# ros2_eth_rx_adapter

**ros2_eth_rx_adapter: metal layers overlaid**

(1.5 px per um) Only two layers are drawn.
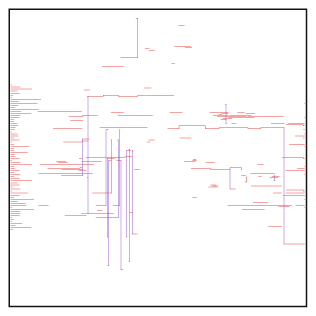
**ros2_eth_rx_adapter: metal 4**

(2 px per um)
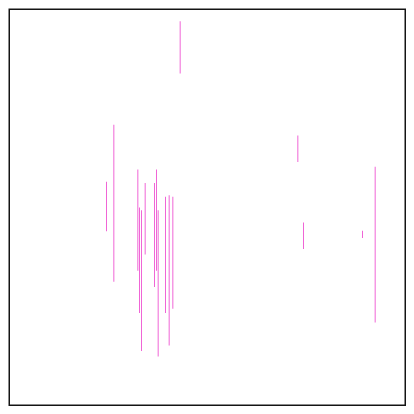
$ cat src/rtl/ros2_eth_rx_adapter.sv
// ros2_eth_rx_adapter
// Re-serializes a parsed IPv4 header plus an 8-bit AXI-Stream payload into a
// flat byte stream for the ROS2 core input FIFO. Header bytes are emitted in
// IPv4 wire order, followed by exactly (total length - 20) payload bytes.
// Short payloads are zero-padded, excess payload is drained without writes,
// and a one-cycle o_frame_err pulse marks every repaired or bad frame.
module ros2_eth_rx_adapter (
   input  logic        i_clk,
   input  logic        i_rst,
   input  logic        i_enable,
   // parsed IPv4 header
   input  logic        i_rx_hdr_valid,
   output logic        o_rx_hdr_ready,
   input  logic [5:0]  i_rx_ip_dscp,
   input  logic [1:0]  i_rx_ip_ecn,
   input  logic [15:0] i_rx_ip_length,
   input  logic [15:0] i_rx_ip_identification,
   input  logic [2:0]  i_rx_ip_flags,
   input  logic [12:0] i_rx_ip_fragment_offset,
   input  logic [7:0]  i_rx_ip_ttl,
   input  logic [7:0]  i_rx_ip_protocol,
   input  logic [15:0] i_rx_ip_header_checksum,
   input  logic [31:0] i_rx_ip_source_ip,
   input  logic [31:0] i_rx_ip_dest_ip,
   // payload stream
   input  logic        i_rx_payload_tvalid,
   output logic        o_rx_payload_tready,
   input  logic [7:0]  i_rx_payload_tdata,
   input  logic        i_rx_payload_tlast,
   input  logic        i_rx_payload_tuser,
   // FIFO write side
   output logic [7:0]  o_dout_data,
   output logic        o_dout_wr_en,
   input  logic        i_dout_full_n,
   output logic        o_frame_err
);

   typedef enum logic [2:0] {
      IDLE,
      WR_HDR,
      WR_PAYLOAD,
      PAD,
      DROP
   } state_t;

   localparam logic [15:0] HDR_BYTES = 16'd20;
   localparam logic [4:0]  LAST_HDR_IDX = 5'd19;

   state_t        state_reg;
   logic [159:0]  hdr_reg;        // whole header, byte 0 in the top bits
   logic [15:0]   len_reg;        // payload bytes still owed to the FIFO in total
   logic [15:0]   cnt_reg;        // payload bytes written (or padded) so far
   logic [4:0]    k_reg;          // header byte index 0..19
   logic          drop_err_reg;   // DROP was entered for an error condition
   logic          frame_err_reg;

   logic [7:0]    hdr_byte [0:19];
   logic [15:0]   cnt_inc;
   logic          active;
   logic          pay_accept;
   logic          last_payload;

   // Reset and disable both force every handshake/strobe low immediately.
   assign active       = i_enable & ~i_rst;
   assign cnt_inc      = cnt_reg + 16'd1;
   assign pay_accept   = i_rx_payload_tvalid & i_dout_full_n;
   assign last_payload = (cnt_inc == len_reg);
   assign o_frame_err  = frame_err_reg;

   // Slice the latched header into its 20 wire-order bytes.
   genvar gi;
   generate
      for (gi = 0; gi < 20; gi++) begin : g_hdr_byte
         assign hdr_byte[gi] = hdr_reg[159 - 8*gi -: 8];
      end
   endgenerate

   // Handshakes and FIFO strobe are combinational so that payload is a
   // zero-latency pass-through and FIFO back-pressure acts in the same cycle.
   always_comb begin
      o_rx_hdr_ready      = 1'b0;
      o_rx_payload_tready = 1'b0;
      o_dout_wr_en        = 1'b0;
      o_dout_data         = 8'h00;
      if (active) begin
         case (state_reg)
            IDLE: begin
               o_rx_hdr_ready = 1'b1;
            end
            WR_HDR: begin
               o_dout_wr_en = i_dout_full_n;
               o_dout_data  = hdr_byte[k_reg];
            end
            WR_PAYLOAD: begin
               o_rx_payload_tready = i_dout_full_n;
               o_dout_wr_en        = pay_accept;
               o_dout_data         = i_rx_payload_tdata;
            end
            PAD: begin
               o_dout_wr_en = i_dout_full_n;
               o_dout_data  = 8'h00;
            end
            DROP: begin
               o_rx_payload_tready = 1'b1;
            end
            default: begin
               o_dout_wr_en = 1'b0;
            end
         endcase
      end
   end

   // Frame sequencing: header latch, header emission, payload copy, padding
   // of short payloads and draining of excess or malformed payloads.
   always_ff @(posedge i_clk) begin
      if (i_rst) begin
         state_reg     <= IDLE;
         hdr_reg       <= '0;
         len_reg       <= '0;
         cnt_reg       <= '0;
         k_reg         <= '0;
         drop_err_reg  <= 1'b0;
         frame_err_reg <= 1'b0;
      end else if (!i_enable) begin
         state_reg     <= IDLE;
         len_reg       <= '0;
         cnt_reg       <= '0;
         k_reg         <= '0;
         drop_err_reg  <= 1'b0;
         frame_err_reg <= 1'b0;
      end else begin
         frame_err_reg <= 1'b0;
         case (state_reg)
            IDLE: begin
               if (i_rx_hdr_valid) begin
                  hdr_reg <= {8'h45,
                              i_rx_ip_dscp, i_rx_ip_ecn,
                              i_rx_ip_length,
                              i_rx_ip_identification,
                              i_rx_ip_flags, i_rx_ip_fragment_offset,
                              i_rx_ip_ttl,
                              i_rx_ip_protocol,
                              i_rx_ip_header_checksum,
                              i_rx_ip_source_ip,
                              i_rx_ip_dest_ip};
                  cnt_reg <= '0;
                  k_reg   <= '0;
                  if (i_rx_ip_length < HDR_BYTES) begin
                     // Malformed length: emit nothing, swallow the payload.
                     len_reg      <= '0;
                     drop_err_reg <= 1'b1;
                     state_reg    <= DROP;
                  end else begin
                     len_reg      <= i_rx_ip_length - HDR_BYTES;
                     drop_err_reg <= 1'b0;
                     state_reg    <= WR_HDR;
                  end
               end
            end
            WR_HDR: begin
               if (i_dout_full_n) begin
                  if (k_reg == LAST_HDR_IDX) begin
                     k_reg <= '0;
                     if (len_reg == 16'd0) begin
                        // Header-only packet: its single payload beat is
                        // discarded silently.
                        drop_err_reg <= 1'b0;
                        state_reg    <= DROP;
                     end else begin
                        state_reg <= WR_PAYLOAD;
                     end
                  end else begin
                     k_reg <= k_reg + 5'd1;
                  end
               end
            end
            WR_PAYLOAD: begin
               if (pay_accept) begin
                  cnt_reg <= cnt_inc;
                  if (last_payload) begin
                     if (i_rx_payload_tlast) begin
                        frame_err_reg <= i_rx_payload_tuser;
                        state_reg     <= IDLE;
                     end else begin
                        // More input than the header promised.
                        drop_err_reg <= 1'b1;
                        state_reg    <= DROP;
                     end
                  end else if (i_rx_payload_tlast) begin
                     // Input ended early: fill the rest with zeros.
                     frame_err_reg <= 1'b1;
                     state_reg     <= PAD;
                  end
               end
            end
            PAD: begin
               if (i_dout_full_n) begin
                  cnt_reg <= cnt_inc;
                  if (last_payload) begin
                     state_reg <= IDLE;
                  end
               end
            end
            DROP: begin
               if (i_rx_payload_tvalid && i_rx_payload_tlast) begin
                  frame_err_reg <= drop_err_reg;
                  drop_err_reg  <= 1'b0;
                  state_reg     <= IDLE;
               end
            end
            default: begin
               state_reg <= IDLE;
            end
         endcase
      end
   end

endmodule

$ cat config.mk
export PLATFORM = sky130hd
export DESIGN_NAME = ros2_eth_rx_adapter
export DESIGN_NICKNAME = d
export VERILOG_FILES = /design/src/rtl/ros2_eth_rx_adapter.sv
export SDC_FILE = /design/constraint.sdc
export NUM_CORES = 1
export LEC_CHECK = 0
export CAP_MARGIN = 20
export CORE_MARGIN = 2
export CORE_UTILIZATION = 25
export DETAILED_ROUTE_END_ITERATION = 7
export SLEW_MARGIN = 20
export SYNTH_ARGS = -nofsm -noshare
export SYNTH_HDL_FRONTEND = slang
export SYNTH_SLANG_ARGS = --single-unit
$ cat constraint.sdc
create_clock -name i_clk -period 2.5 [get_ports i_clk]
set_input_delay 0.25 -clock i_clk [delete_from_list [all_inputs] [get_ports i_clk]]
set_output_delay 0.25 -clock i_clk [all_outputs]
set_load 0.01 [all_outputs]
==> results_dict.tcl <==
# yosys + openroad results
set metrics [dict create \
    grt_pass1_vias 8557 \
    edf_count 0 \
    critPathBufInv 2 \
    routed-wl-met2_um 15200 \
    syn_area_per_cell_um2 8.09 \
    period_needed_ns 2.89 \
    n_fill_cell 3804 \
    violations "setup timing" \
    grt_max_degree 107 \
    largest_reg_flops 153 \
    io_buffers 179 \
    run_status "finished, violations left" \
    finalWorstSetupSlack_ns -0.392 \
    grtUsageTotal 0.165 \
    grt_busiest_layer "met2" \
    comb-power_mw 1.07 \
    setup_violations 8 \
    n_all_inverters 10 \
    ant_nets 0 \
    clk_pin_slew_ns 0.09 \
    worst-path-stages 8 \
    yosys_cells 1153 \
    max_stage_delay_ns 0.54 \
    crit_type "reg -> out" \
    finalHoldViolCount 0 \
    routabilityCongestion 0.917 \
    drt_iter0_markers 760 \
    power_mw 7.39 \
    cts_hold_buf 0 \
    io_pins 180 \
    clock_skew_ns 0.0166 \
    pwr-share-comb 0.145 \
    tool_warnings 30 \
    area_growth_syn_to_layout_pct 38.1 \
    cts_buffer_depth 2 \
    overflow 0 \
    comb_share 0.400 \
    synthCells 1153 \
    first_pass_iters 6 \
    cp-start-kind "flip-flop" \
    dieArea_mm2 0.0389 \
    yosys-stat-area_mm2 0.00933 \
    numCtsBuffers 17 \
    drc_errors 0 \
    num_vias 8924 \
    syn_area_mm2 0.00933 \
    power_density_mw_per_mm2 573 \
]
About 'metal layers overlaid' of ros2_eth_rx_adapter:
layer	colour	wire length
M3	red	1590 um
M4	purple	807 um

About 'metal 4' of ros2_eth_rx_adapter:
nets with wire on the layer	16
longest straight run	78.2 um
wire length on this layer	807 um

-- kinds of logic (layout without fill, tap and decap cells) --
kind of cell,count (synthesis),after routing,synth area share
and+or+nand+nor,509,509,0.233
DFF,195,195,0.418
buffers and inverters,97,313,0.0413
AOI/OAI and AO/OA,265,265,0.159
adders and majority gates,3,3,0.00402
xor gates and xnor gates,30,30,0.0282
muxes,54,54,0.117
-- synthesized netlist by cell type, types with 3 or more instances --
library cell and n:
nand2_1 350, a21oi_1 199, dfxtp_1 195, clkbuf_1 67, nor2_1 67, mux4_2 43
o21ai_0 18, xnor2_1 18, nor3_1 14, nand3_1 13, nor4_1 12, xor2_1 12
buf_2 11, nand4_1 10, inv_1 9, a22oi_1 8, mux2_2 7, a31oi_1 6
nor2b_1 6, or3_1 6, a22o_1 5, buf_1 5, nand3b_1 5, a211oi_1 4
mux2i_1 4, or4_1 4, and3_1 3, clkbuf_2 3, ha_1 3, nand2b_1 3
-- through the flow --
step           setup TNS (ns)   util  std cells
2_1_floorplan               0      -       1153
3_3_place_gp            -3.39  0.330       1797
3_5_place_dp            -3.85  0.330       1797
4_1_cts                 -3.19  0.350       1834
5_1_grt                 -3.67  0.351       1837
6_report                -2.78  0.351       1837

# text_cmd_engine_flat

**text_cmd_engine_flat: logic cells by family**

(1.5 px per um)
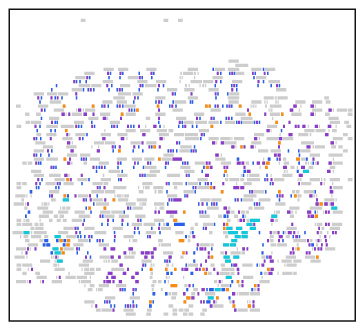
--- src/rtl/text_cmd_engine_if.sv ---
// CPU register port and text-memory write port of the text command engine.
interface text_cmd_engine_if #(
    parameter int unsigned ADDR_W = 12
);
    logic              ce;
    logic              rw;
    logic [3:0]        addr;
    logic [7:0]        data_in;
    logic [7:0]        data_out;
    logic [ADDR_W-1:0] text_addr;
    logic [15:0]       text_data;
    logic              text_enable;
    logic              text_ready;

    // Engine side
    modport slave (
        input  ce, rw, addr, data_in, text_ready,
        output data_out, text_addr, text_data, text_enable
    );

    // Host CPU / text memory side
    modport master (
        output ce, rw, addr, data_in, text_ready,
        input  data_out, text_addr, text_data, text_enable
    );
endinterface

--- src/rtl/text_cmd_engine.sv ---
// Byte-wide CPU register port -> 16-bit text memory writes, with write FIFO,
// cursor auto-advance and a clear-screen / clear-to-EOL fill engine.
module text_cmd_engine #(
    parameter int unsigned COLS       = 80,
    parameter int unsigned ROWS       = 30,
    parameter int unsigned ADDR_W     = 12,
    parameter int unsigned FIFO_DEPTH = 4
) (
    input  logic               cpu_clock,
    input  logic               reset,
    text_cmd_engine_if.slave   bus
);

    localparam int unsigned PTR_W = $clog2(FIFO_DEPTH);
    localparam int unsigned CNT_W = ADDR_W + 1;

    localparam logic [7:0]        COLS_M1      = 8'(COLS - 1);
    localparam logic [7:0]        ROWS_M1      = 8'(ROWS - 1);
    localparam logic [CNT_W-1:0]  SCREEN_WORDS = CNT_W'(COLS * ROWS);
    localparam logic [CNT_W-1:0]  CNT_ONE      = CNT_W'(1);
    localparam logic [ADDR_W-1:0] ADDR_ONE     = ADDR_W'(1);
    localparam logic [PTR_W:0]    PTR_ONE      = (PTR_W + 1)'(1);

    localparam logic [3:0] REG_ATTR     = 4'd0;
    localparam logic [3:0] REG_CHAR     = 4'd1;
    localparam logic [3:0] REG_FILLCHAR = 4'd2;
    localparam logic [3:0] REG_CUR_X    = 4'd3;
    localparam logic [3:0] REG_CUR_Y    = 4'd4;
    localparam logic [3:0] REG_CMD      = 4'd5;
    localparam logic [3:0] REG_STATUS   = 4'd6;

    localparam logic [7:0] CMD_CLEAR = 8'h01;
    localparam logic [7:0] CMD_EOL   = 8'h02;

    typedef enum logic [1:0] {
        ST_IDLE,
        ST_DRAIN,
        ST_FILL
    } state_e;

    typedef struct packed {
        logic [ADDR_W-1:0] addr;
        logic [15:0]       data;
    } entry_t;

    state_e            state_q, state_d;
    logic [7:0]        attr_q, attr_d;
    logic [7:0]        char_q, char_d;
    logic [7:0]        fillchar_q, fillchar_d;
    logic [7:0]        cur_x_q, cur_x_d;
    logic [7:0]        cur_y_q, cur_y_d;
    logic              overflow_q, overflow_d;
    logic [7:0]        data_out_q, data_out_d;
    logic [ADDR_W-1:0] text_addr_q, text_addr_d;
    logic [15:0]       text_data_q, text_data_d;
    logic              text_enable_q, text_enable_d;
    logic              slot_fifo_q, slot_fifo_d;
    logic [ADDR_W-1:0] fill_addr_q, fill_addr_d;
    logic [CNT_W-1:0]  fill_left_q, fill_left_d;
    logic [15:0]       fill_word_q, fill_word_d;
    logic [PTR_W:0]    wr_ptr_q, wr_ptr_d;
    logic [PTR_W:0]    rd_ptr_q, rd_ptr_d;
    logic [PTR_W:0]    ld_ptr_q, ld_ptr_d;
    entry_t            fifo_q [FIFO_DEPTH];
    entry_t            fifo_d [FIFO_DEPTH];

    logic              wr_access;
    logic              rd_access;
    logic              cmd_valid;
    logic              slot_free;
    logic              pop;
    logic              can_load;
    logic              fifo_full;
    logic              fifo_empty;
    logic              push_ok;
    logic [ADDR_W-1:0] cursor_addr;
    entry_t            head;

    assign bus.data_out    = data_out_q;
    assign bus.text_addr   = text_addr_q;
    assign bus.text_data   = text_data_q;
    assign bus.text_enable = text_enable_q;

    // Next-state: output slot / fill sequencing, FIFO pointers, register file
    always_comb begin
        state_d       = state_q;
        attr_d        = attr_q;
        char_d        = char_q;
        fillchar_d    = fillchar_q;
        cur_x_d       = cur_x_q;
        cur_y_d       = cur_y_q;
        overflow_d    = overflow_q;
        data_out_d    = data_out_q;
        text_addr_d   = text_addr_q;
        text_data_d   = text_data_q;
        text_enable_d = text_enable_q;
        slot_fifo_d   = slot_fifo_q;
        fill_addr_d   = fill_addr_q;
        fill_left_d   = fill_left_q;
        fill_word_d   = fill_word_q;
        wr_ptr_d      = wr_ptr_q;
        rd_ptr_d      = rd_ptr_q;
        ld_ptr_d      = ld_ptr_q;
        fifo_d        = fifo_q;

        wr_access   = bus.ce && bus.rw;
        rd_access   = bus.ce && !bus.rw;
        cmd_valid   = wr_access && (bus.addr == REG_CMD) && (state_q != ST_FILL)
                      && ((bus.data_in == CMD_CLEAR) || (bus.data_in == CMD_EOL));
        cursor_addr = ADDR_W'(cur_y_q) * ADDR_W'(COLS) + ADDR_W'(cur_x_q);

        // FIFO space is freed only when a FIFO-sourced word actually transfers;
        // ld_ptr runs one ahead of rd_ptr while that word sits in the output slot.
        fifo_empty = (wr_ptr_q == rd_ptr_q);
        fifo_full  = (wr_ptr_q[PTR_W] != rd_ptr_q[PTR_W])
                     && (wr_ptr_q[PTR_W-1:0] == rd_ptr_q[PTR_W-1:0]);
        can_load   = (wr_ptr_q != ld_ptr_q);
        head       = fifo_q[ld_ptr_q[PTR_W-1:0]];
        slot_free  = !text_enable_q || bus.text_ready;
        pop        = text_enable_q && bus.text_ready && slot_fifo_q;

        if (pop) begin
            rd_ptr_d = rd_ptr_q + PTR_ONE;
        end

        unique case (state_q)
            ST_FILL: begin
                if (slot_free) begin
                    if (fill_left_q != '0) begin
                        text_enable_d = 1'b1;
                        slot_fifo_d   = 1'b0;
                        text_addr_d   = fill_addr_q;
                        text_data_d   = fill_word_q;
                        fill_addr_d   = fill_addr_q + ADDR_ONE;
                        fill_left_d   = fill_left_q - CNT_ONE;
                    end else if (can_load) begin
                        text_enable_d = 1'b1;
                        slot_fifo_d   = 1'b1;
                        text_addr_d   = head.addr;
                        text_data_d   = head.data;
                        ld_ptr_d      = ld_ptr_q + PTR_ONE;
                        state_d       = ST_DRAIN;
                    end else begin
                        text_enable_d = 1'b0;
                        slot_fifo_d   = 1'b0;
                        state_d       = ST_IDLE;
                    end
                end
            end
            default: begin
                if (cmd_valid) begin
                    // A word already in the slot finishes; no new FIFO word is loaded.
                    state_d     = ST_FILL;
                    fill_word_d = {attr_q, fillchar_q};
                    if (bus.data_in == CMD_CLEAR) begin
                        fill_addr_d = '0;
                        fill_left_d = SCREEN_WORDS;
                        cur_x_d     = '0;
                        cur_y_d     = '0;
                    end else begin
                        fill_addr_d = cursor_addr;
                        fill_left_d = CNT_W'(COLS) - CNT_W'(cur_x_q);
                    end
                    if (slot_free) begin
                        text_enable_d = 1'b0;
                        slot_fifo_d   = 1'b0;
                    end
                end else if (slot_free) begin
                    if (can_load) begin
                        text_enable_d = 1'b1;
                        slot_fifo_d   = 1'b1;
                        text_addr_d   = head.addr;
                        text_data_d   = head.data;
                        ld_ptr_d      = ld_ptr_q + PTR_ONE;
                        state_d       = ST_DRAIN;
                    end else begin
                        text_enable_d = 1'b0;
                        slot_fifo_d   = 1'b0;
                        state_d       = ST_IDLE;
                    end
                end
            end
        endcase

        // A transfer on a full FIFO frees the slot the new entry takes
        push_ok = !fifo_full || pop;

        if (wr_access) begin
            unique case (bus.addr)
                REG_ATTR:     attr_d     = bus.data_in;
                REG_FILLCHAR: fillchar_d = bus.data_in;
                REG_CUR_X:    cur_x_d    = (bus.data_in > COLS_M1) ? COLS_M1 : bus.data_in;
                REG_CUR_Y:    cur_y_d    = (bus.data_in > ROWS_M1) ? ROWS_M1 : bus.data_in;
                REG_CHAR: begin
                    char_d = bus.data_in;
                    if (push_ok) begin
                        fifo_d[wr_ptr_q[PTR_W-1:0]] = '{addr: cursor_addr,
                                                        data: {attr_q, bus.data_in}};
                        wr_ptr_d = wr_ptr_q + PTR_ONE;
                    end else begin
                        overflow_d = 1'b1;
                    end
                    if (cur_x_q == COLS_M1) begin
                        cur_x_d = '0;
                        cur_y_d = (cur_y_q == ROWS_M1) ? 8'd0 : cur_y_q + 8'd1;
                    end else begin
                        cur_x_d = cur_x_q + 8'd1;
                    end
                end
                default: ;
            endcase
        end

        if (rd_access) begin
            unique case (bus.addr)
                REG_ATTR:     data_out_d = attr_q;
                REG_CHAR:     data_out_d = char_q;
                REG_FILLCHAR: data_out_d = fillchar_q;
                REG_CUR_X:    data_out_d = cur_x_q;
                REG_CUR_Y:    data_out_d = cur_y_q;
                REG_STATUS: begin
                    data_out_d = {4'b0000, fifo_empty, overflow_q, fifo_full,
                                  (state_q == ST_FILL)};
                    overflow_d = 1'b0;
                end
                default:      data_out_d = 8'h00;
            endcase
        end
    end

    // State register with synchronous reset
    always_ff @(posedge cpu_clock) begin
        if (reset) begin
            state_q       <= ST_IDLE;
            attr_q        <= '0;
            char_q        <= '0;
            fillchar_q    <= '0;
            cur_x_q       <= '0;
            cur_y_q       <= '0;
            overflow_q    <= 1'b0;
            data_out_q    <= '0;
            text_addr_q   <= '0;
            text_data_q   <= '0;
            text_enable_q <= 1'b0;
            slot_fifo_q   <= 1'b0;
            fill_addr_q   <= '0;
            fill_left_q   <= '0;
            fill_word_q   <= '0;
            wr_ptr_q      <= '0;
            rd_ptr_q      <= '0;
            ld_ptr_q      <= '0;
            for (int i = 0; i < int'(FIFO_DEPTH); i++) begin
                fifo_q[i] <= '0;
            end
        end else begin
            state_q       <= state_d;
            attr_q        <= attr_d;
            char_q        <= char_d;
            fillchar_q    <= fillchar_d;
            cur_x_q       <= cur_x_d;
            cur_y_q       <= cur_y_d;
            overflow_q    <= overflow_d;
            data_out_q    <= data_out_d;
            text_addr_q   <= text_addr_d;
            text_data_q   <= text_data_d;
            text_enable_q <= text_enable_d;
            slot_fifo_q   <= slot_fifo_d;
            fill_addr_q   <= fill_addr_d;
            fill_left_q   <= fill_left_d;
            fill_word_q   <= fill_word_d;
            wr_ptr_q      <= wr_ptr_d;
            rd_ptr_q      <= rd_ptr_d;
            ld_ptr_q      <= ld_ptr_d;
            fifo_q        <= fifo_d;
        end
    end

endmodule

--- src/flat_wrapper.sv ---
// flat-port wrapper written by rule: the top's interface ports become plain ports
module text_cmd_engine_flat 
#(
    parameter int unsigned COLS       = 80,
    parameter int unsigned ROWS       = 30,
    parameter int unsigned ADDR_W     = 12,
    parameter int unsigned FIFO_DEPTH = 4
)
  (cpu_clock, reset, bus_ce, bus_rw, bus_addr, bus_data_in, bus_text_ready, bus_data_out, bus_text_addr, bus_text_data, bus_text_enable);
  text_cmd_engine_if #(.ADDR_W(ADDR_W)) bus_i ();
  input  logic cpu_clock;
  input  logic reset;
  input wire logic [$bits(bus_i.ce)-1:0] bus_ce;
  input wire logic [$bits(bus_i.rw)-1:0] bus_rw;
  input wire logic [$bits(bus_i.addr)-1:0] bus_addr;
  input wire logic [$bits(bus_i.data_in)-1:0] bus_data_in;
  input wire logic [$bits(bus_i.text_ready)-1:0] bus_text_ready;
  output wire logic [$bits(bus_i.data_out)-1:0] bus_data_out;
  output wire logic [$bits(bus_i.text_addr)-1:0] bus_text_addr;
  output wire logic [$bits(bus_i.text_data)-1:0] bus_text_data;
  output wire logic [$bits(bus_i.text_enable)-1:0] bus_text_enable;
  assign bus_i.ce = bus_ce;
  assign bus_i.rw = bus_rw;
  assign bus_i.addr = bus_addr;
  assign bus_i.data_in = bus_data_in;
  assign bus_i.text_ready = bus_text_ready;
  assign bus_data_out = bus_i.data_out;
  assign bus_text_addr = bus_i.text_addr;
  assign bus_text_data = bus_i.text_data;
  assign bus_text_enable = bus_i.text_enable;
  text_cmd_engine #(.COLS(COLS), .ROWS(ROWS), .ADDR_W(ADDR_W), .FIFO_DEPTH(FIFO_DEPTH)) u_core (.cpu_clock(cpu_clock), .reset(reset), .bus(bus_i));
endmodule
--- config.mk ---
export PLATFORM = sky130hd
export DESIGN_NAME = text_cmd_engine_flat
export DESIGN_NICKNAME = d
export VERILOG_FILES = /design/src/rtl/text_cmd_engine_if.sv /design/src/rtl/text_cmd_engine.sv /design/src/flat_wrapper.sv
export SDC_FILE = /design/constraint.sdc
export NUM_CORES = 1
export LEC_CHECK = 0
export CAP_MARGIN = 40
export CORE_ASPECT_RATIO = 0.9
export CORE_UTILIZATION = 25
export CTS_CLUSTER_DIAMETER = 100
export CTS_CLUSTER_SIZE = 28
export DETAILED_ROUTE_END_ITERATION = 10
export PLACE_DENSITY = 0.4
export RECOVER_POWER = 25
export SYNTH_ARGS = -nofsm -noshare
export SYNTH_HDL_FRONTEND = slang
export SYNTH_SLANG_ARGS = --single-unit
--- constraint.sdc ---
create_clock -name cpu_clock -period 6.5 [get_ports cpu_clock]
set_input_delay 1.625 -clock cpu_clock [delete_from_list [all_inputs] [get_ports cpu_clock]]
set_output_delay 1.625 -clock cpu_clock [all_outputs]
set_load 0.01 [all_outputs]
==> results_dict.tcl <==
# yosys + openroad results
set metrics [dict create \
    ys_seq_share 0.417 \
    lay_top_cells "nand2_1 (276), dfxtp_1 (242), a21oi_1 (173)" \
    worst_pin_slew_ns 2.68 \
    vdd_ir_drop_max_mv 0.194 \
    finalHoldViolCount 0 \
    met1_usage 0.256 \
    drive_above_1_share 0.0683 \
    seqCellArea_mm2 0.00487 \
    simple_gate_area_frac 0.221 \
    grt_pass1_wl_um 63200 \
    cts_tree "built" \
    finalWorstSetupSlack_ns 1.39 \
    r2r_cells 9 \
    grt_busiest_layer "met2" \
    cts_root_buf "clkbuf_16" \
    mux_area_frac 0.0704 \
    crit_path_end_kind "flip-flop" \
    coreArea_mm2 0.0457 \
    top_area_cell "dfxtp_1" \
    detailed_place_hpwl_um 26600 \
    aoi_share 0.186 \
    routed-wl-met2_um 18100 \
    routed_wl_um 41100 \
    ys.flops 243 \
    overflow 0 \
    grt_pass1_vias 9769 \
    grt_use_met2 0.273 \
    fmax_ghz 0.196 \
    grtUsageTotal 0.174 \
    period_used_share 0.785 \
    final_area_mm2 0.0132 \
    startpoint "bus_addr[1]" \
    crit_type "in -> reg" \
    rsz0062_at_grt "false" \
    cts_hold_buf 0 \
    p_leak_nw 4.34 \
    maxCapViolCount 2 \
    min_path_type "reg -> reg" \
    dr_wl_met3_um 1750 \
    buf_share 0.0624 \
    die_y_um 207 \
    highest_layer "met4" \
    cts_buffer_depth 3 \
    ant_nets 0 \
    io_buffers 53 \
    finalSetupTns_ns 0 \
    antenna_found_initial 1 \
    grt_max_degree 81 \
    period_needed_ns 5.11 \
    hold_start "u_core.fill_word_q[15]" \
    seqAreaFraction 0.369 \
    nClkBuffers 16 \
    rrSetupSlack_ns 3.29 \
    n_fill_cell 4932 \
    avgRoutedWirePerCell_um 20.6 \
    topCellsByArea "dfxtp_1 (42%), nand2_1 (8.9%), a21oi_1 (7.4%)" \
    wl_met1_um 20600 \
    yosys_cells 1405 \
    top_cells_by_count "nand2_1 (276), dfxtp_1 (243), a21oi_1 (173), nor2_1 (135), o21ai_0 (66)" \
    nets 1430 \
    violations "capacitance limit, slew limit" \
    slew_viol_final 66 \
    cts.sinks 243 \
    num_vias 10102 \
    numCtsBuffers 14 \
    synthCells 1405 \
    ys_warn_count 0 \
    min_path_cells 2 \
    run_status "finished, violations left" \
    regToRegEndpoint "u_core.fill_addr_q[11]" \
]
## Picture notes: 'logic cells by family' of text_cmd_engine_flat
family	colour	cells
nand cells	blue	318
and/or cells	orange	65
aoi and oai cells	purple	348
fa/ha/maj cells	cyan	27
Commonest Layout Cell: nand2_1
Comb/total area: 0.472
Finished Layout Cells: 1999

stage by stage:
step | instances | hold slack [ns]
3_3_place_gp | 1970 | 0.438
4_1_cts | 1999 | 0.457
3_5_place_dp | 1978 | 0.441
6_report | 1999 | 0.453
2_1_floorplan | 1405 | 0.429
5_1_grt | 1999 | 0.470
power breakdown:
part / total [mW] / leakage (nW) / switching [mW] / internal [mW]
sequential: 1.64 / 1.96 / 0.0714 / 1.56
combinational: 0.678 / 2.15 / 0.389 / 0.289
clock: 1.04 / 0.227 / 0.585 / 0.458
critical path, delay by kind of cell:
| kind | cells | cell delay (ns) |
|---|---|---|
| compound gates | 1 | 0.08 |
| buf+inv | 1 | 0.66 |
| simple gates | 5 | 3.00 |
state kept, by name, indices dropped and copies added (netlist names), 8 cells and up:
signal and count:
u_core.fifo_q 112, u_core.bus.text_data 16, u_core.char_q 8, u_core.attr_q 8, u_core.fill_word_q 16, u_core.cur_y_q 8
u_core.fill_left_q 13, u_core.fill_addr_q 12, u_core.bus.text_addr 12, u_core.fillchar_q 8, u_core.bus.data_out 8, u_core.cur_x_q 8

# branch_resolve_unit

**branch_resolve_unit: metal 4**

(3 px per um)
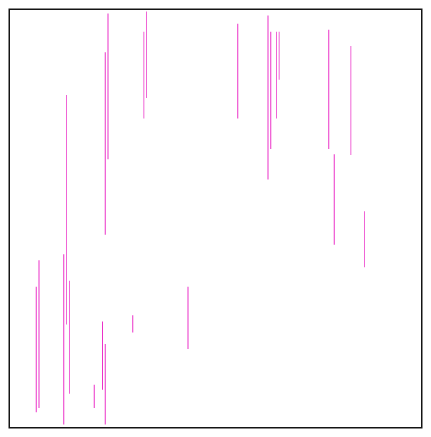
**config.mk**
```make
export PLATFORM = sky130hd
export DESIGN_NAME = branch_resolve_unit
export DESIGN_NICKNAME = d
export VERILOG_FILES = /design/src/rtl/branch_resolve_unit_pkg.sv /design/src/rtl/branch_resolve_unit_operand_mux.sv /design/src/rtl/branch_resolve_unit.sv
export SDC_FILE = /design/constraint.sdc
export NUM_CORES = 1
export LEC_CHECK = 0
export CORE_AREA = 2 2 135 137
export DETAILED_ROUTE_END_ITERATION = 16
export DIE_AREA = 0 0 137 139
export PLACE_DENSITY = 0.8
export SETUP_SLACK_MARGIN = 0.4
export SYNTH_ARGS = -nofsm -noshare
export SYNTH_HDL_FRONTEND = slang
export SYNTH_SLANG_ARGS = --single-unit
```
**constraint.sdc**
```tcl
create_clock -name clk -period 10.1 [get_ports clk]
set_clock_uncertainty 0.1 [all_clocks]
set_input_delay 3.03 -clock clk [delete_from_list [all_inputs] [get_ports clk]]
set_output_delay 3.03 -clock clk [all_outputs]
set_load 0.02 [all_outputs]
```
**src/rtl/branch_resolve_unit_pkg.sv**
```systemverilog
// Shared definitions for the ID-stage branch resolve unit.
//   - forward-select codes driven by the branch forwarding stage
//   - stall FSM state encoding
//   - default datapath width
package branch_resolve_unit_pkg;

  localparam int BRU_DATA_W = 32;

  // forwardAD / forwardBD operand source codes
  localparam logic [1:0] FWD_RF        = 2'b00;
  localparam logic [1:0] FWD_EXMEM_ALU = 2'b01;
  localparam logic [1:0] FWD_EXMEM_MEM = 2'b10;
  localparam logic [1:0] FWD_MEMWB     = 2'b11;

  typedef enum logic {
    ST_IDLE  = 1'b0,
    ST_STALL = 1'b1
  } bru_state_e;

  // Counter value loaded on entry to STALL. An ALU producer only needs the
  // detection cycle; a load needs lbs stall cycles in total, one of which
  // is the detection cycle.
  function automatic logic [1:0] stall_cnt_init(input logic is_load, input int lbs);
    logic [1:0] init;
    if (is_load) begin
      init = 2'(lbs - 1);
    end else begin
      init = 2'b00;
    end
    return init;
  endfunction

endpackage

```
**src/rtl/branch_resolve_unit_operand_mux.sv**
```systemverilog
// branch_operand_mux: 4:1 forwarding select for one branch comparison operand.
// Ports:
//   sel               in   2       forward-select code (FWD_*)
//   rf_data           in   DATA_W  register-file read data
//   alu_result_exmem  in   DATA_W  EX/MEM ALU result
//   mem_rdata_exmem   in   DATA_W  data-memory read data in MEM
//   wb_data_memwb     in   DATA_W  MEM/WB writeback data
//   operand           out  DATA_W  selected operand
module branch_operand_mux
  import branch_resolve_unit_pkg::*;
#(
  parameter int DATA_W = BRU_DATA_W
) (
  input  logic [1:0]        sel,
  input  logic [DATA_W-1:0] rf_data,
  input  logic [DATA_W-1:0] alu_result_exmem,
  input  logic [DATA_W-1:0] mem_rdata_exmem,
  input  logic [DATA_W-1:0] wb_data_memwb,
  output logic [DATA_W-1:0] operand
);

  // forward select
  always_comb begin
    operand = rf_data;
    case (sel)
      FWD_RF:        operand = rf_data;
      FWD_EXMEM_ALU: operand = alu_result_exmem;
      FWD_EXMEM_MEM: operand = mem_rdata_exmem;
      FWD_MEMWB:     operand = wb_data_memwb;
      default:       operand = rf_data;
    endcase
  end

endmodule

```
**src/rtl/branch_resolve_unit.sv**
```systemverilog
// branch_resolve_unit: ID-stage beq/bne resolution with forwarded operands,
// branch-hazard stall FSM and saturating perf counters.
// Ports:
//   clk, reset                      clock, synchronous active-high reset
//   branch, branch_ne               ID holds beq/bne; 1 = bne
//   rs, rt, rs_data, rt_data        ID sources and register-file data
//   forwardAD, forwardBD            operand forward-select codes
//   alu_result_exmem, mem_rdata_exmem, wb_data_memwb   forwarding sources
//   reg_write_idex, mem_read_idex, writebackreg_idex   producer in ID/EX
//   pc_plus4_ifid, imm_ext          branch target inputs
//   stall_if, stall_id, bubble_idex stall controls (always equal)
//   pc_src, flush_ifid              taken-branch redirect and IF/ID kill
//   branch_target                   pc_plus4_ifid + (imm_ext << 2)
//   taken_count, stall_count        saturating perf counters
module branch_resolve_unit
  import branch_resolve_unit_pkg::*;
#(
  parameter int DATA_W             = BRU_DATA_W,
  parameter int LOAD_BRANCH_STALLS = 1,
  parameter int PERF_W             = 32
) (
  input  logic              clk,
  input  logic              reset,
  input  logic              branch,
  input  logic              branch_ne,
  input  logic [4:0]        rs,
  input  logic [4:0]        rt,
  input  logic [DATA_W-1:0] rs_data,
  input  logic [DATA_W-1:0] rt_data,
  input  logic [1:0]        forwardAD,
  input  logic [1:0]        forwardBD,
  input  logic [DATA_W-1:0] alu_result_exmem,
  input  logic [DATA_W-1:0] mem_rdata_exmem,
  input  logic [DATA_W-1:0] wb_data_memwb,
  input  logic              reg_write_idex,
  input  logic              mem_read_idex,
  input  logic [4:0]        writebackreg_idex,
  input  logic [DATA_W-1:0] pc_plus4_ifid,
  input  logic [DATA_W-1:0] imm_ext,
  output logic              stall_if,
  output logic              stall_id,
  output logic              bubble_idex,
  output logic              pc_src,
  output logic [DATA_W-1:0] branch_target,
  output logic              flush_ifid,
  output logic [PERF_W-1:0] taken_count,
  output logic [PERF_W-1:0] stall_count
);

  localparam logic [1:0]        LOAD_CNT_INIT = stall_cnt_init(1'b1, LOAD_BRANCH_STALLS);
  localparam logic [PERF_W-1:0] PERF_ONE      = {{(PERF_W-1){1'b0}}, 1'b1};

  bru_state_e  state;
  logic [1:0]  cnt;
  logic [DATA_W-1:0] op_a;
  logic [DATA_W-1:0] op_b;
  logic        hazard;
  logic        taken;
  logic        stall;
  logic        redirect;

  branch_operand_mux #(.DATA_W(DATA_W)) u_mux_a (
    .sel              (forwardAD),
    .rf_data          (rs_data),
    .alu_result_exmem (alu_result_exmem),
    .mem_rdata_exmem  (mem_rdata_exmem),
    .wb_data_memwb    (wb_data_memwb),
    .operand          (op_a)
  );

  branch_operand_mux #(.DATA_W(DATA_W)) u_mux_b (
    .sel              (forwardBD),
    .rf_data          (rt_data),
    .alu_result_exmem (alu_result_exmem),
    .mem_rdata_exmem  (mem_rdata_exmem),
    .wb_data_memwb    (wb_data_memwb),
    .operand          (op_b)
  );

  // A single hazard term covers rs, rt or both, so a double match is one stall sequence.
  assign hazard = branch & reg_write_idex & (writebackreg_idex != 5'd0) &
                  ((writebackreg_idex == rs) | (writebackreg_idex == rt));
  assign taken  = branch & ((op_a == op_b) ^ branch_ne);

  // stall decode: immediate in IDLE on detection, counter-driven in STALL, forced low in reset
  always_comb begin
    stall = 1'b0;
    if (reset) begin
      stall = 1'b0;
    end else if (state == ST_IDLE) begin
      stall = hazard;
    end else begin
      stall = (cnt != 2'd0);
    end
  end

  assign redirect      = taken & ~stall & ~reset;
  assign stall_if      = stall;
  assign stall_id      = stall;
  assign bubble_idex   = stall;
  assign pc_src        = redirect;
  assign flush_ifid    = redirect;
  assign branch_target = pc_plus4_ifid + {imm_ext[DATA_W-3:0], 2'b00};

  // branch-hazard stall FSM
  always_ff @(posedge clk) begin
    if (reset) begin
      state <= ST_IDLE;
      cnt   <= 2'd0;
    end else begin
      case (state)
        ST_IDLE: begin
          if (hazard) begin
            state <= ST_STALL;
            cnt   <= mem_read_idex ? LOAD_CNT_INIT : 2'd0;
          end else begin
            state <= ST_IDLE;
          end
        end
        ST_STALL: begin
          if (cnt != 2'd0) begin
            cnt <= cnt - 2'd1;
          end else begin
            state <= ST_IDLE;
          end
        end
        default: begin
          state <= ST_IDLE;
          cnt   <= 2'd0;
        end
      endcase
    end
  end

  // saturating perf counters
  always_ff @(posedge clk) begin
    if (reset) begin
      taken_count <= '0;
      stall_count <= '0;
    end else begin
      if (redirect && (taken_count != {PERF_W{1'b1}})) begin
        taken_count <= taken_count + PERF_ONE;
      end
      if (stall && (stall_count != {PERF_W{1'b1}})) begin
        stall_count <= stall_count + PERF_ONE;
      end
    end
  end

endmodule

```
==> results_dict.tcl <==
# yosys + openroad results
set metrics [dict create \
    run_status "finished clean" \
    gr-usage-met3 0.0515 \
    syn_area_per_cell_um2 9.00 \
    hold_start "cnt[1]" \
    detailed_place_hpwl_um 21200 \
    grtUsageTotal 0.265 \
    maxSlewHeadroom 0.423 \
    critical_path_required_ns 6.97 \
    dieArea_mm2 0.0190 \
    drt_iter0_markers 456 \
    drive_above_1_share 0.106 \
    yosysTopAreaCellShare 0.213 \
    cts.sinks 67 \
    fp-row-count 49 \
    routed_wl_um 25400 \
    crit_path_end_kind "output port" \
    met1_usage 0.320 \
    top_cells_by_count "nor2_1 (70), dfxtp_1 (67), mux4_2 (64), xor2_1 (50), a21oi_1 (47)" \
    antenna_found_initial 3 \
    grt_use_met2 0.461 \
    path_cells "clkdlybuf4s50_1 > ha_1 > inv_1 > fa_1 > nand2b_1 > a21o_1 > a311oi_1 > buf_4 > buf_4 > a41o_1 > a21oi_1 > xnor2_1 > clkdlybuf4s50_1" \
    startpoint "pc_plus4_ifid[2]" \
    maxCapViolCount 0 \
    cts_buffer_depth 2 \
    lay_top_count "clkdlybuf4s50_1" \
    ys_warn_count 0 \
    nets 1357 \
    cts_root_buf "clkbuf_16" \
    die_width_um 137 \
    clk_pin_slew_ns 0.05 \
    cp-start-kind "primary input" \
    lay_top_cells "clkdlybuf4s50_1 (333), nor2_1 (70), dfxtp_1 (67)" \
    grt_pass1_vias 7222 \
]
Notes on 'metal 4' of branch_resolve_unit above:
nets with wire on the layer	22
main direction	vertical
wire length on this layer	801 um
longest straight run	76.2 um

-- logic make-up (layout without fill, tap and decap cells) --
| group | after synthesis | after routing | share of synthesized area |
|---|---|---|---|
| AOI/OAI and AO/OA | 134 | 134 | 0.126 |
| muxes | 75 | 75 | 0.231 |
| and+or+nand+nor | 276 | 276 | 0.212 |
| adders and majority gates | 33 | 33 | 0.0623 |
| other | 0 | 3 | 0 |
| buffers and inverters | 70 | 399 | 0.0469 |
| xor gates and xnor gates | 95 | 95 | 0.123 |
| DFF | 67 | 67 | 0.199 |
-- through the flow --
stage,util,std cells,instance area [um^2],hold WS (ns),setup WS (ns)
after floorplan,-,750,6750,0.354,1.34
after global placement,0.588,1293,10400,0.367,0.146
after detailed placement,0.588,1293,10400,0.394,0.125
after CTS,0.605,1308,10700,0.403,0.383
after global routing,0.606,1311,10700,0.435,0.408
final,0.606,1311,10700,0.399,0.616
-- area by class of cell --
type	count	area (um^2)
fill	1502	6960
multi-input combinational	613	5100
timing repair buffer	357	3550
sequential	67	1340
tap	229	287
clock buffer	10	229
inverter	27	101
clock inverter	5	78.8
antenna	3	7.51
-- where the power goes --
part	internal, mW	switching (mW)
Sequential	0.265	0.000570
Clock	0.214	0.110
Combinational	0.225	0.179

# spi_mem_ctrl

[src/rtl/spi_mem_ctrl.sv]
// spi_mem_ctrl: SPI mode-0 master that moves one 16-bit word to or from a
// 23LC-style serial SRAM. A frame is 40 bits: 8-bit command (0x03 read,
// 0x02 write), 16-bit byte address ({word address, 1'b0}) and 16 data bits.
// busy_o stalls the CPU control FSM until the frame has finished.

module spi_mem_ctrl #(
   parameter int CLK_DIV = 1
) (
   input  logic        clk,
   input  logic        resetb,
   input  logic        start_i,
   input  logic        rwb_i,
   input  logic [14:0] addr_i,
   input  logic [15:0] wdata_i,
   input  logic        miso_i,
   output logic        sclk_o,
   output logic        mosi_o,
   output logic        csb_o,
   output logic        busy_o,
   output logic        done_o,
   output logic [15:0] data_o
);

   localparam int              DIV_W    = $clog2(CLK_DIV) + 1;
   localparam logic [DIV_W-1:0] DIV_LAST = DIV_W'(CLK_DIV - 1);
   localparam logic [5:0]      BIT_LAST = 6'd39;

   typedef enum logic [1:0] {
      IDLE,
      SHIFT,
      HOLD,
      DONE
   } state_t;

   state_t           state;
   logic [39:0]      shreg;
   logic [39:0]      new_frame;
   logic [5:0]       bit_cnt;
   logic [DIV_W-1:0] div_cnt;
   logic             rd_q;

   // Frame loaded at accept; the data field carries wdata_i even for reads.
   always_comb begin
      new_frame = {(rwb_i ? 8'h03 : 8'h02), addr_i, 1'b0, wdata_i};
   end

   // The FSM must stall in the very cycle it raises start, so busy is
   // combinational in IDLE and drops only for the DONE cycle.
   always_comb begin
      busy_o = 1'b1;
      if (state == IDLE) begin
         busy_o = start_i;
      end else if (state == DONE) begin
         busy_o = 1'b0;
      end
   end

   // Sequencer: SCLK low/high phases of CLK_DIV cycles each, MOSI updated on
   // the falling SCLK edge, MISO shifted in on the rising SCLK edge.
   always_ff @(posedge clk or negedge resetb) begin
      if (!resetb) begin
         state   <= IDLE;
         shreg   <= '0;
         bit_cnt <= '0;
         div_cnt <= '0;
         rd_q    <= 1'b0;
         sclk_o  <= 1'b0;
         mosi_o  <= 1'b0;
         csb_o   <= 1'b1;
         done_o  <= 1'b0;
         data_o  <= '0;
      end else begin
         done_o <= 1'b0;
         case (state)
            IDLE: begin
               csb_o   <= 1'b1;
               sclk_o  <= 1'b0;
               div_cnt <= '0;
               bit_cnt <= '0;
               if (start_i) begin
                  rd_q   <= rwb_i;
                  shreg  <= new_frame;
                  mosi_o <= new_frame[39];
                  csb_o  <= 1'b0;
                  state  <= SHIFT;
               end
            end
            SHIFT: begin
               if (div_cnt != DIV_LAST) begin
                  div_cnt <= div_cnt + 1'b1;
               end else begin
                  div_cnt <= '0;
                  if (!sclk_o) begin
                     sclk_o <= 1'b1;
                     shreg  <= {shreg[38:0], miso_i};
                  end else begin
                     sclk_o <= 1'b0;
                     if (bit_cnt == BIT_LAST) begin
                        state <= HOLD;
                     end else begin
                        bit_cnt <= bit_cnt + 1'b1;
                        mosi_o  <= shreg[39];
                     end
                  end
               end
            end
            HOLD: begin
               if (div_cnt != DIV_LAST) begin
                  div_cnt <= div_cnt + 1'b1;
               end else begin
                  div_cnt <= '0;
                  csb_o   <= 1'b1;
                  mosi_o  <= 1'b0;
                  done_o  <= 1'b1;
                  state   <= DONE;
                  if (rd_q) begin
                     data_o <= shreg[15:0];
                  end
               end
            end
            DONE: begin
               state <= IDLE;
            end
            default: begin
               state <= IDLE;
            end
         endcase
      end
   end

endmodule

[config.mk]
export PLATFORM = sky130hd
export DESIGN_NAME = spi_mem_ctrl
export DESIGN_NICKNAME = d
export VERILOG_FILES = /design/src/rtl/spi_mem_ctrl.sv
export SDC_FILE = /design/constraint.sdc
export NUM_CORES = 1
export LEC_CHECK = 0
export CELL_PAD_IN_SITES_DETAIL_PLACEMENT = 1
export CELL_PAD_IN_SITES_GLOBAL_PLACEMENT = 2
export CORE_ASPECT_RATIO = 0.5
export CORE_MARGIN = 3
export CORE_UTILIZATION = 36
export DETAILED_ROUTE_END_ITERATION = 10
export GPL_TIMING_DRIVEN = 1
export HOLD_SLACK_MARGIN = 0.02
export PLACE_DENSITY = 0.9
export SYNTH_ARGS = -nofsm -noshare
export SYNTH_HDL_FRONTEND = slang
export SYNTH_SLANG_ARGS = --single-unit
[constraint.sdc]
create_clock -name clk -period 4.8 [get_ports clk]
set_input_delay 0.72 -clock clk [delete_from_list [all_inputs] [get_ports clk]]
set_output_delay 0.72 -clock clk [all_outputs]
set_load 0.01 [all_outputs]
**spi_mem_ctrl: the clock network**

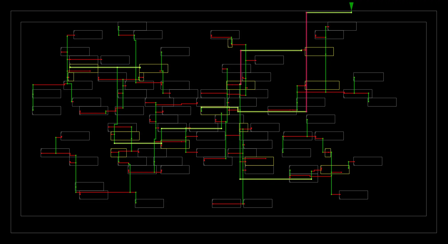
P_clk: 0.652 mW
clk_buf instances: 12
CTS Sinks: 69
flop count: 69
CTS Buf Count: 9

==> results_dict.tcl <==
# yosys + openroad results
set metrics [dict create \
    post-place-ws_ns 1.86 \
    worst-path-stages 5 \
    top_power_group "the clock network" \
    coreArea_mm2 0.00817 \
    run_status "finished clean" \
    regToRegEndpoint "shreg[8]" \
    largest_class "sequential cells" \
    buf_share 0.143 \
    antenna_cells 0 \
    io_pins 57 \
    seqAreaFraction 0.432 \
    grt_max_degree 73 \
    grt_pass1_wl_um 11800 \
    finalWorstSetupSlack_ns 1.84 \
    comb-power_mw 0.0673 \
    fp-row-count 23 \
]
**spi_mem_ctrl: metal layers overlaid**

(3 px per um) Only two layers are drawn.
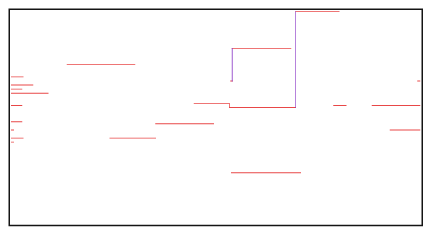
layer	colour	wire length
M3	red	219 um
M4	purple	42.8 um
GRT Util Overall: 0.156
Vias: 2156
routed len/inst: 16.3 um
final wirelength: 7140 um

registers in the layout, indices dropped and copies added (netlist names):
signal	cells
rd_q	1
bit_cnt	6
csb_o	1
sclk_o	1
state	2
shreg	40
data_o	16
done_o	1
mosi_o	1
placed cells by master (no fill, tap or decap), types with 8 or more instances in the layout:
cell,n
a22o_1,8
clkbuf_16,9
clkdlybuf4s50_1,55
dfrtp_1,68
mux2_2,17
mux2i_1,33
nand2_1,42
o21ai_0,25
o21ai_1,10
metrics by stage:
step	cells	total power, mW
after floorplan	270	0.639
after global placement	423	0.686
after detailed placement	423	0.690
after CTS	439	1.35
after global routing	439	1.39
final	439	1.33
synthesized netlist by cell type (5+ instances only):
library cell,instances,area (um^2)
mux2_2,17,191
ha_1,6,75.1
dfrtp_1,68,1700
o21ai_0,25,125
o21ai_1,10,50.1
a22o_1,8,70.1
nand2_1,42,158
nor2_1,5,18.8
inv_1,5,18.8
mux2i_1,33,330
buf_2,10,50.1
metal layers:
layer,share of wire,global-route usage,vias to the layer above
li1,-,-,1041
met1,0.44,0.186,1084
met2,0.52,0.271,27
met3,0.031,0.0547,4
met4,0.0059,0.0431,0
met5,0,0,-

# sdram_port_arbiter

**sdram_port_arbiter: clock network drawn from the DEF**

(4 px per um)
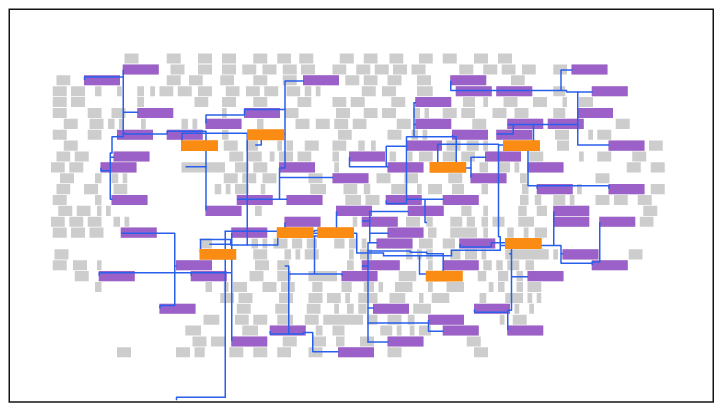
**sdram_port_arbiter: ports around the boundary**

(3 px per um) Pins as bars across the die edge, other pins in grey.
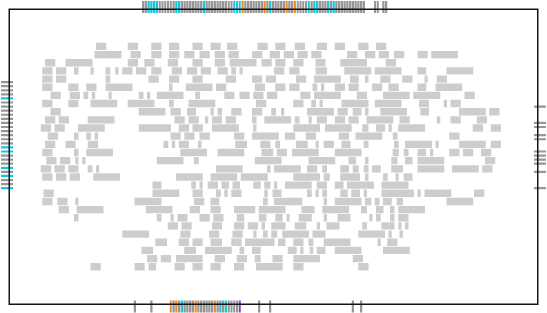
**sdram_port_arbiter: logic cells by family**

(3 px per um)
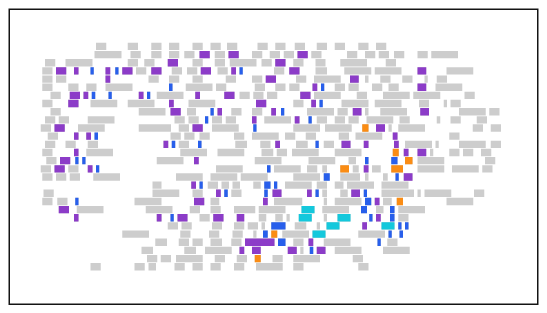
`src/rtl/sdram_port_arbiter.sv`:
```
// Arbitrates the byte-wide SDRAM controller port between the loader (write), cassette and cartridge readers.
// Loader has absolute priority; readers round-robin; a stalled controller is released by a timeout.
module sdram_port_arbiter #(
  parameter int ADDR_W  = 25,
  parameter int TIMEOUT = 255
) (
  input  logic              CLK50MHZ,
  input  logic              COCO_RESET_N,
  input  logic              download,
  input  logic              p0_req,
  input  logic [ADDR_W-1:0] p0_addr,
  input  logic [7:0]        p0_wdata,
  output logic              p0_ack,
  input  logic              p1_req,
  input  logic [ADDR_W-1:0] p1_addr,
  output logic              p1_ack,
  output logic [7:0]        p1_rdata,
  input  logic              p2_req,
  input  logic [ADDR_W-1:0] p2_addr,
  output logic              p2_ack,
  output logic [7:0]        p2_rdata,
  input  logic              mem_ready,
  output logic [ADDR_W-1:0] mem_addr,
  output logic [7:0]        mem_din,
  output logic              mem_rd,
  output logic              mem_we,
  input  logic [7:0]        mem_dout,
  input  logic              mem_ack,
  output logic              timeout_err,
  output logic              busy
);

  localparam logic [7:0] TO_LIMIT = 8'(TIMEOUT);

  typedef enum logic [1:0] {
    S_IDLE  = 2'd0,
    S_ISSUE = 2'd1,
    S_WAIT  = 2'd2,
    S_DONE  = 2'd3
  } state_t;

  state_t            state_q;
  logic [1:0]        gnt_q;
  logic [1:0]        last_q;
  logic [7:0]        cnt_q;
  logic [ADDR_W-1:0] mem_addr_q;
  logic [7:0]        mem_din_q;
  logic              mem_rd_q;
  logic              mem_we_q;
  logic              p0_ack_q;
  logic              p1_ack_q;
  logic              p2_ack_q;
  logic [7:0]        p1_rdata_q;
  logic [7:0]        p2_rdata_q;
  logic              timeout_err_q;
  logic              busy_q;

  logic [1:0]        gnt_d;
  logic              any_d;
  logic [ADDR_W-1:0] addr_d;

  // Readers are ineligible while a download runs; a reader tie goes to the port not served last.
  always_comb begin
    gnt_d = 2'd0;
    any_d = 1'b0;
    if (p0_req) begin
      gnt_d = 2'd0;
      any_d = 1'b1;
    end else if (!download && p1_req && p2_req) begin
      gnt_d = (last_q == 2'd2) ? 2'd1 : 2'd2;
      any_d = 1'b1;
    end else if (!download && p1_req) begin
      gnt_d = 2'd1;
      any_d = 1'b1;
    end else if (!download && p2_req) begin
      gnt_d = 2'd2;
      any_d = 1'b1;
    end else begin
      gnt_d = 2'd0;
      any_d = 1'b0;
    end
  end

  always_comb begin
    case (gnt_d)
      2'd0:    addr_d = p0_addr;
      2'd1:    addr_d = p1_addr;
      default: addr_d = p2_addr;
    endcase
  end

  always_ff @(posedge CLK50MHZ or negedge COCO_RESET_N) begin
    if (!COCO_RESET_N) begin
      state_q       <= S_IDLE;
      gnt_q         <= 2'd0;
      last_q        <= 2'd2;
      cnt_q         <= 8'd0;
      mem_addr_q    <= '0;
      mem_din_q     <= 8'd0;
      mem_rd_q      <= 1'b0;
      mem_we_q      <= 1'b0;
      p0_ack_q      <= 1'b0;
      p1_ack_q      <= 1'b0;
      p2_ack_q      <= 1'b0;
      p1_rdata_q    <= 8'd0;
      p2_rdata_q    <= 8'd0;
      timeout_err_q <= 1'b0;
      busy_q        <= 1'b0;
    end else begin
      mem_rd_q      <= 1'b0;
      mem_we_q      <= 1'b0;
      p0_ack_q      <= 1'b0;
      p1_ack_q      <= 1'b0;
      p2_ack_q      <= 1'b0;
      timeout_err_q <= 1'b0;
      case (state_q)
        S_IDLE: begin
          if (mem_ready && any_d) begin
            gnt_q      <= gnt_d;
            mem_addr_q <= addr_d;
            mem_din_q  <= p0_wdata;
            mem_we_q   <= (gnt_d == 2'd0);
            mem_rd_q   <= (gnt_d != 2'd0);
            if (gnt_d != 2'd0) begin
              last_q <= gnt_d;
            end
            busy_q     <= 1'b1;
            state_q    <= S_ISSUE;
          end
        end
        S_ISSUE: begin
          cnt_q   <= 8'd0;
          state_q <= S_WAIT;
        end
        S_WAIT: begin
          // A real ack on the limit cycle beats the timeout.
          if (mem_ack || (cnt_q >= TO_LIMIT)) begin
            timeout_err_q <= !mem_ack;
            state_q       <= S_DONE;
            case (gnt_q)
              2'd0: p0_ack_q <= 1'b1;
              2'd1: begin
                p1_ack_q   <= 1'b1;
                p1_rdata_q <= mem_ack ? mem_dout : 8'hFF;
              end
              default: begin
                p2_ack_q   <= 1'b1;
                p2_rdata_q <= mem_ack ? mem_dout : 8'hFF;
              end
            endcase
          end else if (cnt_q != 8'hFF) begin
            cnt_q <= cnt_q + 8'd1;
          end
        end
        S_DONE: begin
          busy_q  <= 1'b0;
          state_q <= S_IDLE;
        end
        default: begin
          busy_q  <= 1'b0;
          state_q <= S_IDLE;
        end
      endcase
    end
  end

  assign mem_addr    = mem_addr_q;
  assign mem_din     = mem_din_q;
  assign mem_rd      = mem_rd_q;
  assign mem_we      = mem_we_q;
  assign p0_ack      = p0_ack_q;
  assign p1_ack      = p1_ack_q;
  assign p2_ack      = p2_ack_q;
  assign p1_rdata    = p1_rdata_q;
  assign p2_rdata    = p2_rdata_q;
  assign timeout_err = timeout_err_q;
  assign busy        = busy_q;

endmodule

```
`config.mk`:
```
export PLATFORM = sky130hd
export DESIGN_NAME = sdram_port_arbiter
export DESIGN_NICKNAME = d
export VERILOG_FILES = /design/src/rtl/sdram_port_arbiter.sv
export SDC_FILE = /design/constraint.sdc
export NUM_CORES = 1
export LEC_CHECK = 0
export CAP_MARGIN = 20
export CELL_PAD_IN_SITES_DETAIL_PLACEMENT = 1
export CELL_PAD_IN_SITES_GLOBAL_PLACEMENT = 2
export CORE_ASPECT_RATIO = 0.5
export CORE_MARGIN = 10
export CORE_UTILIZATION = 26
export DETAILED_ROUTE_END_ITERATION = 7
export PLACE_DENSITY = 0.88
export SLEW_MARGIN = 20
export SYNTH_ARGS = -nofsm -noshare
export SYNTH_HDL_FRONTEND = slang
export SYNTH_SLANG_ARGS = --single-unit
```
`constraint.sdc`:
```
create_clock -name CLK50MHZ -period 2.8 [get_ports CLK50MHZ]
set_input_delay 0.42 -clock CLK50MHZ [delete_from_list [all_inputs] [get_ports CLK50MHZ]]
set_output_delay 0.42 -clock CLK50MHZ [all_outputs]
set_load 0.01 [all_outputs]
```
==> results_dict.tcl <==
# yosys + openroad results
set metrics [dict create \
    run_status "finished clean" \
    detailed_place_hpwl_um 8550 \
    grtUsageTotal 0.131 \
    routed_wl_um 11400 \
    flop_cell "dfrtp_1" \
    rsz0062_at_grt "false" \
    postSynth.asyncResetShare 1.00 \
    place_area_mm2 0.00486 \
    first_pass_iters 7 \
    path_cells "inv_1 > ha_1 > nand2b_1 > a211o_1 > or3_1 > a21oi_1" \
    critPathSlowestCell "dfrtp_1" \
    post-place-ws_ns 0.433 \
    worst_pin_slew_ns 0.900 \
    grt_pass1_vias 3148 \
    routabilityCongestion 0.757 \
]
## Picture notes: 'clock network drawn from the DEF' of sdram_port_arbiter
[flip-flops] purple | count: 70
[clock wires] blue | length: 1080 um
[clock-net drivers] orange | count: 9
routed clock nets	10
Clock power frac: 0.261
Final Skew: 0.00557 ns
Latency at later pin: 0.33 ns
P_clk: 1.24 mW

## Picture notes: 'ports around the boundary' of sdram_port_arbiter
port	colour	pins	direction	edge
p2_req	purple	1	input	bottom
p0_wdata	orange	8	input	4 top, 4 bottom
mem_addr	cyan	25	output	16 top, 6 left, 3 bottom
all pins by edge	85 top, 32 bottom, 27 left, 11 right
input/output buffers: 154
Die Y: 97.8 um
Die X: 176 um

## Picture notes: 'logic cells by family' of sdram_port_arbiter
family	colour	cells
fa/ha/maj cells	cyan	6
nand cells	blue	49
and/or cells	orange	8
aoi and oai cells	purple	78

-- cells by family after synthesis --
logic type	synth area share
buffers and inverters	0.0373
adder cells (fa/ha/maj)	0.0238
AND-OR/OR-AND	0.221
XOR/XNOR	0.00278
AND/OR/NAND/NOR	0.117
flip-flops	0.557
multiplexers	0.0417
-- sequential cells by signal, indices dropped and copies added (netlist names) --
| signal | count |
|---|---|
| busy | 1 |
| cnt_q | 8 |
| gnt_q | 2 |
| last_q | 2 |
| mem_addr | 25 |
| mem_din | 8 |
| mem_rd | 1 |
| mem_we | 1 |
| p0_ack | 1 |
| p1_ack | 1 |
| p1_rdata | 8 |
| p2_ack | 1 |
| p2_rdata | 8 |
| state_q | 2 |
| timeout_err | 1 |
-- routing by layer --
| metal | up-vias | global-route usage | wire, um |
|---|---|---|---|
| li1 | 1360 | - | - |
| met1 | 1453 | 0.143 | 4550 |
| met2 | 62 | 0.248 | 6310 |
| met3 | 6 | 0.0327 | 400 |
| met4 | 0 | 0.0330 | 111 |
| met5 | - | 0 | 0 |
-- layout make-up --
class	count	area, um^2
well taps	165	206
clock buffers	9	225
repair buffers	161	1600
multi-input cells	183	1280
inverters	4	15.0
flip-flops and latches	70	1750
clock inverters	7	96.3
fillers	1335	6660

# instr_fetch

File: src/rtl/mips_pkg.sv
// Shared constants for the instruction-fetch slice: reset vector, memory
// geometry, instruction width and sequential PC step.
package mips_pkg;

  localparam logic [31:0] RESET_PC_DEFAULT = 32'h0000_0000;
  localparam int          IMEM_ADDR_W      = 9;
  localparam int          INSN_W           = 32;
  localparam logic [31:0] PC_STEP          = 32'd4;

endpackage

File: src/rtl/pc_reg.sv
// Next-PC priority mux and the pc_r register.
// Priority: reset > hold > redirect > stall > sequential increment.
// i_hold freezes the PC while the fetch stage has no valid instruction
// (the cycle after reset release, or a sticky fault), so the word that is
// already being read is the first one delivered as valid.
module pc_reg #(
  parameter logic [31:0] RESET_PC = mips_pkg::RESET_PC_DEFAULT,
  parameter int          ADDR_W   = mips_pkg::IMEM_ADDR_W
) (
  input  logic              clk,
  input  logic              reset,
  input  logic              i_hold,
  input  logic              i_redirect,
  input  logic [31:0]       i_target,
  input  logic              i_stall,
  output logic [31:0]       o_pc,
  output logic [ADDR_W-1:0] o_word_addr
);

  logic [31:0] r_pc;
  logic [31:0] w_pc_next;

  // Select the address the memory reads at the coming edge.
  always_comb begin
    w_pc_next = r_pc + mips_pkg::PC_STEP;
    if (reset) begin
      w_pc_next = RESET_PC;
    end else if (i_hold) begin
      w_pc_next = r_pc;
    end else if (i_redirect) begin
      w_pc_next = i_target;
    end else if (i_stall) begin
      w_pc_next = r_pc;
    end
  end

  // pc_r tracks the address whose data the memory returns this cycle.
  always_ff @(posedge clk) begin
    if (reset) begin
      r_pc <= RESET_PC;
    end else begin
      r_pc <= w_pc_next;
    end
  end

  // Upper PC bits are dropped here, so the word address wraps naturally.
  assign o_word_addr = w_pc_next[ADDR_W+1:2];
  assign o_pc        = r_pc;

endmodule

File: src/rtl/instr_fetch.sv
// Instruction fetch stage in front of a one-cycle synchronous instruction
// memory. Optional feature macro: IFETCH_MISALIGN_TRAP_EN (when defined, a
// redirect to a non word-aligned target raises a sticky fetch_fault and
// freezes fetch until reset; otherwise the target's low two bits are
// cleared and fetch_fault is constant 0).
//
// Handshake: if_valid is the producer's valid, ~stall is the consumer's
// ready. An instruction is transferred on every edge with if_valid=1 and
// stall=0; while stalled, if_instr/if_pc/if_valid are held stable because
// the memory re-reads the same word. redirect overrides stall.
module instr_fetch #(
  parameter logic [31:0] RESET_PC    = mips_pkg::RESET_PC_DEFAULT,
  parameter int          IMEM_ADDR_W = mips_pkg::IMEM_ADDR_W
) (
  input  logic                          clk,
  input  logic                          reset,
  input  logic                          stall,
  input  logic                          redirect,
  input  logic [31:0]                   redirect_pc,
  output logic [IMEM_ADDR_W-1:0]        imem_addr,
  input  logic [mips_pkg::INSN_W-1:0]   imem_dout,
  output logic [mips_pkg::INSN_W-1:0]   if_instr,
  output logic [31:0]                   if_pc,
  output logic [31:0]                   if_pc4,
  output logic                          if_valid,
  output logic [31:0]                   fetch_cnt,
  output logic                          fetch_fault
);

  logic        r_valid;
  logic        r_fault;
  logic [31:0] r_fetch_cnt;
  logic        w_misalign;
  logic        w_hold;
  logic [31:0] w_target;
  logic [31:0] w_pc;

`ifdef IFETCH_MISALIGN_TRAP_EN
  // A misaligned redirect only counts while a valid instruction is live.
  assign w_misalign = r_valid & redirect & (redirect_pc[1:0] != 2'b00);
  assign w_target   = redirect_pc;
`else
  assign w_misalign = 1'b0;
  assign w_target   = redirect_pc & ~32'h0000_0003;
`endif

  // Freeze the PC while no valid instruction exists or a fault is raised.
  assign w_hold = ~r_valid | w_misalign;

  pc_reg #(
    .RESET_PC (RESET_PC),
    .ADDR_W   (IMEM_ADDR_W)
  ) u_pc_reg (
    .clk         (clk),
    .reset       (reset),
    .i_hold      (w_hold),
    .i_redirect  (redirect),
    .i_target    (w_target),
    .i_stall     (stall),
    .o_pc        (w_pc),
    .o_word_addr (imem_addr)
  );

  // Valid rises on the first edge after reset release and drops on a fault.
  always_ff @(posedge clk) begin
    if (reset) begin
      r_valid <= 1'b0;
    end else begin
      r_valid <= ~(r_fault | w_misalign);
    end
  end

  // Sticky misaligned-redirect fault, cleared only by reset.
  always_ff @(posedge clk) begin
    if (reset) begin
      r_fault <= 1'b0;
    end else if (w_misalign) begin
      r_fault <= 1'b1;
    end
  end

  // Count instructions handed downstream (valid and not stalled).
  always_ff @(posedge clk) begin
    if (reset) begin
      r_fetch_cnt <= 32'd0;
    end else if (r_valid && !stall) begin
      r_fetch_cnt <= r_fetch_cnt + 32'd1;
    end
  end

  assign if_instr    = imem_dout;
  assign if_pc       = w_pc;
  assign if_pc4      = w_pc + mips_pkg::PC_STEP;
  assign if_valid    = r_valid;
  assign fetch_cnt   = r_fetch_cnt;
  assign fetch_fault = r_fault;

endmodule

File: config.mk
export PLATFORM = sky130hd
export DESIGN_NAME = instr_fetch
export DESIGN_NICKNAME = d
export VERILOG_FILES = /design/src/rtl/mips_pkg.sv /design/src/rtl/pc_reg.sv /design/src/rtl/instr_fetch.sv
export SDC_FILE = /design/constraint.sdc
export NUM_CORES = 1
export LEC_CHECK = 0
export ABC_CLOCK_PERIOD_IN_PS = 2100
export CAP_MARGIN = 20
export CORE_MARGIN = 2
export CORE_UTILIZATION = 36
export CTS_CLUSTER_SIZE = 20
export DETAILED_ROUTE_END_ITERATION = 7
export PLACE_DENSITY = 0.81
export SKIP_LAST_GASP = 1
export SLEW_MARGIN = 20
export SYNTH_ARGS = -nofsm -noshare
export SYNTH_HDL_FRONTEND = slang
export SYNTH_SLANG_ARGS = --single-unit
File: constraint.sdc
create_clock -name clk -period 2.1 [get_ports clk]
set_clock_uncertainty 0.1 [all_clocks]
set_input_delay 0.42 -clock clk [delete_from_list [all_inputs] [get_ports clk]]
set_output_delay 0.42 -clock clk [all_outputs]
set_load 0.01 [all_outputs]
**instr_fetch: metal 4**

(3 px per um)
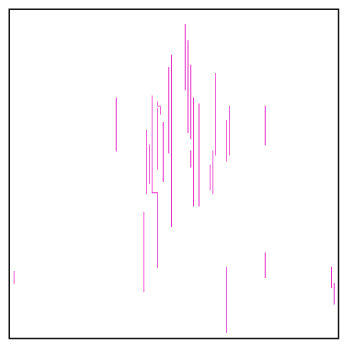
nets with wire on the layer	27
share of all routed wire	3.3%
longest straight run	57.1 um

==> results_dict.tcl <==
# yosys + openroad results
set metrics [dict create \
    synthCells 508 \
    grt_busiest_layer "met2" \
    min_path_cells 2 \
    p_leak_nw 3.16 \
    worst-path-stages 8 \
    slew_viol_final 0 \
    setup_violations 40 \
    clk_latency_ns 0.35 \
    die_y_um 109 \
    r2r_cells 7 \
    timing.hold.ws_ns 0.398 \
    path_cells "buf_6 > nand3_4 > or3_4 > or3_4 > buf_6 > nor2_4 > xor2_2 > buf_2" \
    crit_end "if_pc4[23]" \
    p_seq_frac 0.397 \
    syn_area_per_cell_um2 7.84 \
    io_pins 207 \
    cts_hold_buf 0 \
    drive_above_1_share 0.422 \
    crit_arrival_ns 2.21 \
    violations "setup timing" \
    num_vias 5021 \
    drc_errors 0 \
    finalHoldViolCount 0 \
    top_cells_by_count "dfxtp_1 (65), nor2_1 (64), nand2_1 (40), buf_4 (36), xor2_1 (33)" \
    grt_use_met2 0.470 \
    run_status "finished, violations left" \
    routabilityCongestion 0.914 \
    first_pass_iters 5 \
    finalWorstSetupSlack_ns -0.628 \
    grt_pass1_wl_um 24700 \
    die_width_um 109 \
    lay_top_cells "buf_4 (120), clkdlybuf4s50_1 (98), nor2_1 (58)" \
    critPathSlowestCell "or3_4" \
    min_path_type "reg -> reg" \
    cp-start-kind "flip-flop" \
]
[through the flow]
stage	setup WS [ns]	power, mW	utilization	setup TNS, ns
4_1_cts	-0.614	3.23	0.636	-13.48
5_1_grt	-0.702	3.41	0.671	-17.56
2_1_floorplan	-0.210	1.68	-	-1.26
3_5_place_dp	-0.806	2.04	0.580	-27.79
6_report	-0.628	3.29	0.671	-14.45
3_3_place_gp	-0.763	2.02	0.580	-26.14
[layout make-up]
cell class	instances	area [um^2]
Antenna cell	1	2.50
Clock buffer	11	163
Clock inverter	5	60.1
Fill cell	816	3560
Inverter	10	37.5
Multi-Input combinational cell	371	2890
Sequential cell	65	1330
Tap cell	140	175
Timing Repair Buffer	299	2630
[flip-flops by register name (all words and copies together) (netlist names)]
name	flops
fetch_cnt	32
u_pc_reg.o_pc	32
if_valid	1
[cells by family (layout without fill, tap and decap cells)]
kind of cell               count (synthesis)  count (layout)  share of synthesized area
adders and majority gates                  2               2                    0.00628
DFF                                       65              65                      0.327
and+or+nand+nor                          219             219                      0.284
buffers and inverters                     72             325                      0.104
xor gates and xnor gates                  55              55                      0.121
other                                      1               2                   0.000941
AOI/OAI and AO/OA                         89              89                      0.145
muxes                                      5               5                     0.0126

# spi_slave_4wire_sync

File: src/rtl/spi_pkg.sv
// Shared types and helpers for the oversampled SPI slave.
package spi_pkg;

    localparam int unsigned DATA_WIDTH_DEFAULT = 16;

    typedef enum logic [1:0] {
        IDLE   = 2'd0,
        ACTIVE = 2'd1,
        DONE   = 2'd2
    } state_e;

    // Clock polarity: idle level of sclk.
    function automatic logic cpol(input int unsigned mode);
        return 1'((mode >> 1) & 1);
    endfunction

    // Clock phase: 0 samples on the leading edge, 1 on the trailing edge.
    function automatic logic cpha(input int unsigned mode);
        return 1'(mode & 1);
    endfunction

    // Bit counter must hold 0..dw inclusive.
    function automatic int unsigned cnt_width(input int unsigned dw);
        return $clog2(dw + 1);
    endfunction

    localparam int unsigned CNT_W_DEFAULT = $clog2(DATA_WIDTH_DEFAULT + 1);

endpackage

File: src/rtl/spi_in_sync.sv
// Two-flop synchroniser plus delay stage producing single-cycle edge pulses.
module spi_in_sync #(
    parameter logic RST_VAL = 1'b0
) (
    input  logic clk,
    input  logic rstn,
    input  logic d,
    output logic rise_c,
    output logic fall_c
);

    logic s1_q, s2_q, s3_q;
    logic s1_d, s2_d, s3_d;

    // Next-state of the synchroniser chain and the edge-detect delay stage.
    always_comb begin
        s1_d = d;
        s2_d = s1_q;
        s3_d = s2_q;
    end

    // Chain registers; reset to the line's idle-safe value.
    always_ff @(posedge clk) begin
        if (!rstn) begin
            s1_q <= RST_VAL;
            s2_q <= RST_VAL;
            s3_q <= RST_VAL;
        end else begin
            s1_q <= s1_d;
            s2_q <= s2_d;
            s3_q <= s3_d;
        end
    end

    // Edge pulses compare the synchronised level with its delayed copy.
    always_comb begin
        rise_c = s2_q & ~s3_q;
        fall_c = ~s2_q & s3_q;
    end

endmodule

File: src/rtl/spi_slave_4wire_sync.sv
// Oversampled 4-wire SPI slave: one full-duplex word per cs_n frame, MSB first.
module spi_slave_4wire_sync
    import spi_pkg::*;
#(
    parameter int unsigned              SPI_MODE         = 3,
    parameter int unsigned              DATA_WIDTH       = 16,
    parameter logic [DATA_WIDTH-1:0]    TX_UNDERRUN_FILL = '1
) (
    input  logic                  clk,
    input  logic                  rstn,
    input  logic                  cs_n,
    input  logic                  sclk,
    input  logic                  mosi,
    output logic                  miso,
    output logic                  miso_oe,
    input  logic [DATA_WIDTH-1:0] tx_data,
    input  logic                  tx_valid,
    output logic                  tx_ready,
    output logic [DATA_WIDTH-1:0] rx_data,
    output logic                  rx_valid,
    output logic                  tx_underrun,
    output logic                  frame_err
);

    localparam logic        CPOL  = cpol(SPI_MODE);
    localparam logic        CPHA  = cpha(SPI_MODE);
    localparam int unsigned CNT_W = cnt_width(DATA_WIDTH);

    logic cs_rise_c, cs_fall_c, sclk_rise_c, sclk_fall_c;
    logic lead_c, trail_c, sample_c, shift_c;
    logic mosi_s1_q, mosi_s2_q, mosi_s1_d, mosi_s2_d;

    state_e                 state_q, state_d;
    logic [CNT_W-1:0]       cnt_q, cnt_d;
    logic [DATA_WIDTH-1:0]  shreg_q, shreg_d;
    logic [DATA_WIDTH-1:0]  hold_q, hold_d;
    logic                   tx_ready_q, tx_ready_d;
    logic                   miso_q, miso_d;
    logic                   miso_oe_q, miso_oe_d;
    logic [DATA_WIDTH-1:0]  rx_data_q, rx_data_d;
    logic                   rx_valid_q, rx_valid_d;
    logic                   tx_underrun_q, tx_underrun_d;
    logic                   frame_err_q, frame_err_d;
    logic                   word_done_q, word_done_d;

    // cs_n chain resets low so a select already asserted at reset release is not a frame start.
    spi_in_sync #(.RST_VAL(1'b0)) u_cs_sync (
        .clk    (clk),
        .rstn   (rstn),
        .d      (cs_n),
        .rise_c (cs_rise_c),
        .fall_c (cs_fall_c)
    );

    // sclk chain resets to its idle level so reset release creates no edge.
    spi_in_sync #(.RST_VAL(CPOL)) u_sclk_sync (
        .clk    (clk),
        .rstn   (rstn),
        .d      (sclk),
        .rise_c (sclk_rise_c),
        .fall_c (sclk_fall_c)
    );

    // Map physical edges onto leading/trailing and then onto sample/shift roles.
    always_comb begin
        lead_c   = CPOL ? sclk_fall_c : sclk_rise_c;
        trail_c  = CPOL ? sclk_rise_c : sclk_fall_c;
        sample_c = CPHA ? trail_c : lead_c;
        shift_c  = CPHA ? lead_c  : trail_c;
        mosi_s1_d = mosi;
        mosi_s2_d = mosi_s1_q;
    end

    // Frame FSM, shift register, TX holding register and user-side pulses.
    always_comb begin
        state_d       = state_q;
        cnt_d         = cnt_q;
        shreg_d       = shreg_q;
        hold_d        = hold_q;
        tx_ready_d    = tx_ready_q;
        miso_d        = miso_q;
        rx_data_d     = rx_data_q;
        rx_valid_d    = word_done_q;
        tx_underrun_d = 1'b0;
        frame_err_d   = 1'b0;
        word_done_d   = 1'b0;

        if (word_done_q) begin
            rx_data_d = shreg_q;
        end

        case (state_q)
            IDLE: begin
                miso_d = 1'b0;
                if (cs_fall_c) begin
                    state_d = ACTIVE;
                    cnt_d   = '0;
                    if (!tx_ready_q) begin
                        shreg_d    = hold_q;
                        tx_ready_d = 1'b1;
                    end else begin
                        shreg_d       = TX_UNDERRUN_FILL;
                        tx_underrun_d = 1'b1;
                    end
                    if (!CPHA) begin
                        miso_d = shreg_d[DATA_WIDTH-1];
                    end
                end
            end
            ACTIVE: begin
                if (cs_rise_c) begin
                    state_d     = IDLE;
                    frame_err_d = 1'b1;
                    miso_d      = 1'b0;
                end else if (sample_c) begin
                    shreg_d = {shreg_q[DATA_WIDTH-2:0], mosi_s2_q};
                    cnt_d   = cnt_q + CNT_W'(1);
                    if (cnt_q == CNT_W'(DATA_WIDTH - 1)) begin
                        state_d     = DONE;
                        word_done_d = 1'b1;
                        miso_d      = 1'b0;
                    end
                end else if (shift_c) begin
                    miso_d = shreg_q[DATA_WIDTH-1];
                end
            end
            DONE: begin
                miso_d = 1'b0;
                if (cs_rise_c) begin
                    state_d = IDLE;
                end
            end
            default: begin
                state_d = IDLE;
                miso_d  = 1'b0;
            end
        endcase

        // A load coinciding with frame start lands in the holding register for the next frame.
        if (tx_valid && tx_ready_q) begin
            hold_d     = tx_data;
            tx_ready_d = 1'b0;
        end

        miso_oe_d = (state_d != IDLE);
    end

    // State and datapath registers.
    always_ff @(posedge clk) begin
        if (!rstn) begin
            mosi_s1_q     <= 1'b0;
            mosi_s2_q     <= 1'b0;
            state_q       <= IDLE;
            cnt_q         <= '0;
            shreg_q       <= '0;
            hold_q        <= '0;
            tx_ready_q    <= 1'b1;
            miso_q        <= 1'b0;
            miso_oe_q     <= 1'b0;
            rx_data_q     <= '0;
            rx_valid_q    <= 1'b0;
            tx_underrun_q <= 1'b0;
            frame_err_q   <= 1'b0;
            word_done_q   <= 1'b0;
        end else begin
            mosi_s1_q     <= mosi_s1_d;
            mosi_s2_q     <= mosi_s2_d;
            state_q       <= state_d;
            cnt_q         <= cnt_d;
            shreg_q       <= shreg_d;
            hold_q        <= hold_d;
            tx_ready_q    <= tx_ready_d;
            miso_q        <= miso_d;
            miso_oe_q     <= miso_oe_d;
            rx_data_q     <= rx_data_d;
            rx_valid_q    <= rx_valid_d;
            tx_underrun_q <= tx_underrun_d;
            frame_err_q   <= frame_err_d;
            word_done_q   <= word_done_d;
        end
    end

    always_comb begin
        miso        = miso_q;
        miso_oe     = miso_oe_q;
        tx_ready    = tx_ready_q;
        rx_data     = rx_data_q;
        rx_valid    = rx_valid_q;
        tx_underrun = tx_underrun_q;
        frame_err   = frame_err_q;
    end

endmodule

File: config.mk
export PLATFORM = sky130hd
export DESIGN_NAME = spi_slave_4wire_sync
export DESIGN_NICKNAME = d
export VERILOG_FILES = /design/src/rtl/spi_pkg.sv /design/src/rtl/spi_in_sync.sv /design/src/rtl/spi_slave_4wire_sync.sv
export SDC_FILE = /design/constraint.sdc
export NUM_CORES = 1
export LEC_CHECK = 0
export ABC_CLOCK_PERIOD_IN_PS = 1400
export CAP_MARGIN = 5
export CORE_MARGIN = 4
export CORE_UTILIZATION = 35
export CTS_CLUSTER_SIZE = 40
export DETAILED_ROUTE_END_ITERATION = 8
export PLACE_DENSITY = 0.7
export SYNTH_ARGS = -nofsm -noshare
export SYNTH_HDL_FRONTEND = slang
export SYNTH_SLANG_ARGS = --single-unit
File: constraint.sdc
create_clock -name clk -period 1.4 [get_ports clk]
set_input_delay 0.14 -clock clk [delete_from_list [all_inputs] [get_ports clk]]
set_output_delay 0.14 -clock clk [all_outputs]
set_load 0.05 [all_outputs]
==> results_dict.tcl <==
# yosys + openroad results
set metrics [dict create \
    cts_root_buf "clkbuf_8" \
    min_path_cells 3 \
    place_area_mm2 0.00362 \
    r2r-start "state_q[0]" \
    finalHoldViolCount 0 \
    dp.cells 450 \
    vdd_ir_drop_max_mv 0.458 \
    dieArea_mm2 0.00953 \
    p_leak_nw 1.46 \
    period_used_share 1.09 \
    antenna_found_initial 0 \
    path_cells "or3b_4 > a31oi_4 > buf_12 > buf_2 > nand4_1 > nand2_1" \
    crit_arrival_ns 1.82 \
    p_int_mw 3.17 \
    routed-wl-met2_um 3020 \
    grt_max_degree 47 \
    logic_gate_count 206 \
    ys_warn_count 0 \
    drive_above_1_share 0.252 \
    die_y_um 97.6 \
    cpLargestDelayFamily "simple AND/OR/NAND/NOR gates" \
    yosys-stat-area_mm2 0.00281 \
    grt_use_met2 0.199 \
    highest_layer "met4" \
    ys.flops 70 \
    clk_pin_slew_ns 0.07 \
    maxSlewHeadroom 0.800 \
    gr-usage-met3 0.0431 \
    top_power_group "sequential cells" \
    utilization 0.521 \
    nNonClkBuffers 75 \
    finalWorstSetupSlack_ns -0.133 \
    slew_viol_final 0 \
    numCtsBuffers 9 \
    grt_pass1_wl_um 10200 \
    critPathSlowestCell "or3b_4" \
    cts_tree "built" \
    crit_path_end_kind "flip-flop" \
    met1_usage 0.167 \
    run_status "finished, violations left" \
    buf_share 0.217 \
    violations "setup timing" \
    regToRegEndpoint "cnt_q[2]" \
    area_growth_syn_to_layout_pct 43.9 \
    setup_violations 22 \
    path_max_fanout 7 \
    critPathBufInv 2 \
    power_density_mw_per_mm2 1020 \
    htreeDepth 3 \
    syn_area_per_cell_um2 9.31 \
    ys_seq_share 0.499 \
    grtUsageTotal 0.130 \
    syn_area_mm2 0.00281 \
    p_seq_mw 2.10 \
    startpoint "state_q[0]" \
    first_pass_iters 4 \
    ant_nets 0 \
    wl_met1_um 3000 \
    maxCapViolCount 0 \
]
synth_stat cells, drive strengths merged:
cell      n  area [um^2]
dfxtp    70         1400
nand2    55          206
o21ai    22          110
mux2i    19          190
nor2b    19          119
clkbuf   17         63.8
or3      17          106
a21boi   16          120
o2111ai  16          140
nand2b    8         50.1
and2      7         43.8
buf       7         38.8
and3      3         18.8
nand3     3         15.0
nand4     3         18.8
and3b     2         17.5
ha        2         25.0
inv       2         7.51
nand4b    2         17.5
nor2      2         7.51
a211o     1         8.76
a21oi     1         5.00
a31oi     1         21.3
nand3b    1         7.51
nand4bb   1         11.3
nor3      1         5.00
nor3b     1         7.51
nor4b     1         8.76
or3b      1         8.76
xnor2     1         8.76
repair_timing:
| item | in CTS | in global routing |
|---|---|---|
| resized | 11 | 32 |
| endpoints found under the setup margin | 22 | 23 |
| pin swaps | 2 | 4 |
| buffers inserted | 1 | 1 |
| cloned | 1 | 2 |
cells by family after synthesis:
logic type	count (synthesis)	share of synthesized area
simple gates	127	0.238
flops	70	0.499
xor+xnor	1	0.00312
mux	19	0.0677
buf+inv	26	0.0392
compound gates	57	0.144
fa+ha+maj	2	0.00890
**spi_slave_4wire_sync: the clock network**

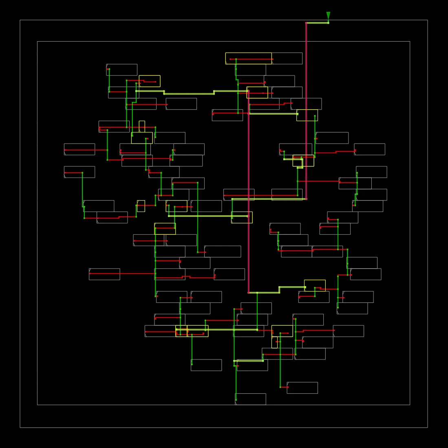
CTS Sinks: 70
flop count: 70
clk_buf instances: 13
Latency at later pin: 0.34 ns
Final Skew: 0.00997 ns

**spi_slave_4wire_sync: logic cells by family**

(4 px per um)
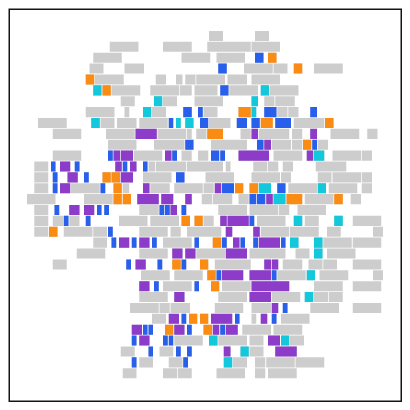
family	colour	cells
nand cells	blue	73
nor cells	cyan	24
aoi and oai cells	purple	56
and/or cells	orange	30

**spi_slave_4wire_sync: ports around the boundary**

(4 px per um) Pins as bars across the die edge, other pins in grey.
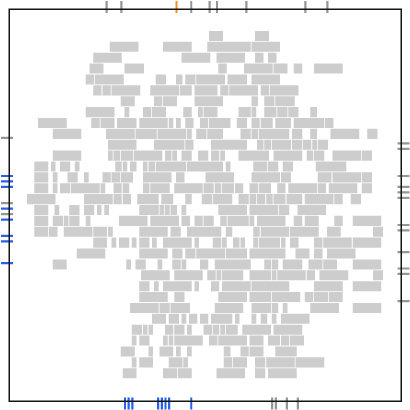
port	colour	pins	direction	edge
rstn	orange	1	input	top
tx_data	blue	16	input	8 left, 8 bottom


# rv32i_trace_monitor

**rv32i_trace_monitor: metal 4**

(1 px per um)
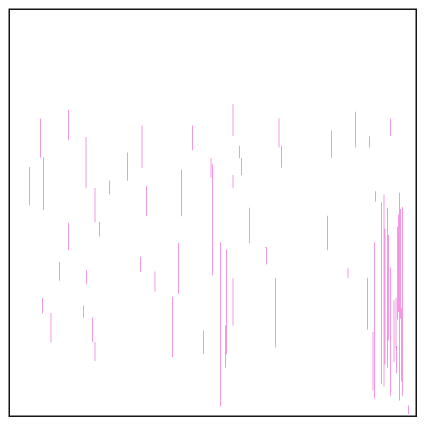
**rv32i_trace_monitor: metal layers overlaid**

(1 px per um) Only two layers are drawn.
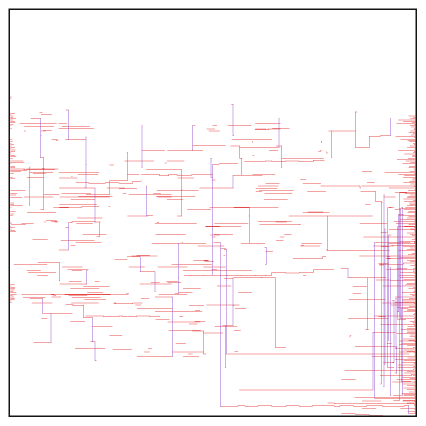
**rv32i_trace_monitor: the clock network**

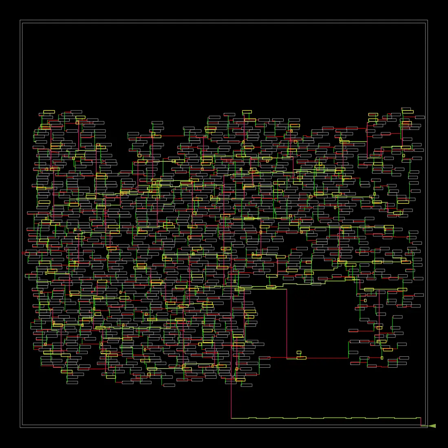
<file path="src/rtl/rv32i_trace_pkg.sv">
// Shared encodings for the rv32i pipeline trace monitor: record types, FSM
// states and the packed trace record layout.
package rv32i_trace_pkg;

    typedef enum logic [1:0] {
        TRC_REDIRECT = 2'd0,
        TRC_STALL    = 2'd1,
        TRC_FLUSH    = 2'd2,
        TRC_RSVD     = 2'd3
    } trc_type_e;

    localparam logic [1:0] ST_IDLE    = 2'd0;
    localparam logic [1:0] ST_ARMED   = 2'd1;
    localparam logic [1:0] ST_CAPTURE = 2'd2;
    localparam logic [1:0] ST_DONE    = 2'd3;

    localparam int REC_W = 66;

    typedef struct packed {
        trc_type_e   typ;
        logic [31:0] addr;
        logic [31:0] data;
    } trc_rec_t;

endpackage

</file>
<file path="src/rtl/trace_fifo.sv">
// Show-ahead synchronous FIFO; a push into a full FIFO succeeds only when a
// pop happens in the same cycle. No write-to-read bypass.
module trace_fifo #(
    parameter int DEPTH = 16,
    parameter int WIDTH = 66
) (
    input  logic             clk,
    input  logic             rst,
    input  logic             clear_i,
    input  logic             push_i,
    input  logic             pop_i,
    input  logic [WIDTH-1:0] wdata_i,
    output logic [WIDTH-1:0] rdata_o,
    output logic             full_o,
    output logic             empty_o
);

    localparam int AW = $clog2(DEPTH);

    logic [WIDTH-1:0] mem_q [DEPTH];
    logic [AW:0]      wr_ptr_q;
    logic [AW:0]      rd_ptr_q;
    logic             do_push;
    logic             do_pop;

    assign empty_o = (wr_ptr_q == rd_ptr_q);
    assign full_o  = (wr_ptr_q[AW] != rd_ptr_q[AW]) &&
                     (wr_ptr_q[AW-1:0] == rd_ptr_q[AW-1:0]);
    assign do_pop  = pop_i & ~empty_o;
    assign do_push = push_i & (~full_o | do_pop);

    // NOTE: sequential state uses non-blocking assignments so every register
    // samples pre-edge values regardless of block evaluation order.
    always_ff @(posedge clk or posedge rst) begin
        if (rst) begin
            wr_ptr_q <= '0;
            rd_ptr_q <= '0;
        end else if (clear_i) begin
            wr_ptr_q <= '0;
            rd_ptr_q <= '0;
        end else begin
            if (do_push) wr_ptr_q <= wr_ptr_q + (AW+1)'(1);
            if (do_pop)  rd_ptr_q <= rd_ptr_q + (AW+1)'(1);
        end
    end

    // NOTE: the storage array is deliberately not reset; the pointers alone
    // define which entries are valid, so the array can map to plain RAM.
    always_ff @(posedge clk) begin
        if (do_push && !clear_i) mem_q[wr_ptr_q[AW-1:0]] <= wdata_i;
    end

    assign rdata_o = mem_q[rd_ptr_q[AW-1:0]];

endmodule

</file>
<file path="src/rtl/rv32i_trace_monitor.sv">
// Passive observer of rv32i_core pipeline control: classifies events into trace
// records, buffers them for a valid/ready consumer and keeps perf counters.
module rv32i_trace_monitor
    import rv32i_trace_pkg::*;
#(
    parameter int DEPTH   = 16,
    parameter int CAP_LEN = 64
) (
    input  logic        clk,
    input  logic        rst,
    input  logic [31:0] pc,
    input  logic        pc_en,
    input  logic [31:0] if_id_instr,
    input  logic [31:0] id_ex_instr,
    input  logic        branch_ex,
    input  logic        branch_taken_ex,
    input  logic [31:0] branch_target,
    input  logic        if_id_flush,
    input  logic        id_ex_flush,
    input  logic        load_stall,
    input  logic        arm,
    input  logic        trig_en,
    input  logic [31:0] trig_pc,
    input  logic        clear,
    output logic        trc_valid,
    input  logic        trc_ready,
    output logic [1:0]  trc_type,
    output logic [31:0] trc_addr,
    output logic [31:0] trc_data,
    output logic [1:0]  state,
    output logic        overflow,
    output logic [31:0] cycle_cnt,
    output logic [31:0] instr_cnt,
    output logic [31:0] stall_cnt,
    output logic [31:0] redirect_cnt
);

    localparam int            SW        = $clog2(CAP_LEN + 1);
    localparam logic [SW-1:0] SESS_LAST = SW'(CAP_LEN - 1);

    logic [1:0]       state_q, state_d;
    logic [SW-1:0]    sess_q, sess_d;
    logic             overflow_q;
    logic [31:0]      cycle_cnt_q, instr_cnt_q, stall_cnt_q, redirect_cnt_q;

    logic             redirect, flush, trig_hit, capture;
    logic             ev_valid, push, pop, full, empty;
    trc_rec_t         ev_rec, out_rec;
    logic [REC_W-1:0] fifo_rdata;

    assign redirect = branch_ex & branch_taken_ex;
    assign flush    = if_id_flush | id_ex_flush;
    assign trig_hit = (pc == trig_pc);
    assign capture  = (state_q == ST_CAPTURE) | ((state_q == ST_ARMED) & trig_hit);

    // A flush coinciding with a redirect is folded into the redirect record.
    always_comb begin
        // NOTE: defaults first so every path assigns and no latch is inferred.
        ev_valid = 1'b0;
        ev_rec   = '0;
        if (redirect) begin
            ev_valid    = 1'b1;
            ev_rec.typ  = TRC_REDIRECT;
            ev_rec.addr = branch_target;
            ev_rec.data = id_ex_instr;
        end else if (load_stall) begin
            ev_valid    = 1'b1;
            ev_rec.typ  = TRC_STALL;
            ev_rec.addr = pc;
            ev_rec.data = if_id_instr;
        end else if (flush) begin
            ev_valid    = 1'b1;
            ev_rec.typ  = TRC_FLUSH;
            ev_rec.addr = pc;
            ev_rec.data = id_ex_instr;
        end
    end

    assign push = ev_valid & capture & ~clear;
    assign pop  = trc_valid & trc_ready;

    trace_fifo #(
        .DEPTH (DEPTH),
        .WIDTH (REC_W)
    ) u_fifo (
        .clk     (clk),
        .rst     (rst),
        .clear_i (clear),
        .push_i  (push),
        .pop_i   (pop),
        .wdata_i (ev_rec),
        .rdata_o (fifo_rdata),
        .full_o  (full),
        .empty_o (empty)
    );

    // Session count advances on every captured event, dropped or not.
    always_comb begin
        state_d = state_q;
        sess_d  = sess_q;
        case (state_q)
            ST_IDLE, ST_DONE: begin
                if (arm) begin
                    state_d = trig_en ? ST_ARMED : ST_CAPTURE;
                    sess_d  = '0;
                end
            end
            ST_ARMED: if (trig_hit) state_d = ST_CAPTURE;
            default: ;
        endcase
        if (push) begin
            sess_d = sess_q + SW'(1);
            if (sess_q == SESS_LAST) state_d = ST_DONE;
        end
    end

    always_ff @(posedge clk or posedge rst) begin
        if (rst) begin
            state_q        <= ST_IDLE;
            sess_q         <= '0;
            overflow_q     <= 1'b0;
            cycle_cnt_q    <= '0;
            instr_cnt_q    <= '0;
            stall_cnt_q    <= '0;
            redirect_cnt_q <= '0;
        end else if (clear) begin
            state_q        <= ST_IDLE;
            sess_q         <= '0;
            overflow_q     <= 1'b0;
            cycle_cnt_q    <= '0;
            instr_cnt_q    <= '0;
            stall_cnt_q    <= '0;
            redirect_cnt_q <= '0;
        end else begin
            state_q        <= state_d;
            sess_q         <= sess_d;
            if (push & full & ~pop) overflow_q <= 1'b1;
            cycle_cnt_q    <= cycle_cnt_q + 32'd1;
            instr_cnt_q    <= instr_cnt_q + {31'd0, pc_en};
            stall_cnt_q    <= stall_cnt_q + {31'd0, load_stall};
            redirect_cnt_q <= redirect_cnt_q + {31'd0, redirect};
        end
    end

    assign trc_valid    = ~empty;
    assign out_rec      = trc_rec_t'(fifo_rdata);
    assign trc_type     = trc_valid ? out_rec.typ  : 2'd0;
    assign trc_addr     = trc_valid ? out_rec.addr : 32'd0;
    assign trc_data     = trc_valid ? out_rec.data : 32'd0;
    assign state        = state_q;
    assign overflow     = overflow_q;
    assign cycle_cnt    = cycle_cnt_q;
    assign instr_cnt    = instr_cnt_q;
    assign stall_cnt    = stall_cnt_q;
    assign redirect_cnt = redirect_cnt_q;

endmodule

</file>
<file path="config.mk">
export PLATFORM = sky130hd
export DESIGN_NAME = rv32i_trace_monitor
export DESIGN_NICKNAME = d
export VERILOG_FILES = /design/src/rtl/rv32i_trace_pkg.sv /design/src/rtl/trace_fifo.sv /design/src/rtl/rv32i_trace_monitor.sv
export SDC_FILE = /design/constraint.sdc
export NUM_CORES = 1
export LEC_CHECK = 0
export CAP_MARGIN = 20
export CORE_MARGIN = 2
export CORE_UTILIZATION = 30
export DETAILED_ROUTE_END_ITERATION = 16
export SETUP_SLACK_MARGIN = 0.5
export SYNTH_ARGS = -nofsm -noshare
export SYNTH_HDL_FRONTEND = slang
export SYNTH_SLANG_ARGS = --single-unit
</file>
<file path="constraint.sdc">
create_clock -name clk -period 11 [get_ports clk]
set_clock_uncertainty 0.2 [all_clocks]
set_input_delay 1.1 -clock clk [delete_from_list [all_inputs] [get_ports clk]]
set_output_delay 1.1 -clock clk [all_outputs]
set_load 0.05 [all_outputs]
</file>
==> results_dict.tcl <==
# yosys + openroad results
set metrics [dict create \
    run_status "finished clean" \
    r2r_cells 8 \
    ant_nets 0 \
    postSynth.asyncResetShare 0.123 \
    switching_share 0.244 \
    finalWorstSetupSlack_ns 4.30 \
    xor_share 0.0268 \
    regToRegEndpoint "u_fifo.mem_q[11][44]" \
    min_to "sess_q[2]" \
    yosys_cells 2492 \
    yosysUniqueCellTypes 45 \
    die_width_um 406 \
    period_needed_ns 6.70 \
    drive_above_1_share 0.212 \
    aoi_share 0.0162 \
    min_path_cells 1 \
    timing.hold.ws_ns 0.298 \
]
About 'metal 4' of rv32i_trace_monitor:
share of all routed wire	2.7%
longest straight run	207 um
nets with wire on the layer	28
main direction	vertical
Vias: 25743
final wirelength: 136000 um

About 'metal layers overlaid' of rv32i_trace_monitor:
layer	colour	wire length
M4	purple	3730 um
M3	red	9100 um
GRT Util Overall: 0.163
routed len/inst: 26.3 um

About 'the clock network' of rv32i_trace_monitor:
Latency at later pin: 0.71 ns
clk_buf instances: 139
P_clk: 4.31 mW

-- worst max-delay path by stage --
stage | start | endpoint
after global placement | u_fifo.rd_ptr_q[0] | trc_addr[7]
final | u_fifo.rd_ptr_q[0] | trc_addr[7]
after detailed placement | u_fifo.rd_ptr_q[0] | trc_addr[7]
after floorplan | pc[22] | u_fifo.mem_q[7][0]
after CTS | u_fifo.rd_ptr_q[0] | trc_addr[7]
after global routing | u_fifo.rd_ptr_q[0] | trc_addr[7]
-- routing by layer --
metal	part of all wire	vias up	track usage
met1	0.45	13819	0.232
met2	0.46	922	0.254
met5	0	-	0
met3	0.067	157	0.0306
met4	0.027	0	0.0449
li1	-	10845	-
-- area by class of cell --
| type | instances | area (um^2) |
|---|---|---|
| fill | 14843 | 101000 |
| sequential | 1204 | 35400 |
| multi-input combinational | 1140 | 12600 |
| timing repair buffer | 434 | 4250 |
| clock buffer | 139 | 2980 |
| tap | 2160 | 2700 |
| clock inverter | 73 | 1150 |
| inverter | 21 | 83.8 |
-- critical path: stages, from the launching register on --
cell             delay, ns
dfrtp_4               0.88
buf_12                0.62
buf_4                 0.86
mux4_2                0.59
mux4_2                0.52
and2_1                0.23
clkdlybuf4s50_1       0.84


==> notes/layouts.md <==
Pictures saved along the way, in no particular order.

The clock network.
Plate I
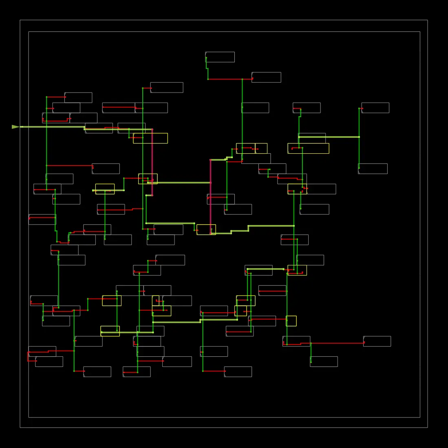
Plate II
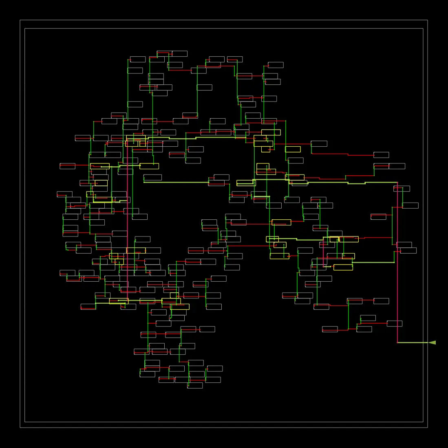
Plate III
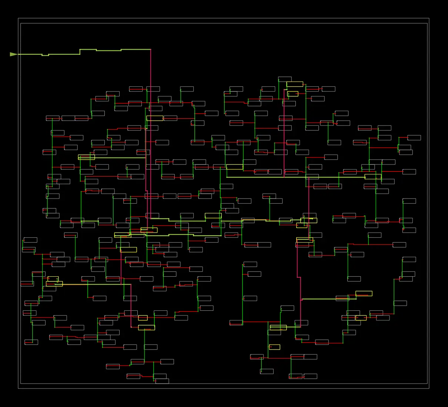
Plate IV
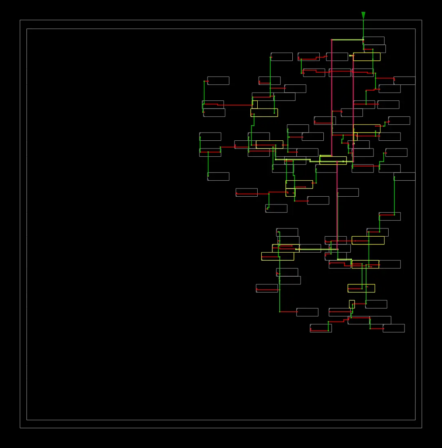
Plate V
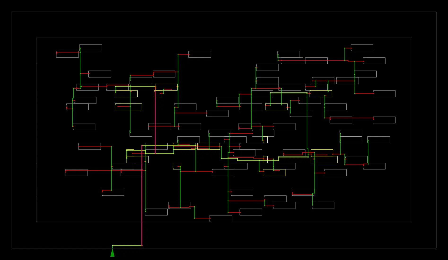
The one with the most sequential cells is Plate III.
- instr_fetch = Plate I
- sdram_port_arbiter = Plate V
- text_cmd_engine_flat = Plate III
- ros2_eth_rx_adapter = Plate II
- branch_resolve_unit = Plate IV


==> gallery <==
Logic cells by family.
image #1
(3 px per um)
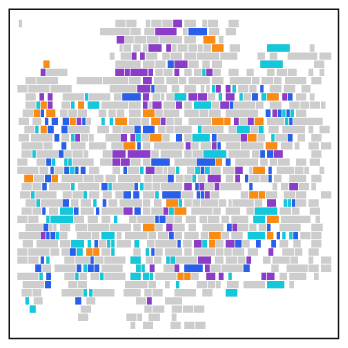
image #2
(2 px per um)
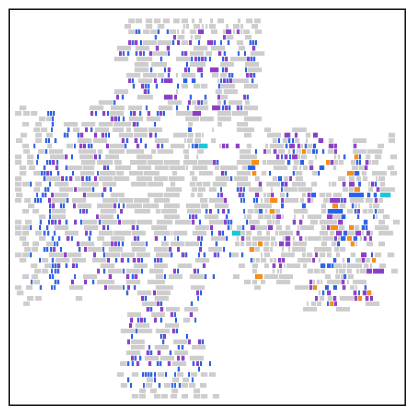
image #3
(4 px per um)
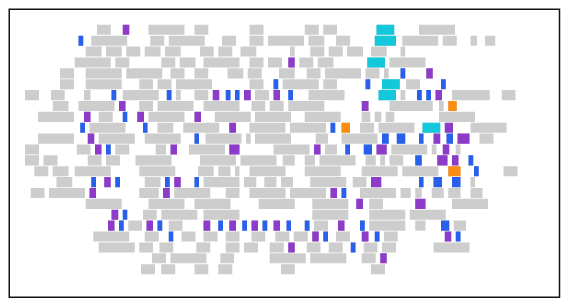
image #4
(3 px per um)
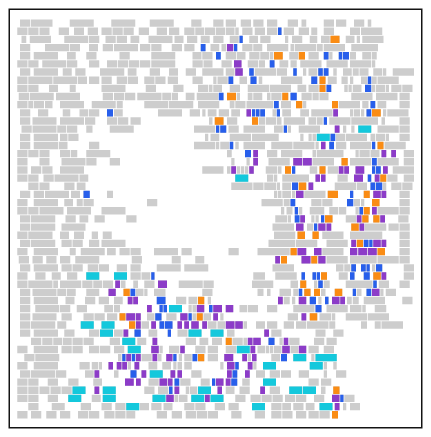
- image #4 = branch_resolve_unit
- image #1 = instr_fetch
- image #3 = spi_mem_ctrl
- image #2 = ros2_eth_rx_adapter
Of these, largest die: image #2
Of these, smallest die: image #3

No activity file was given, so power comes from the tool's default toggle rates.
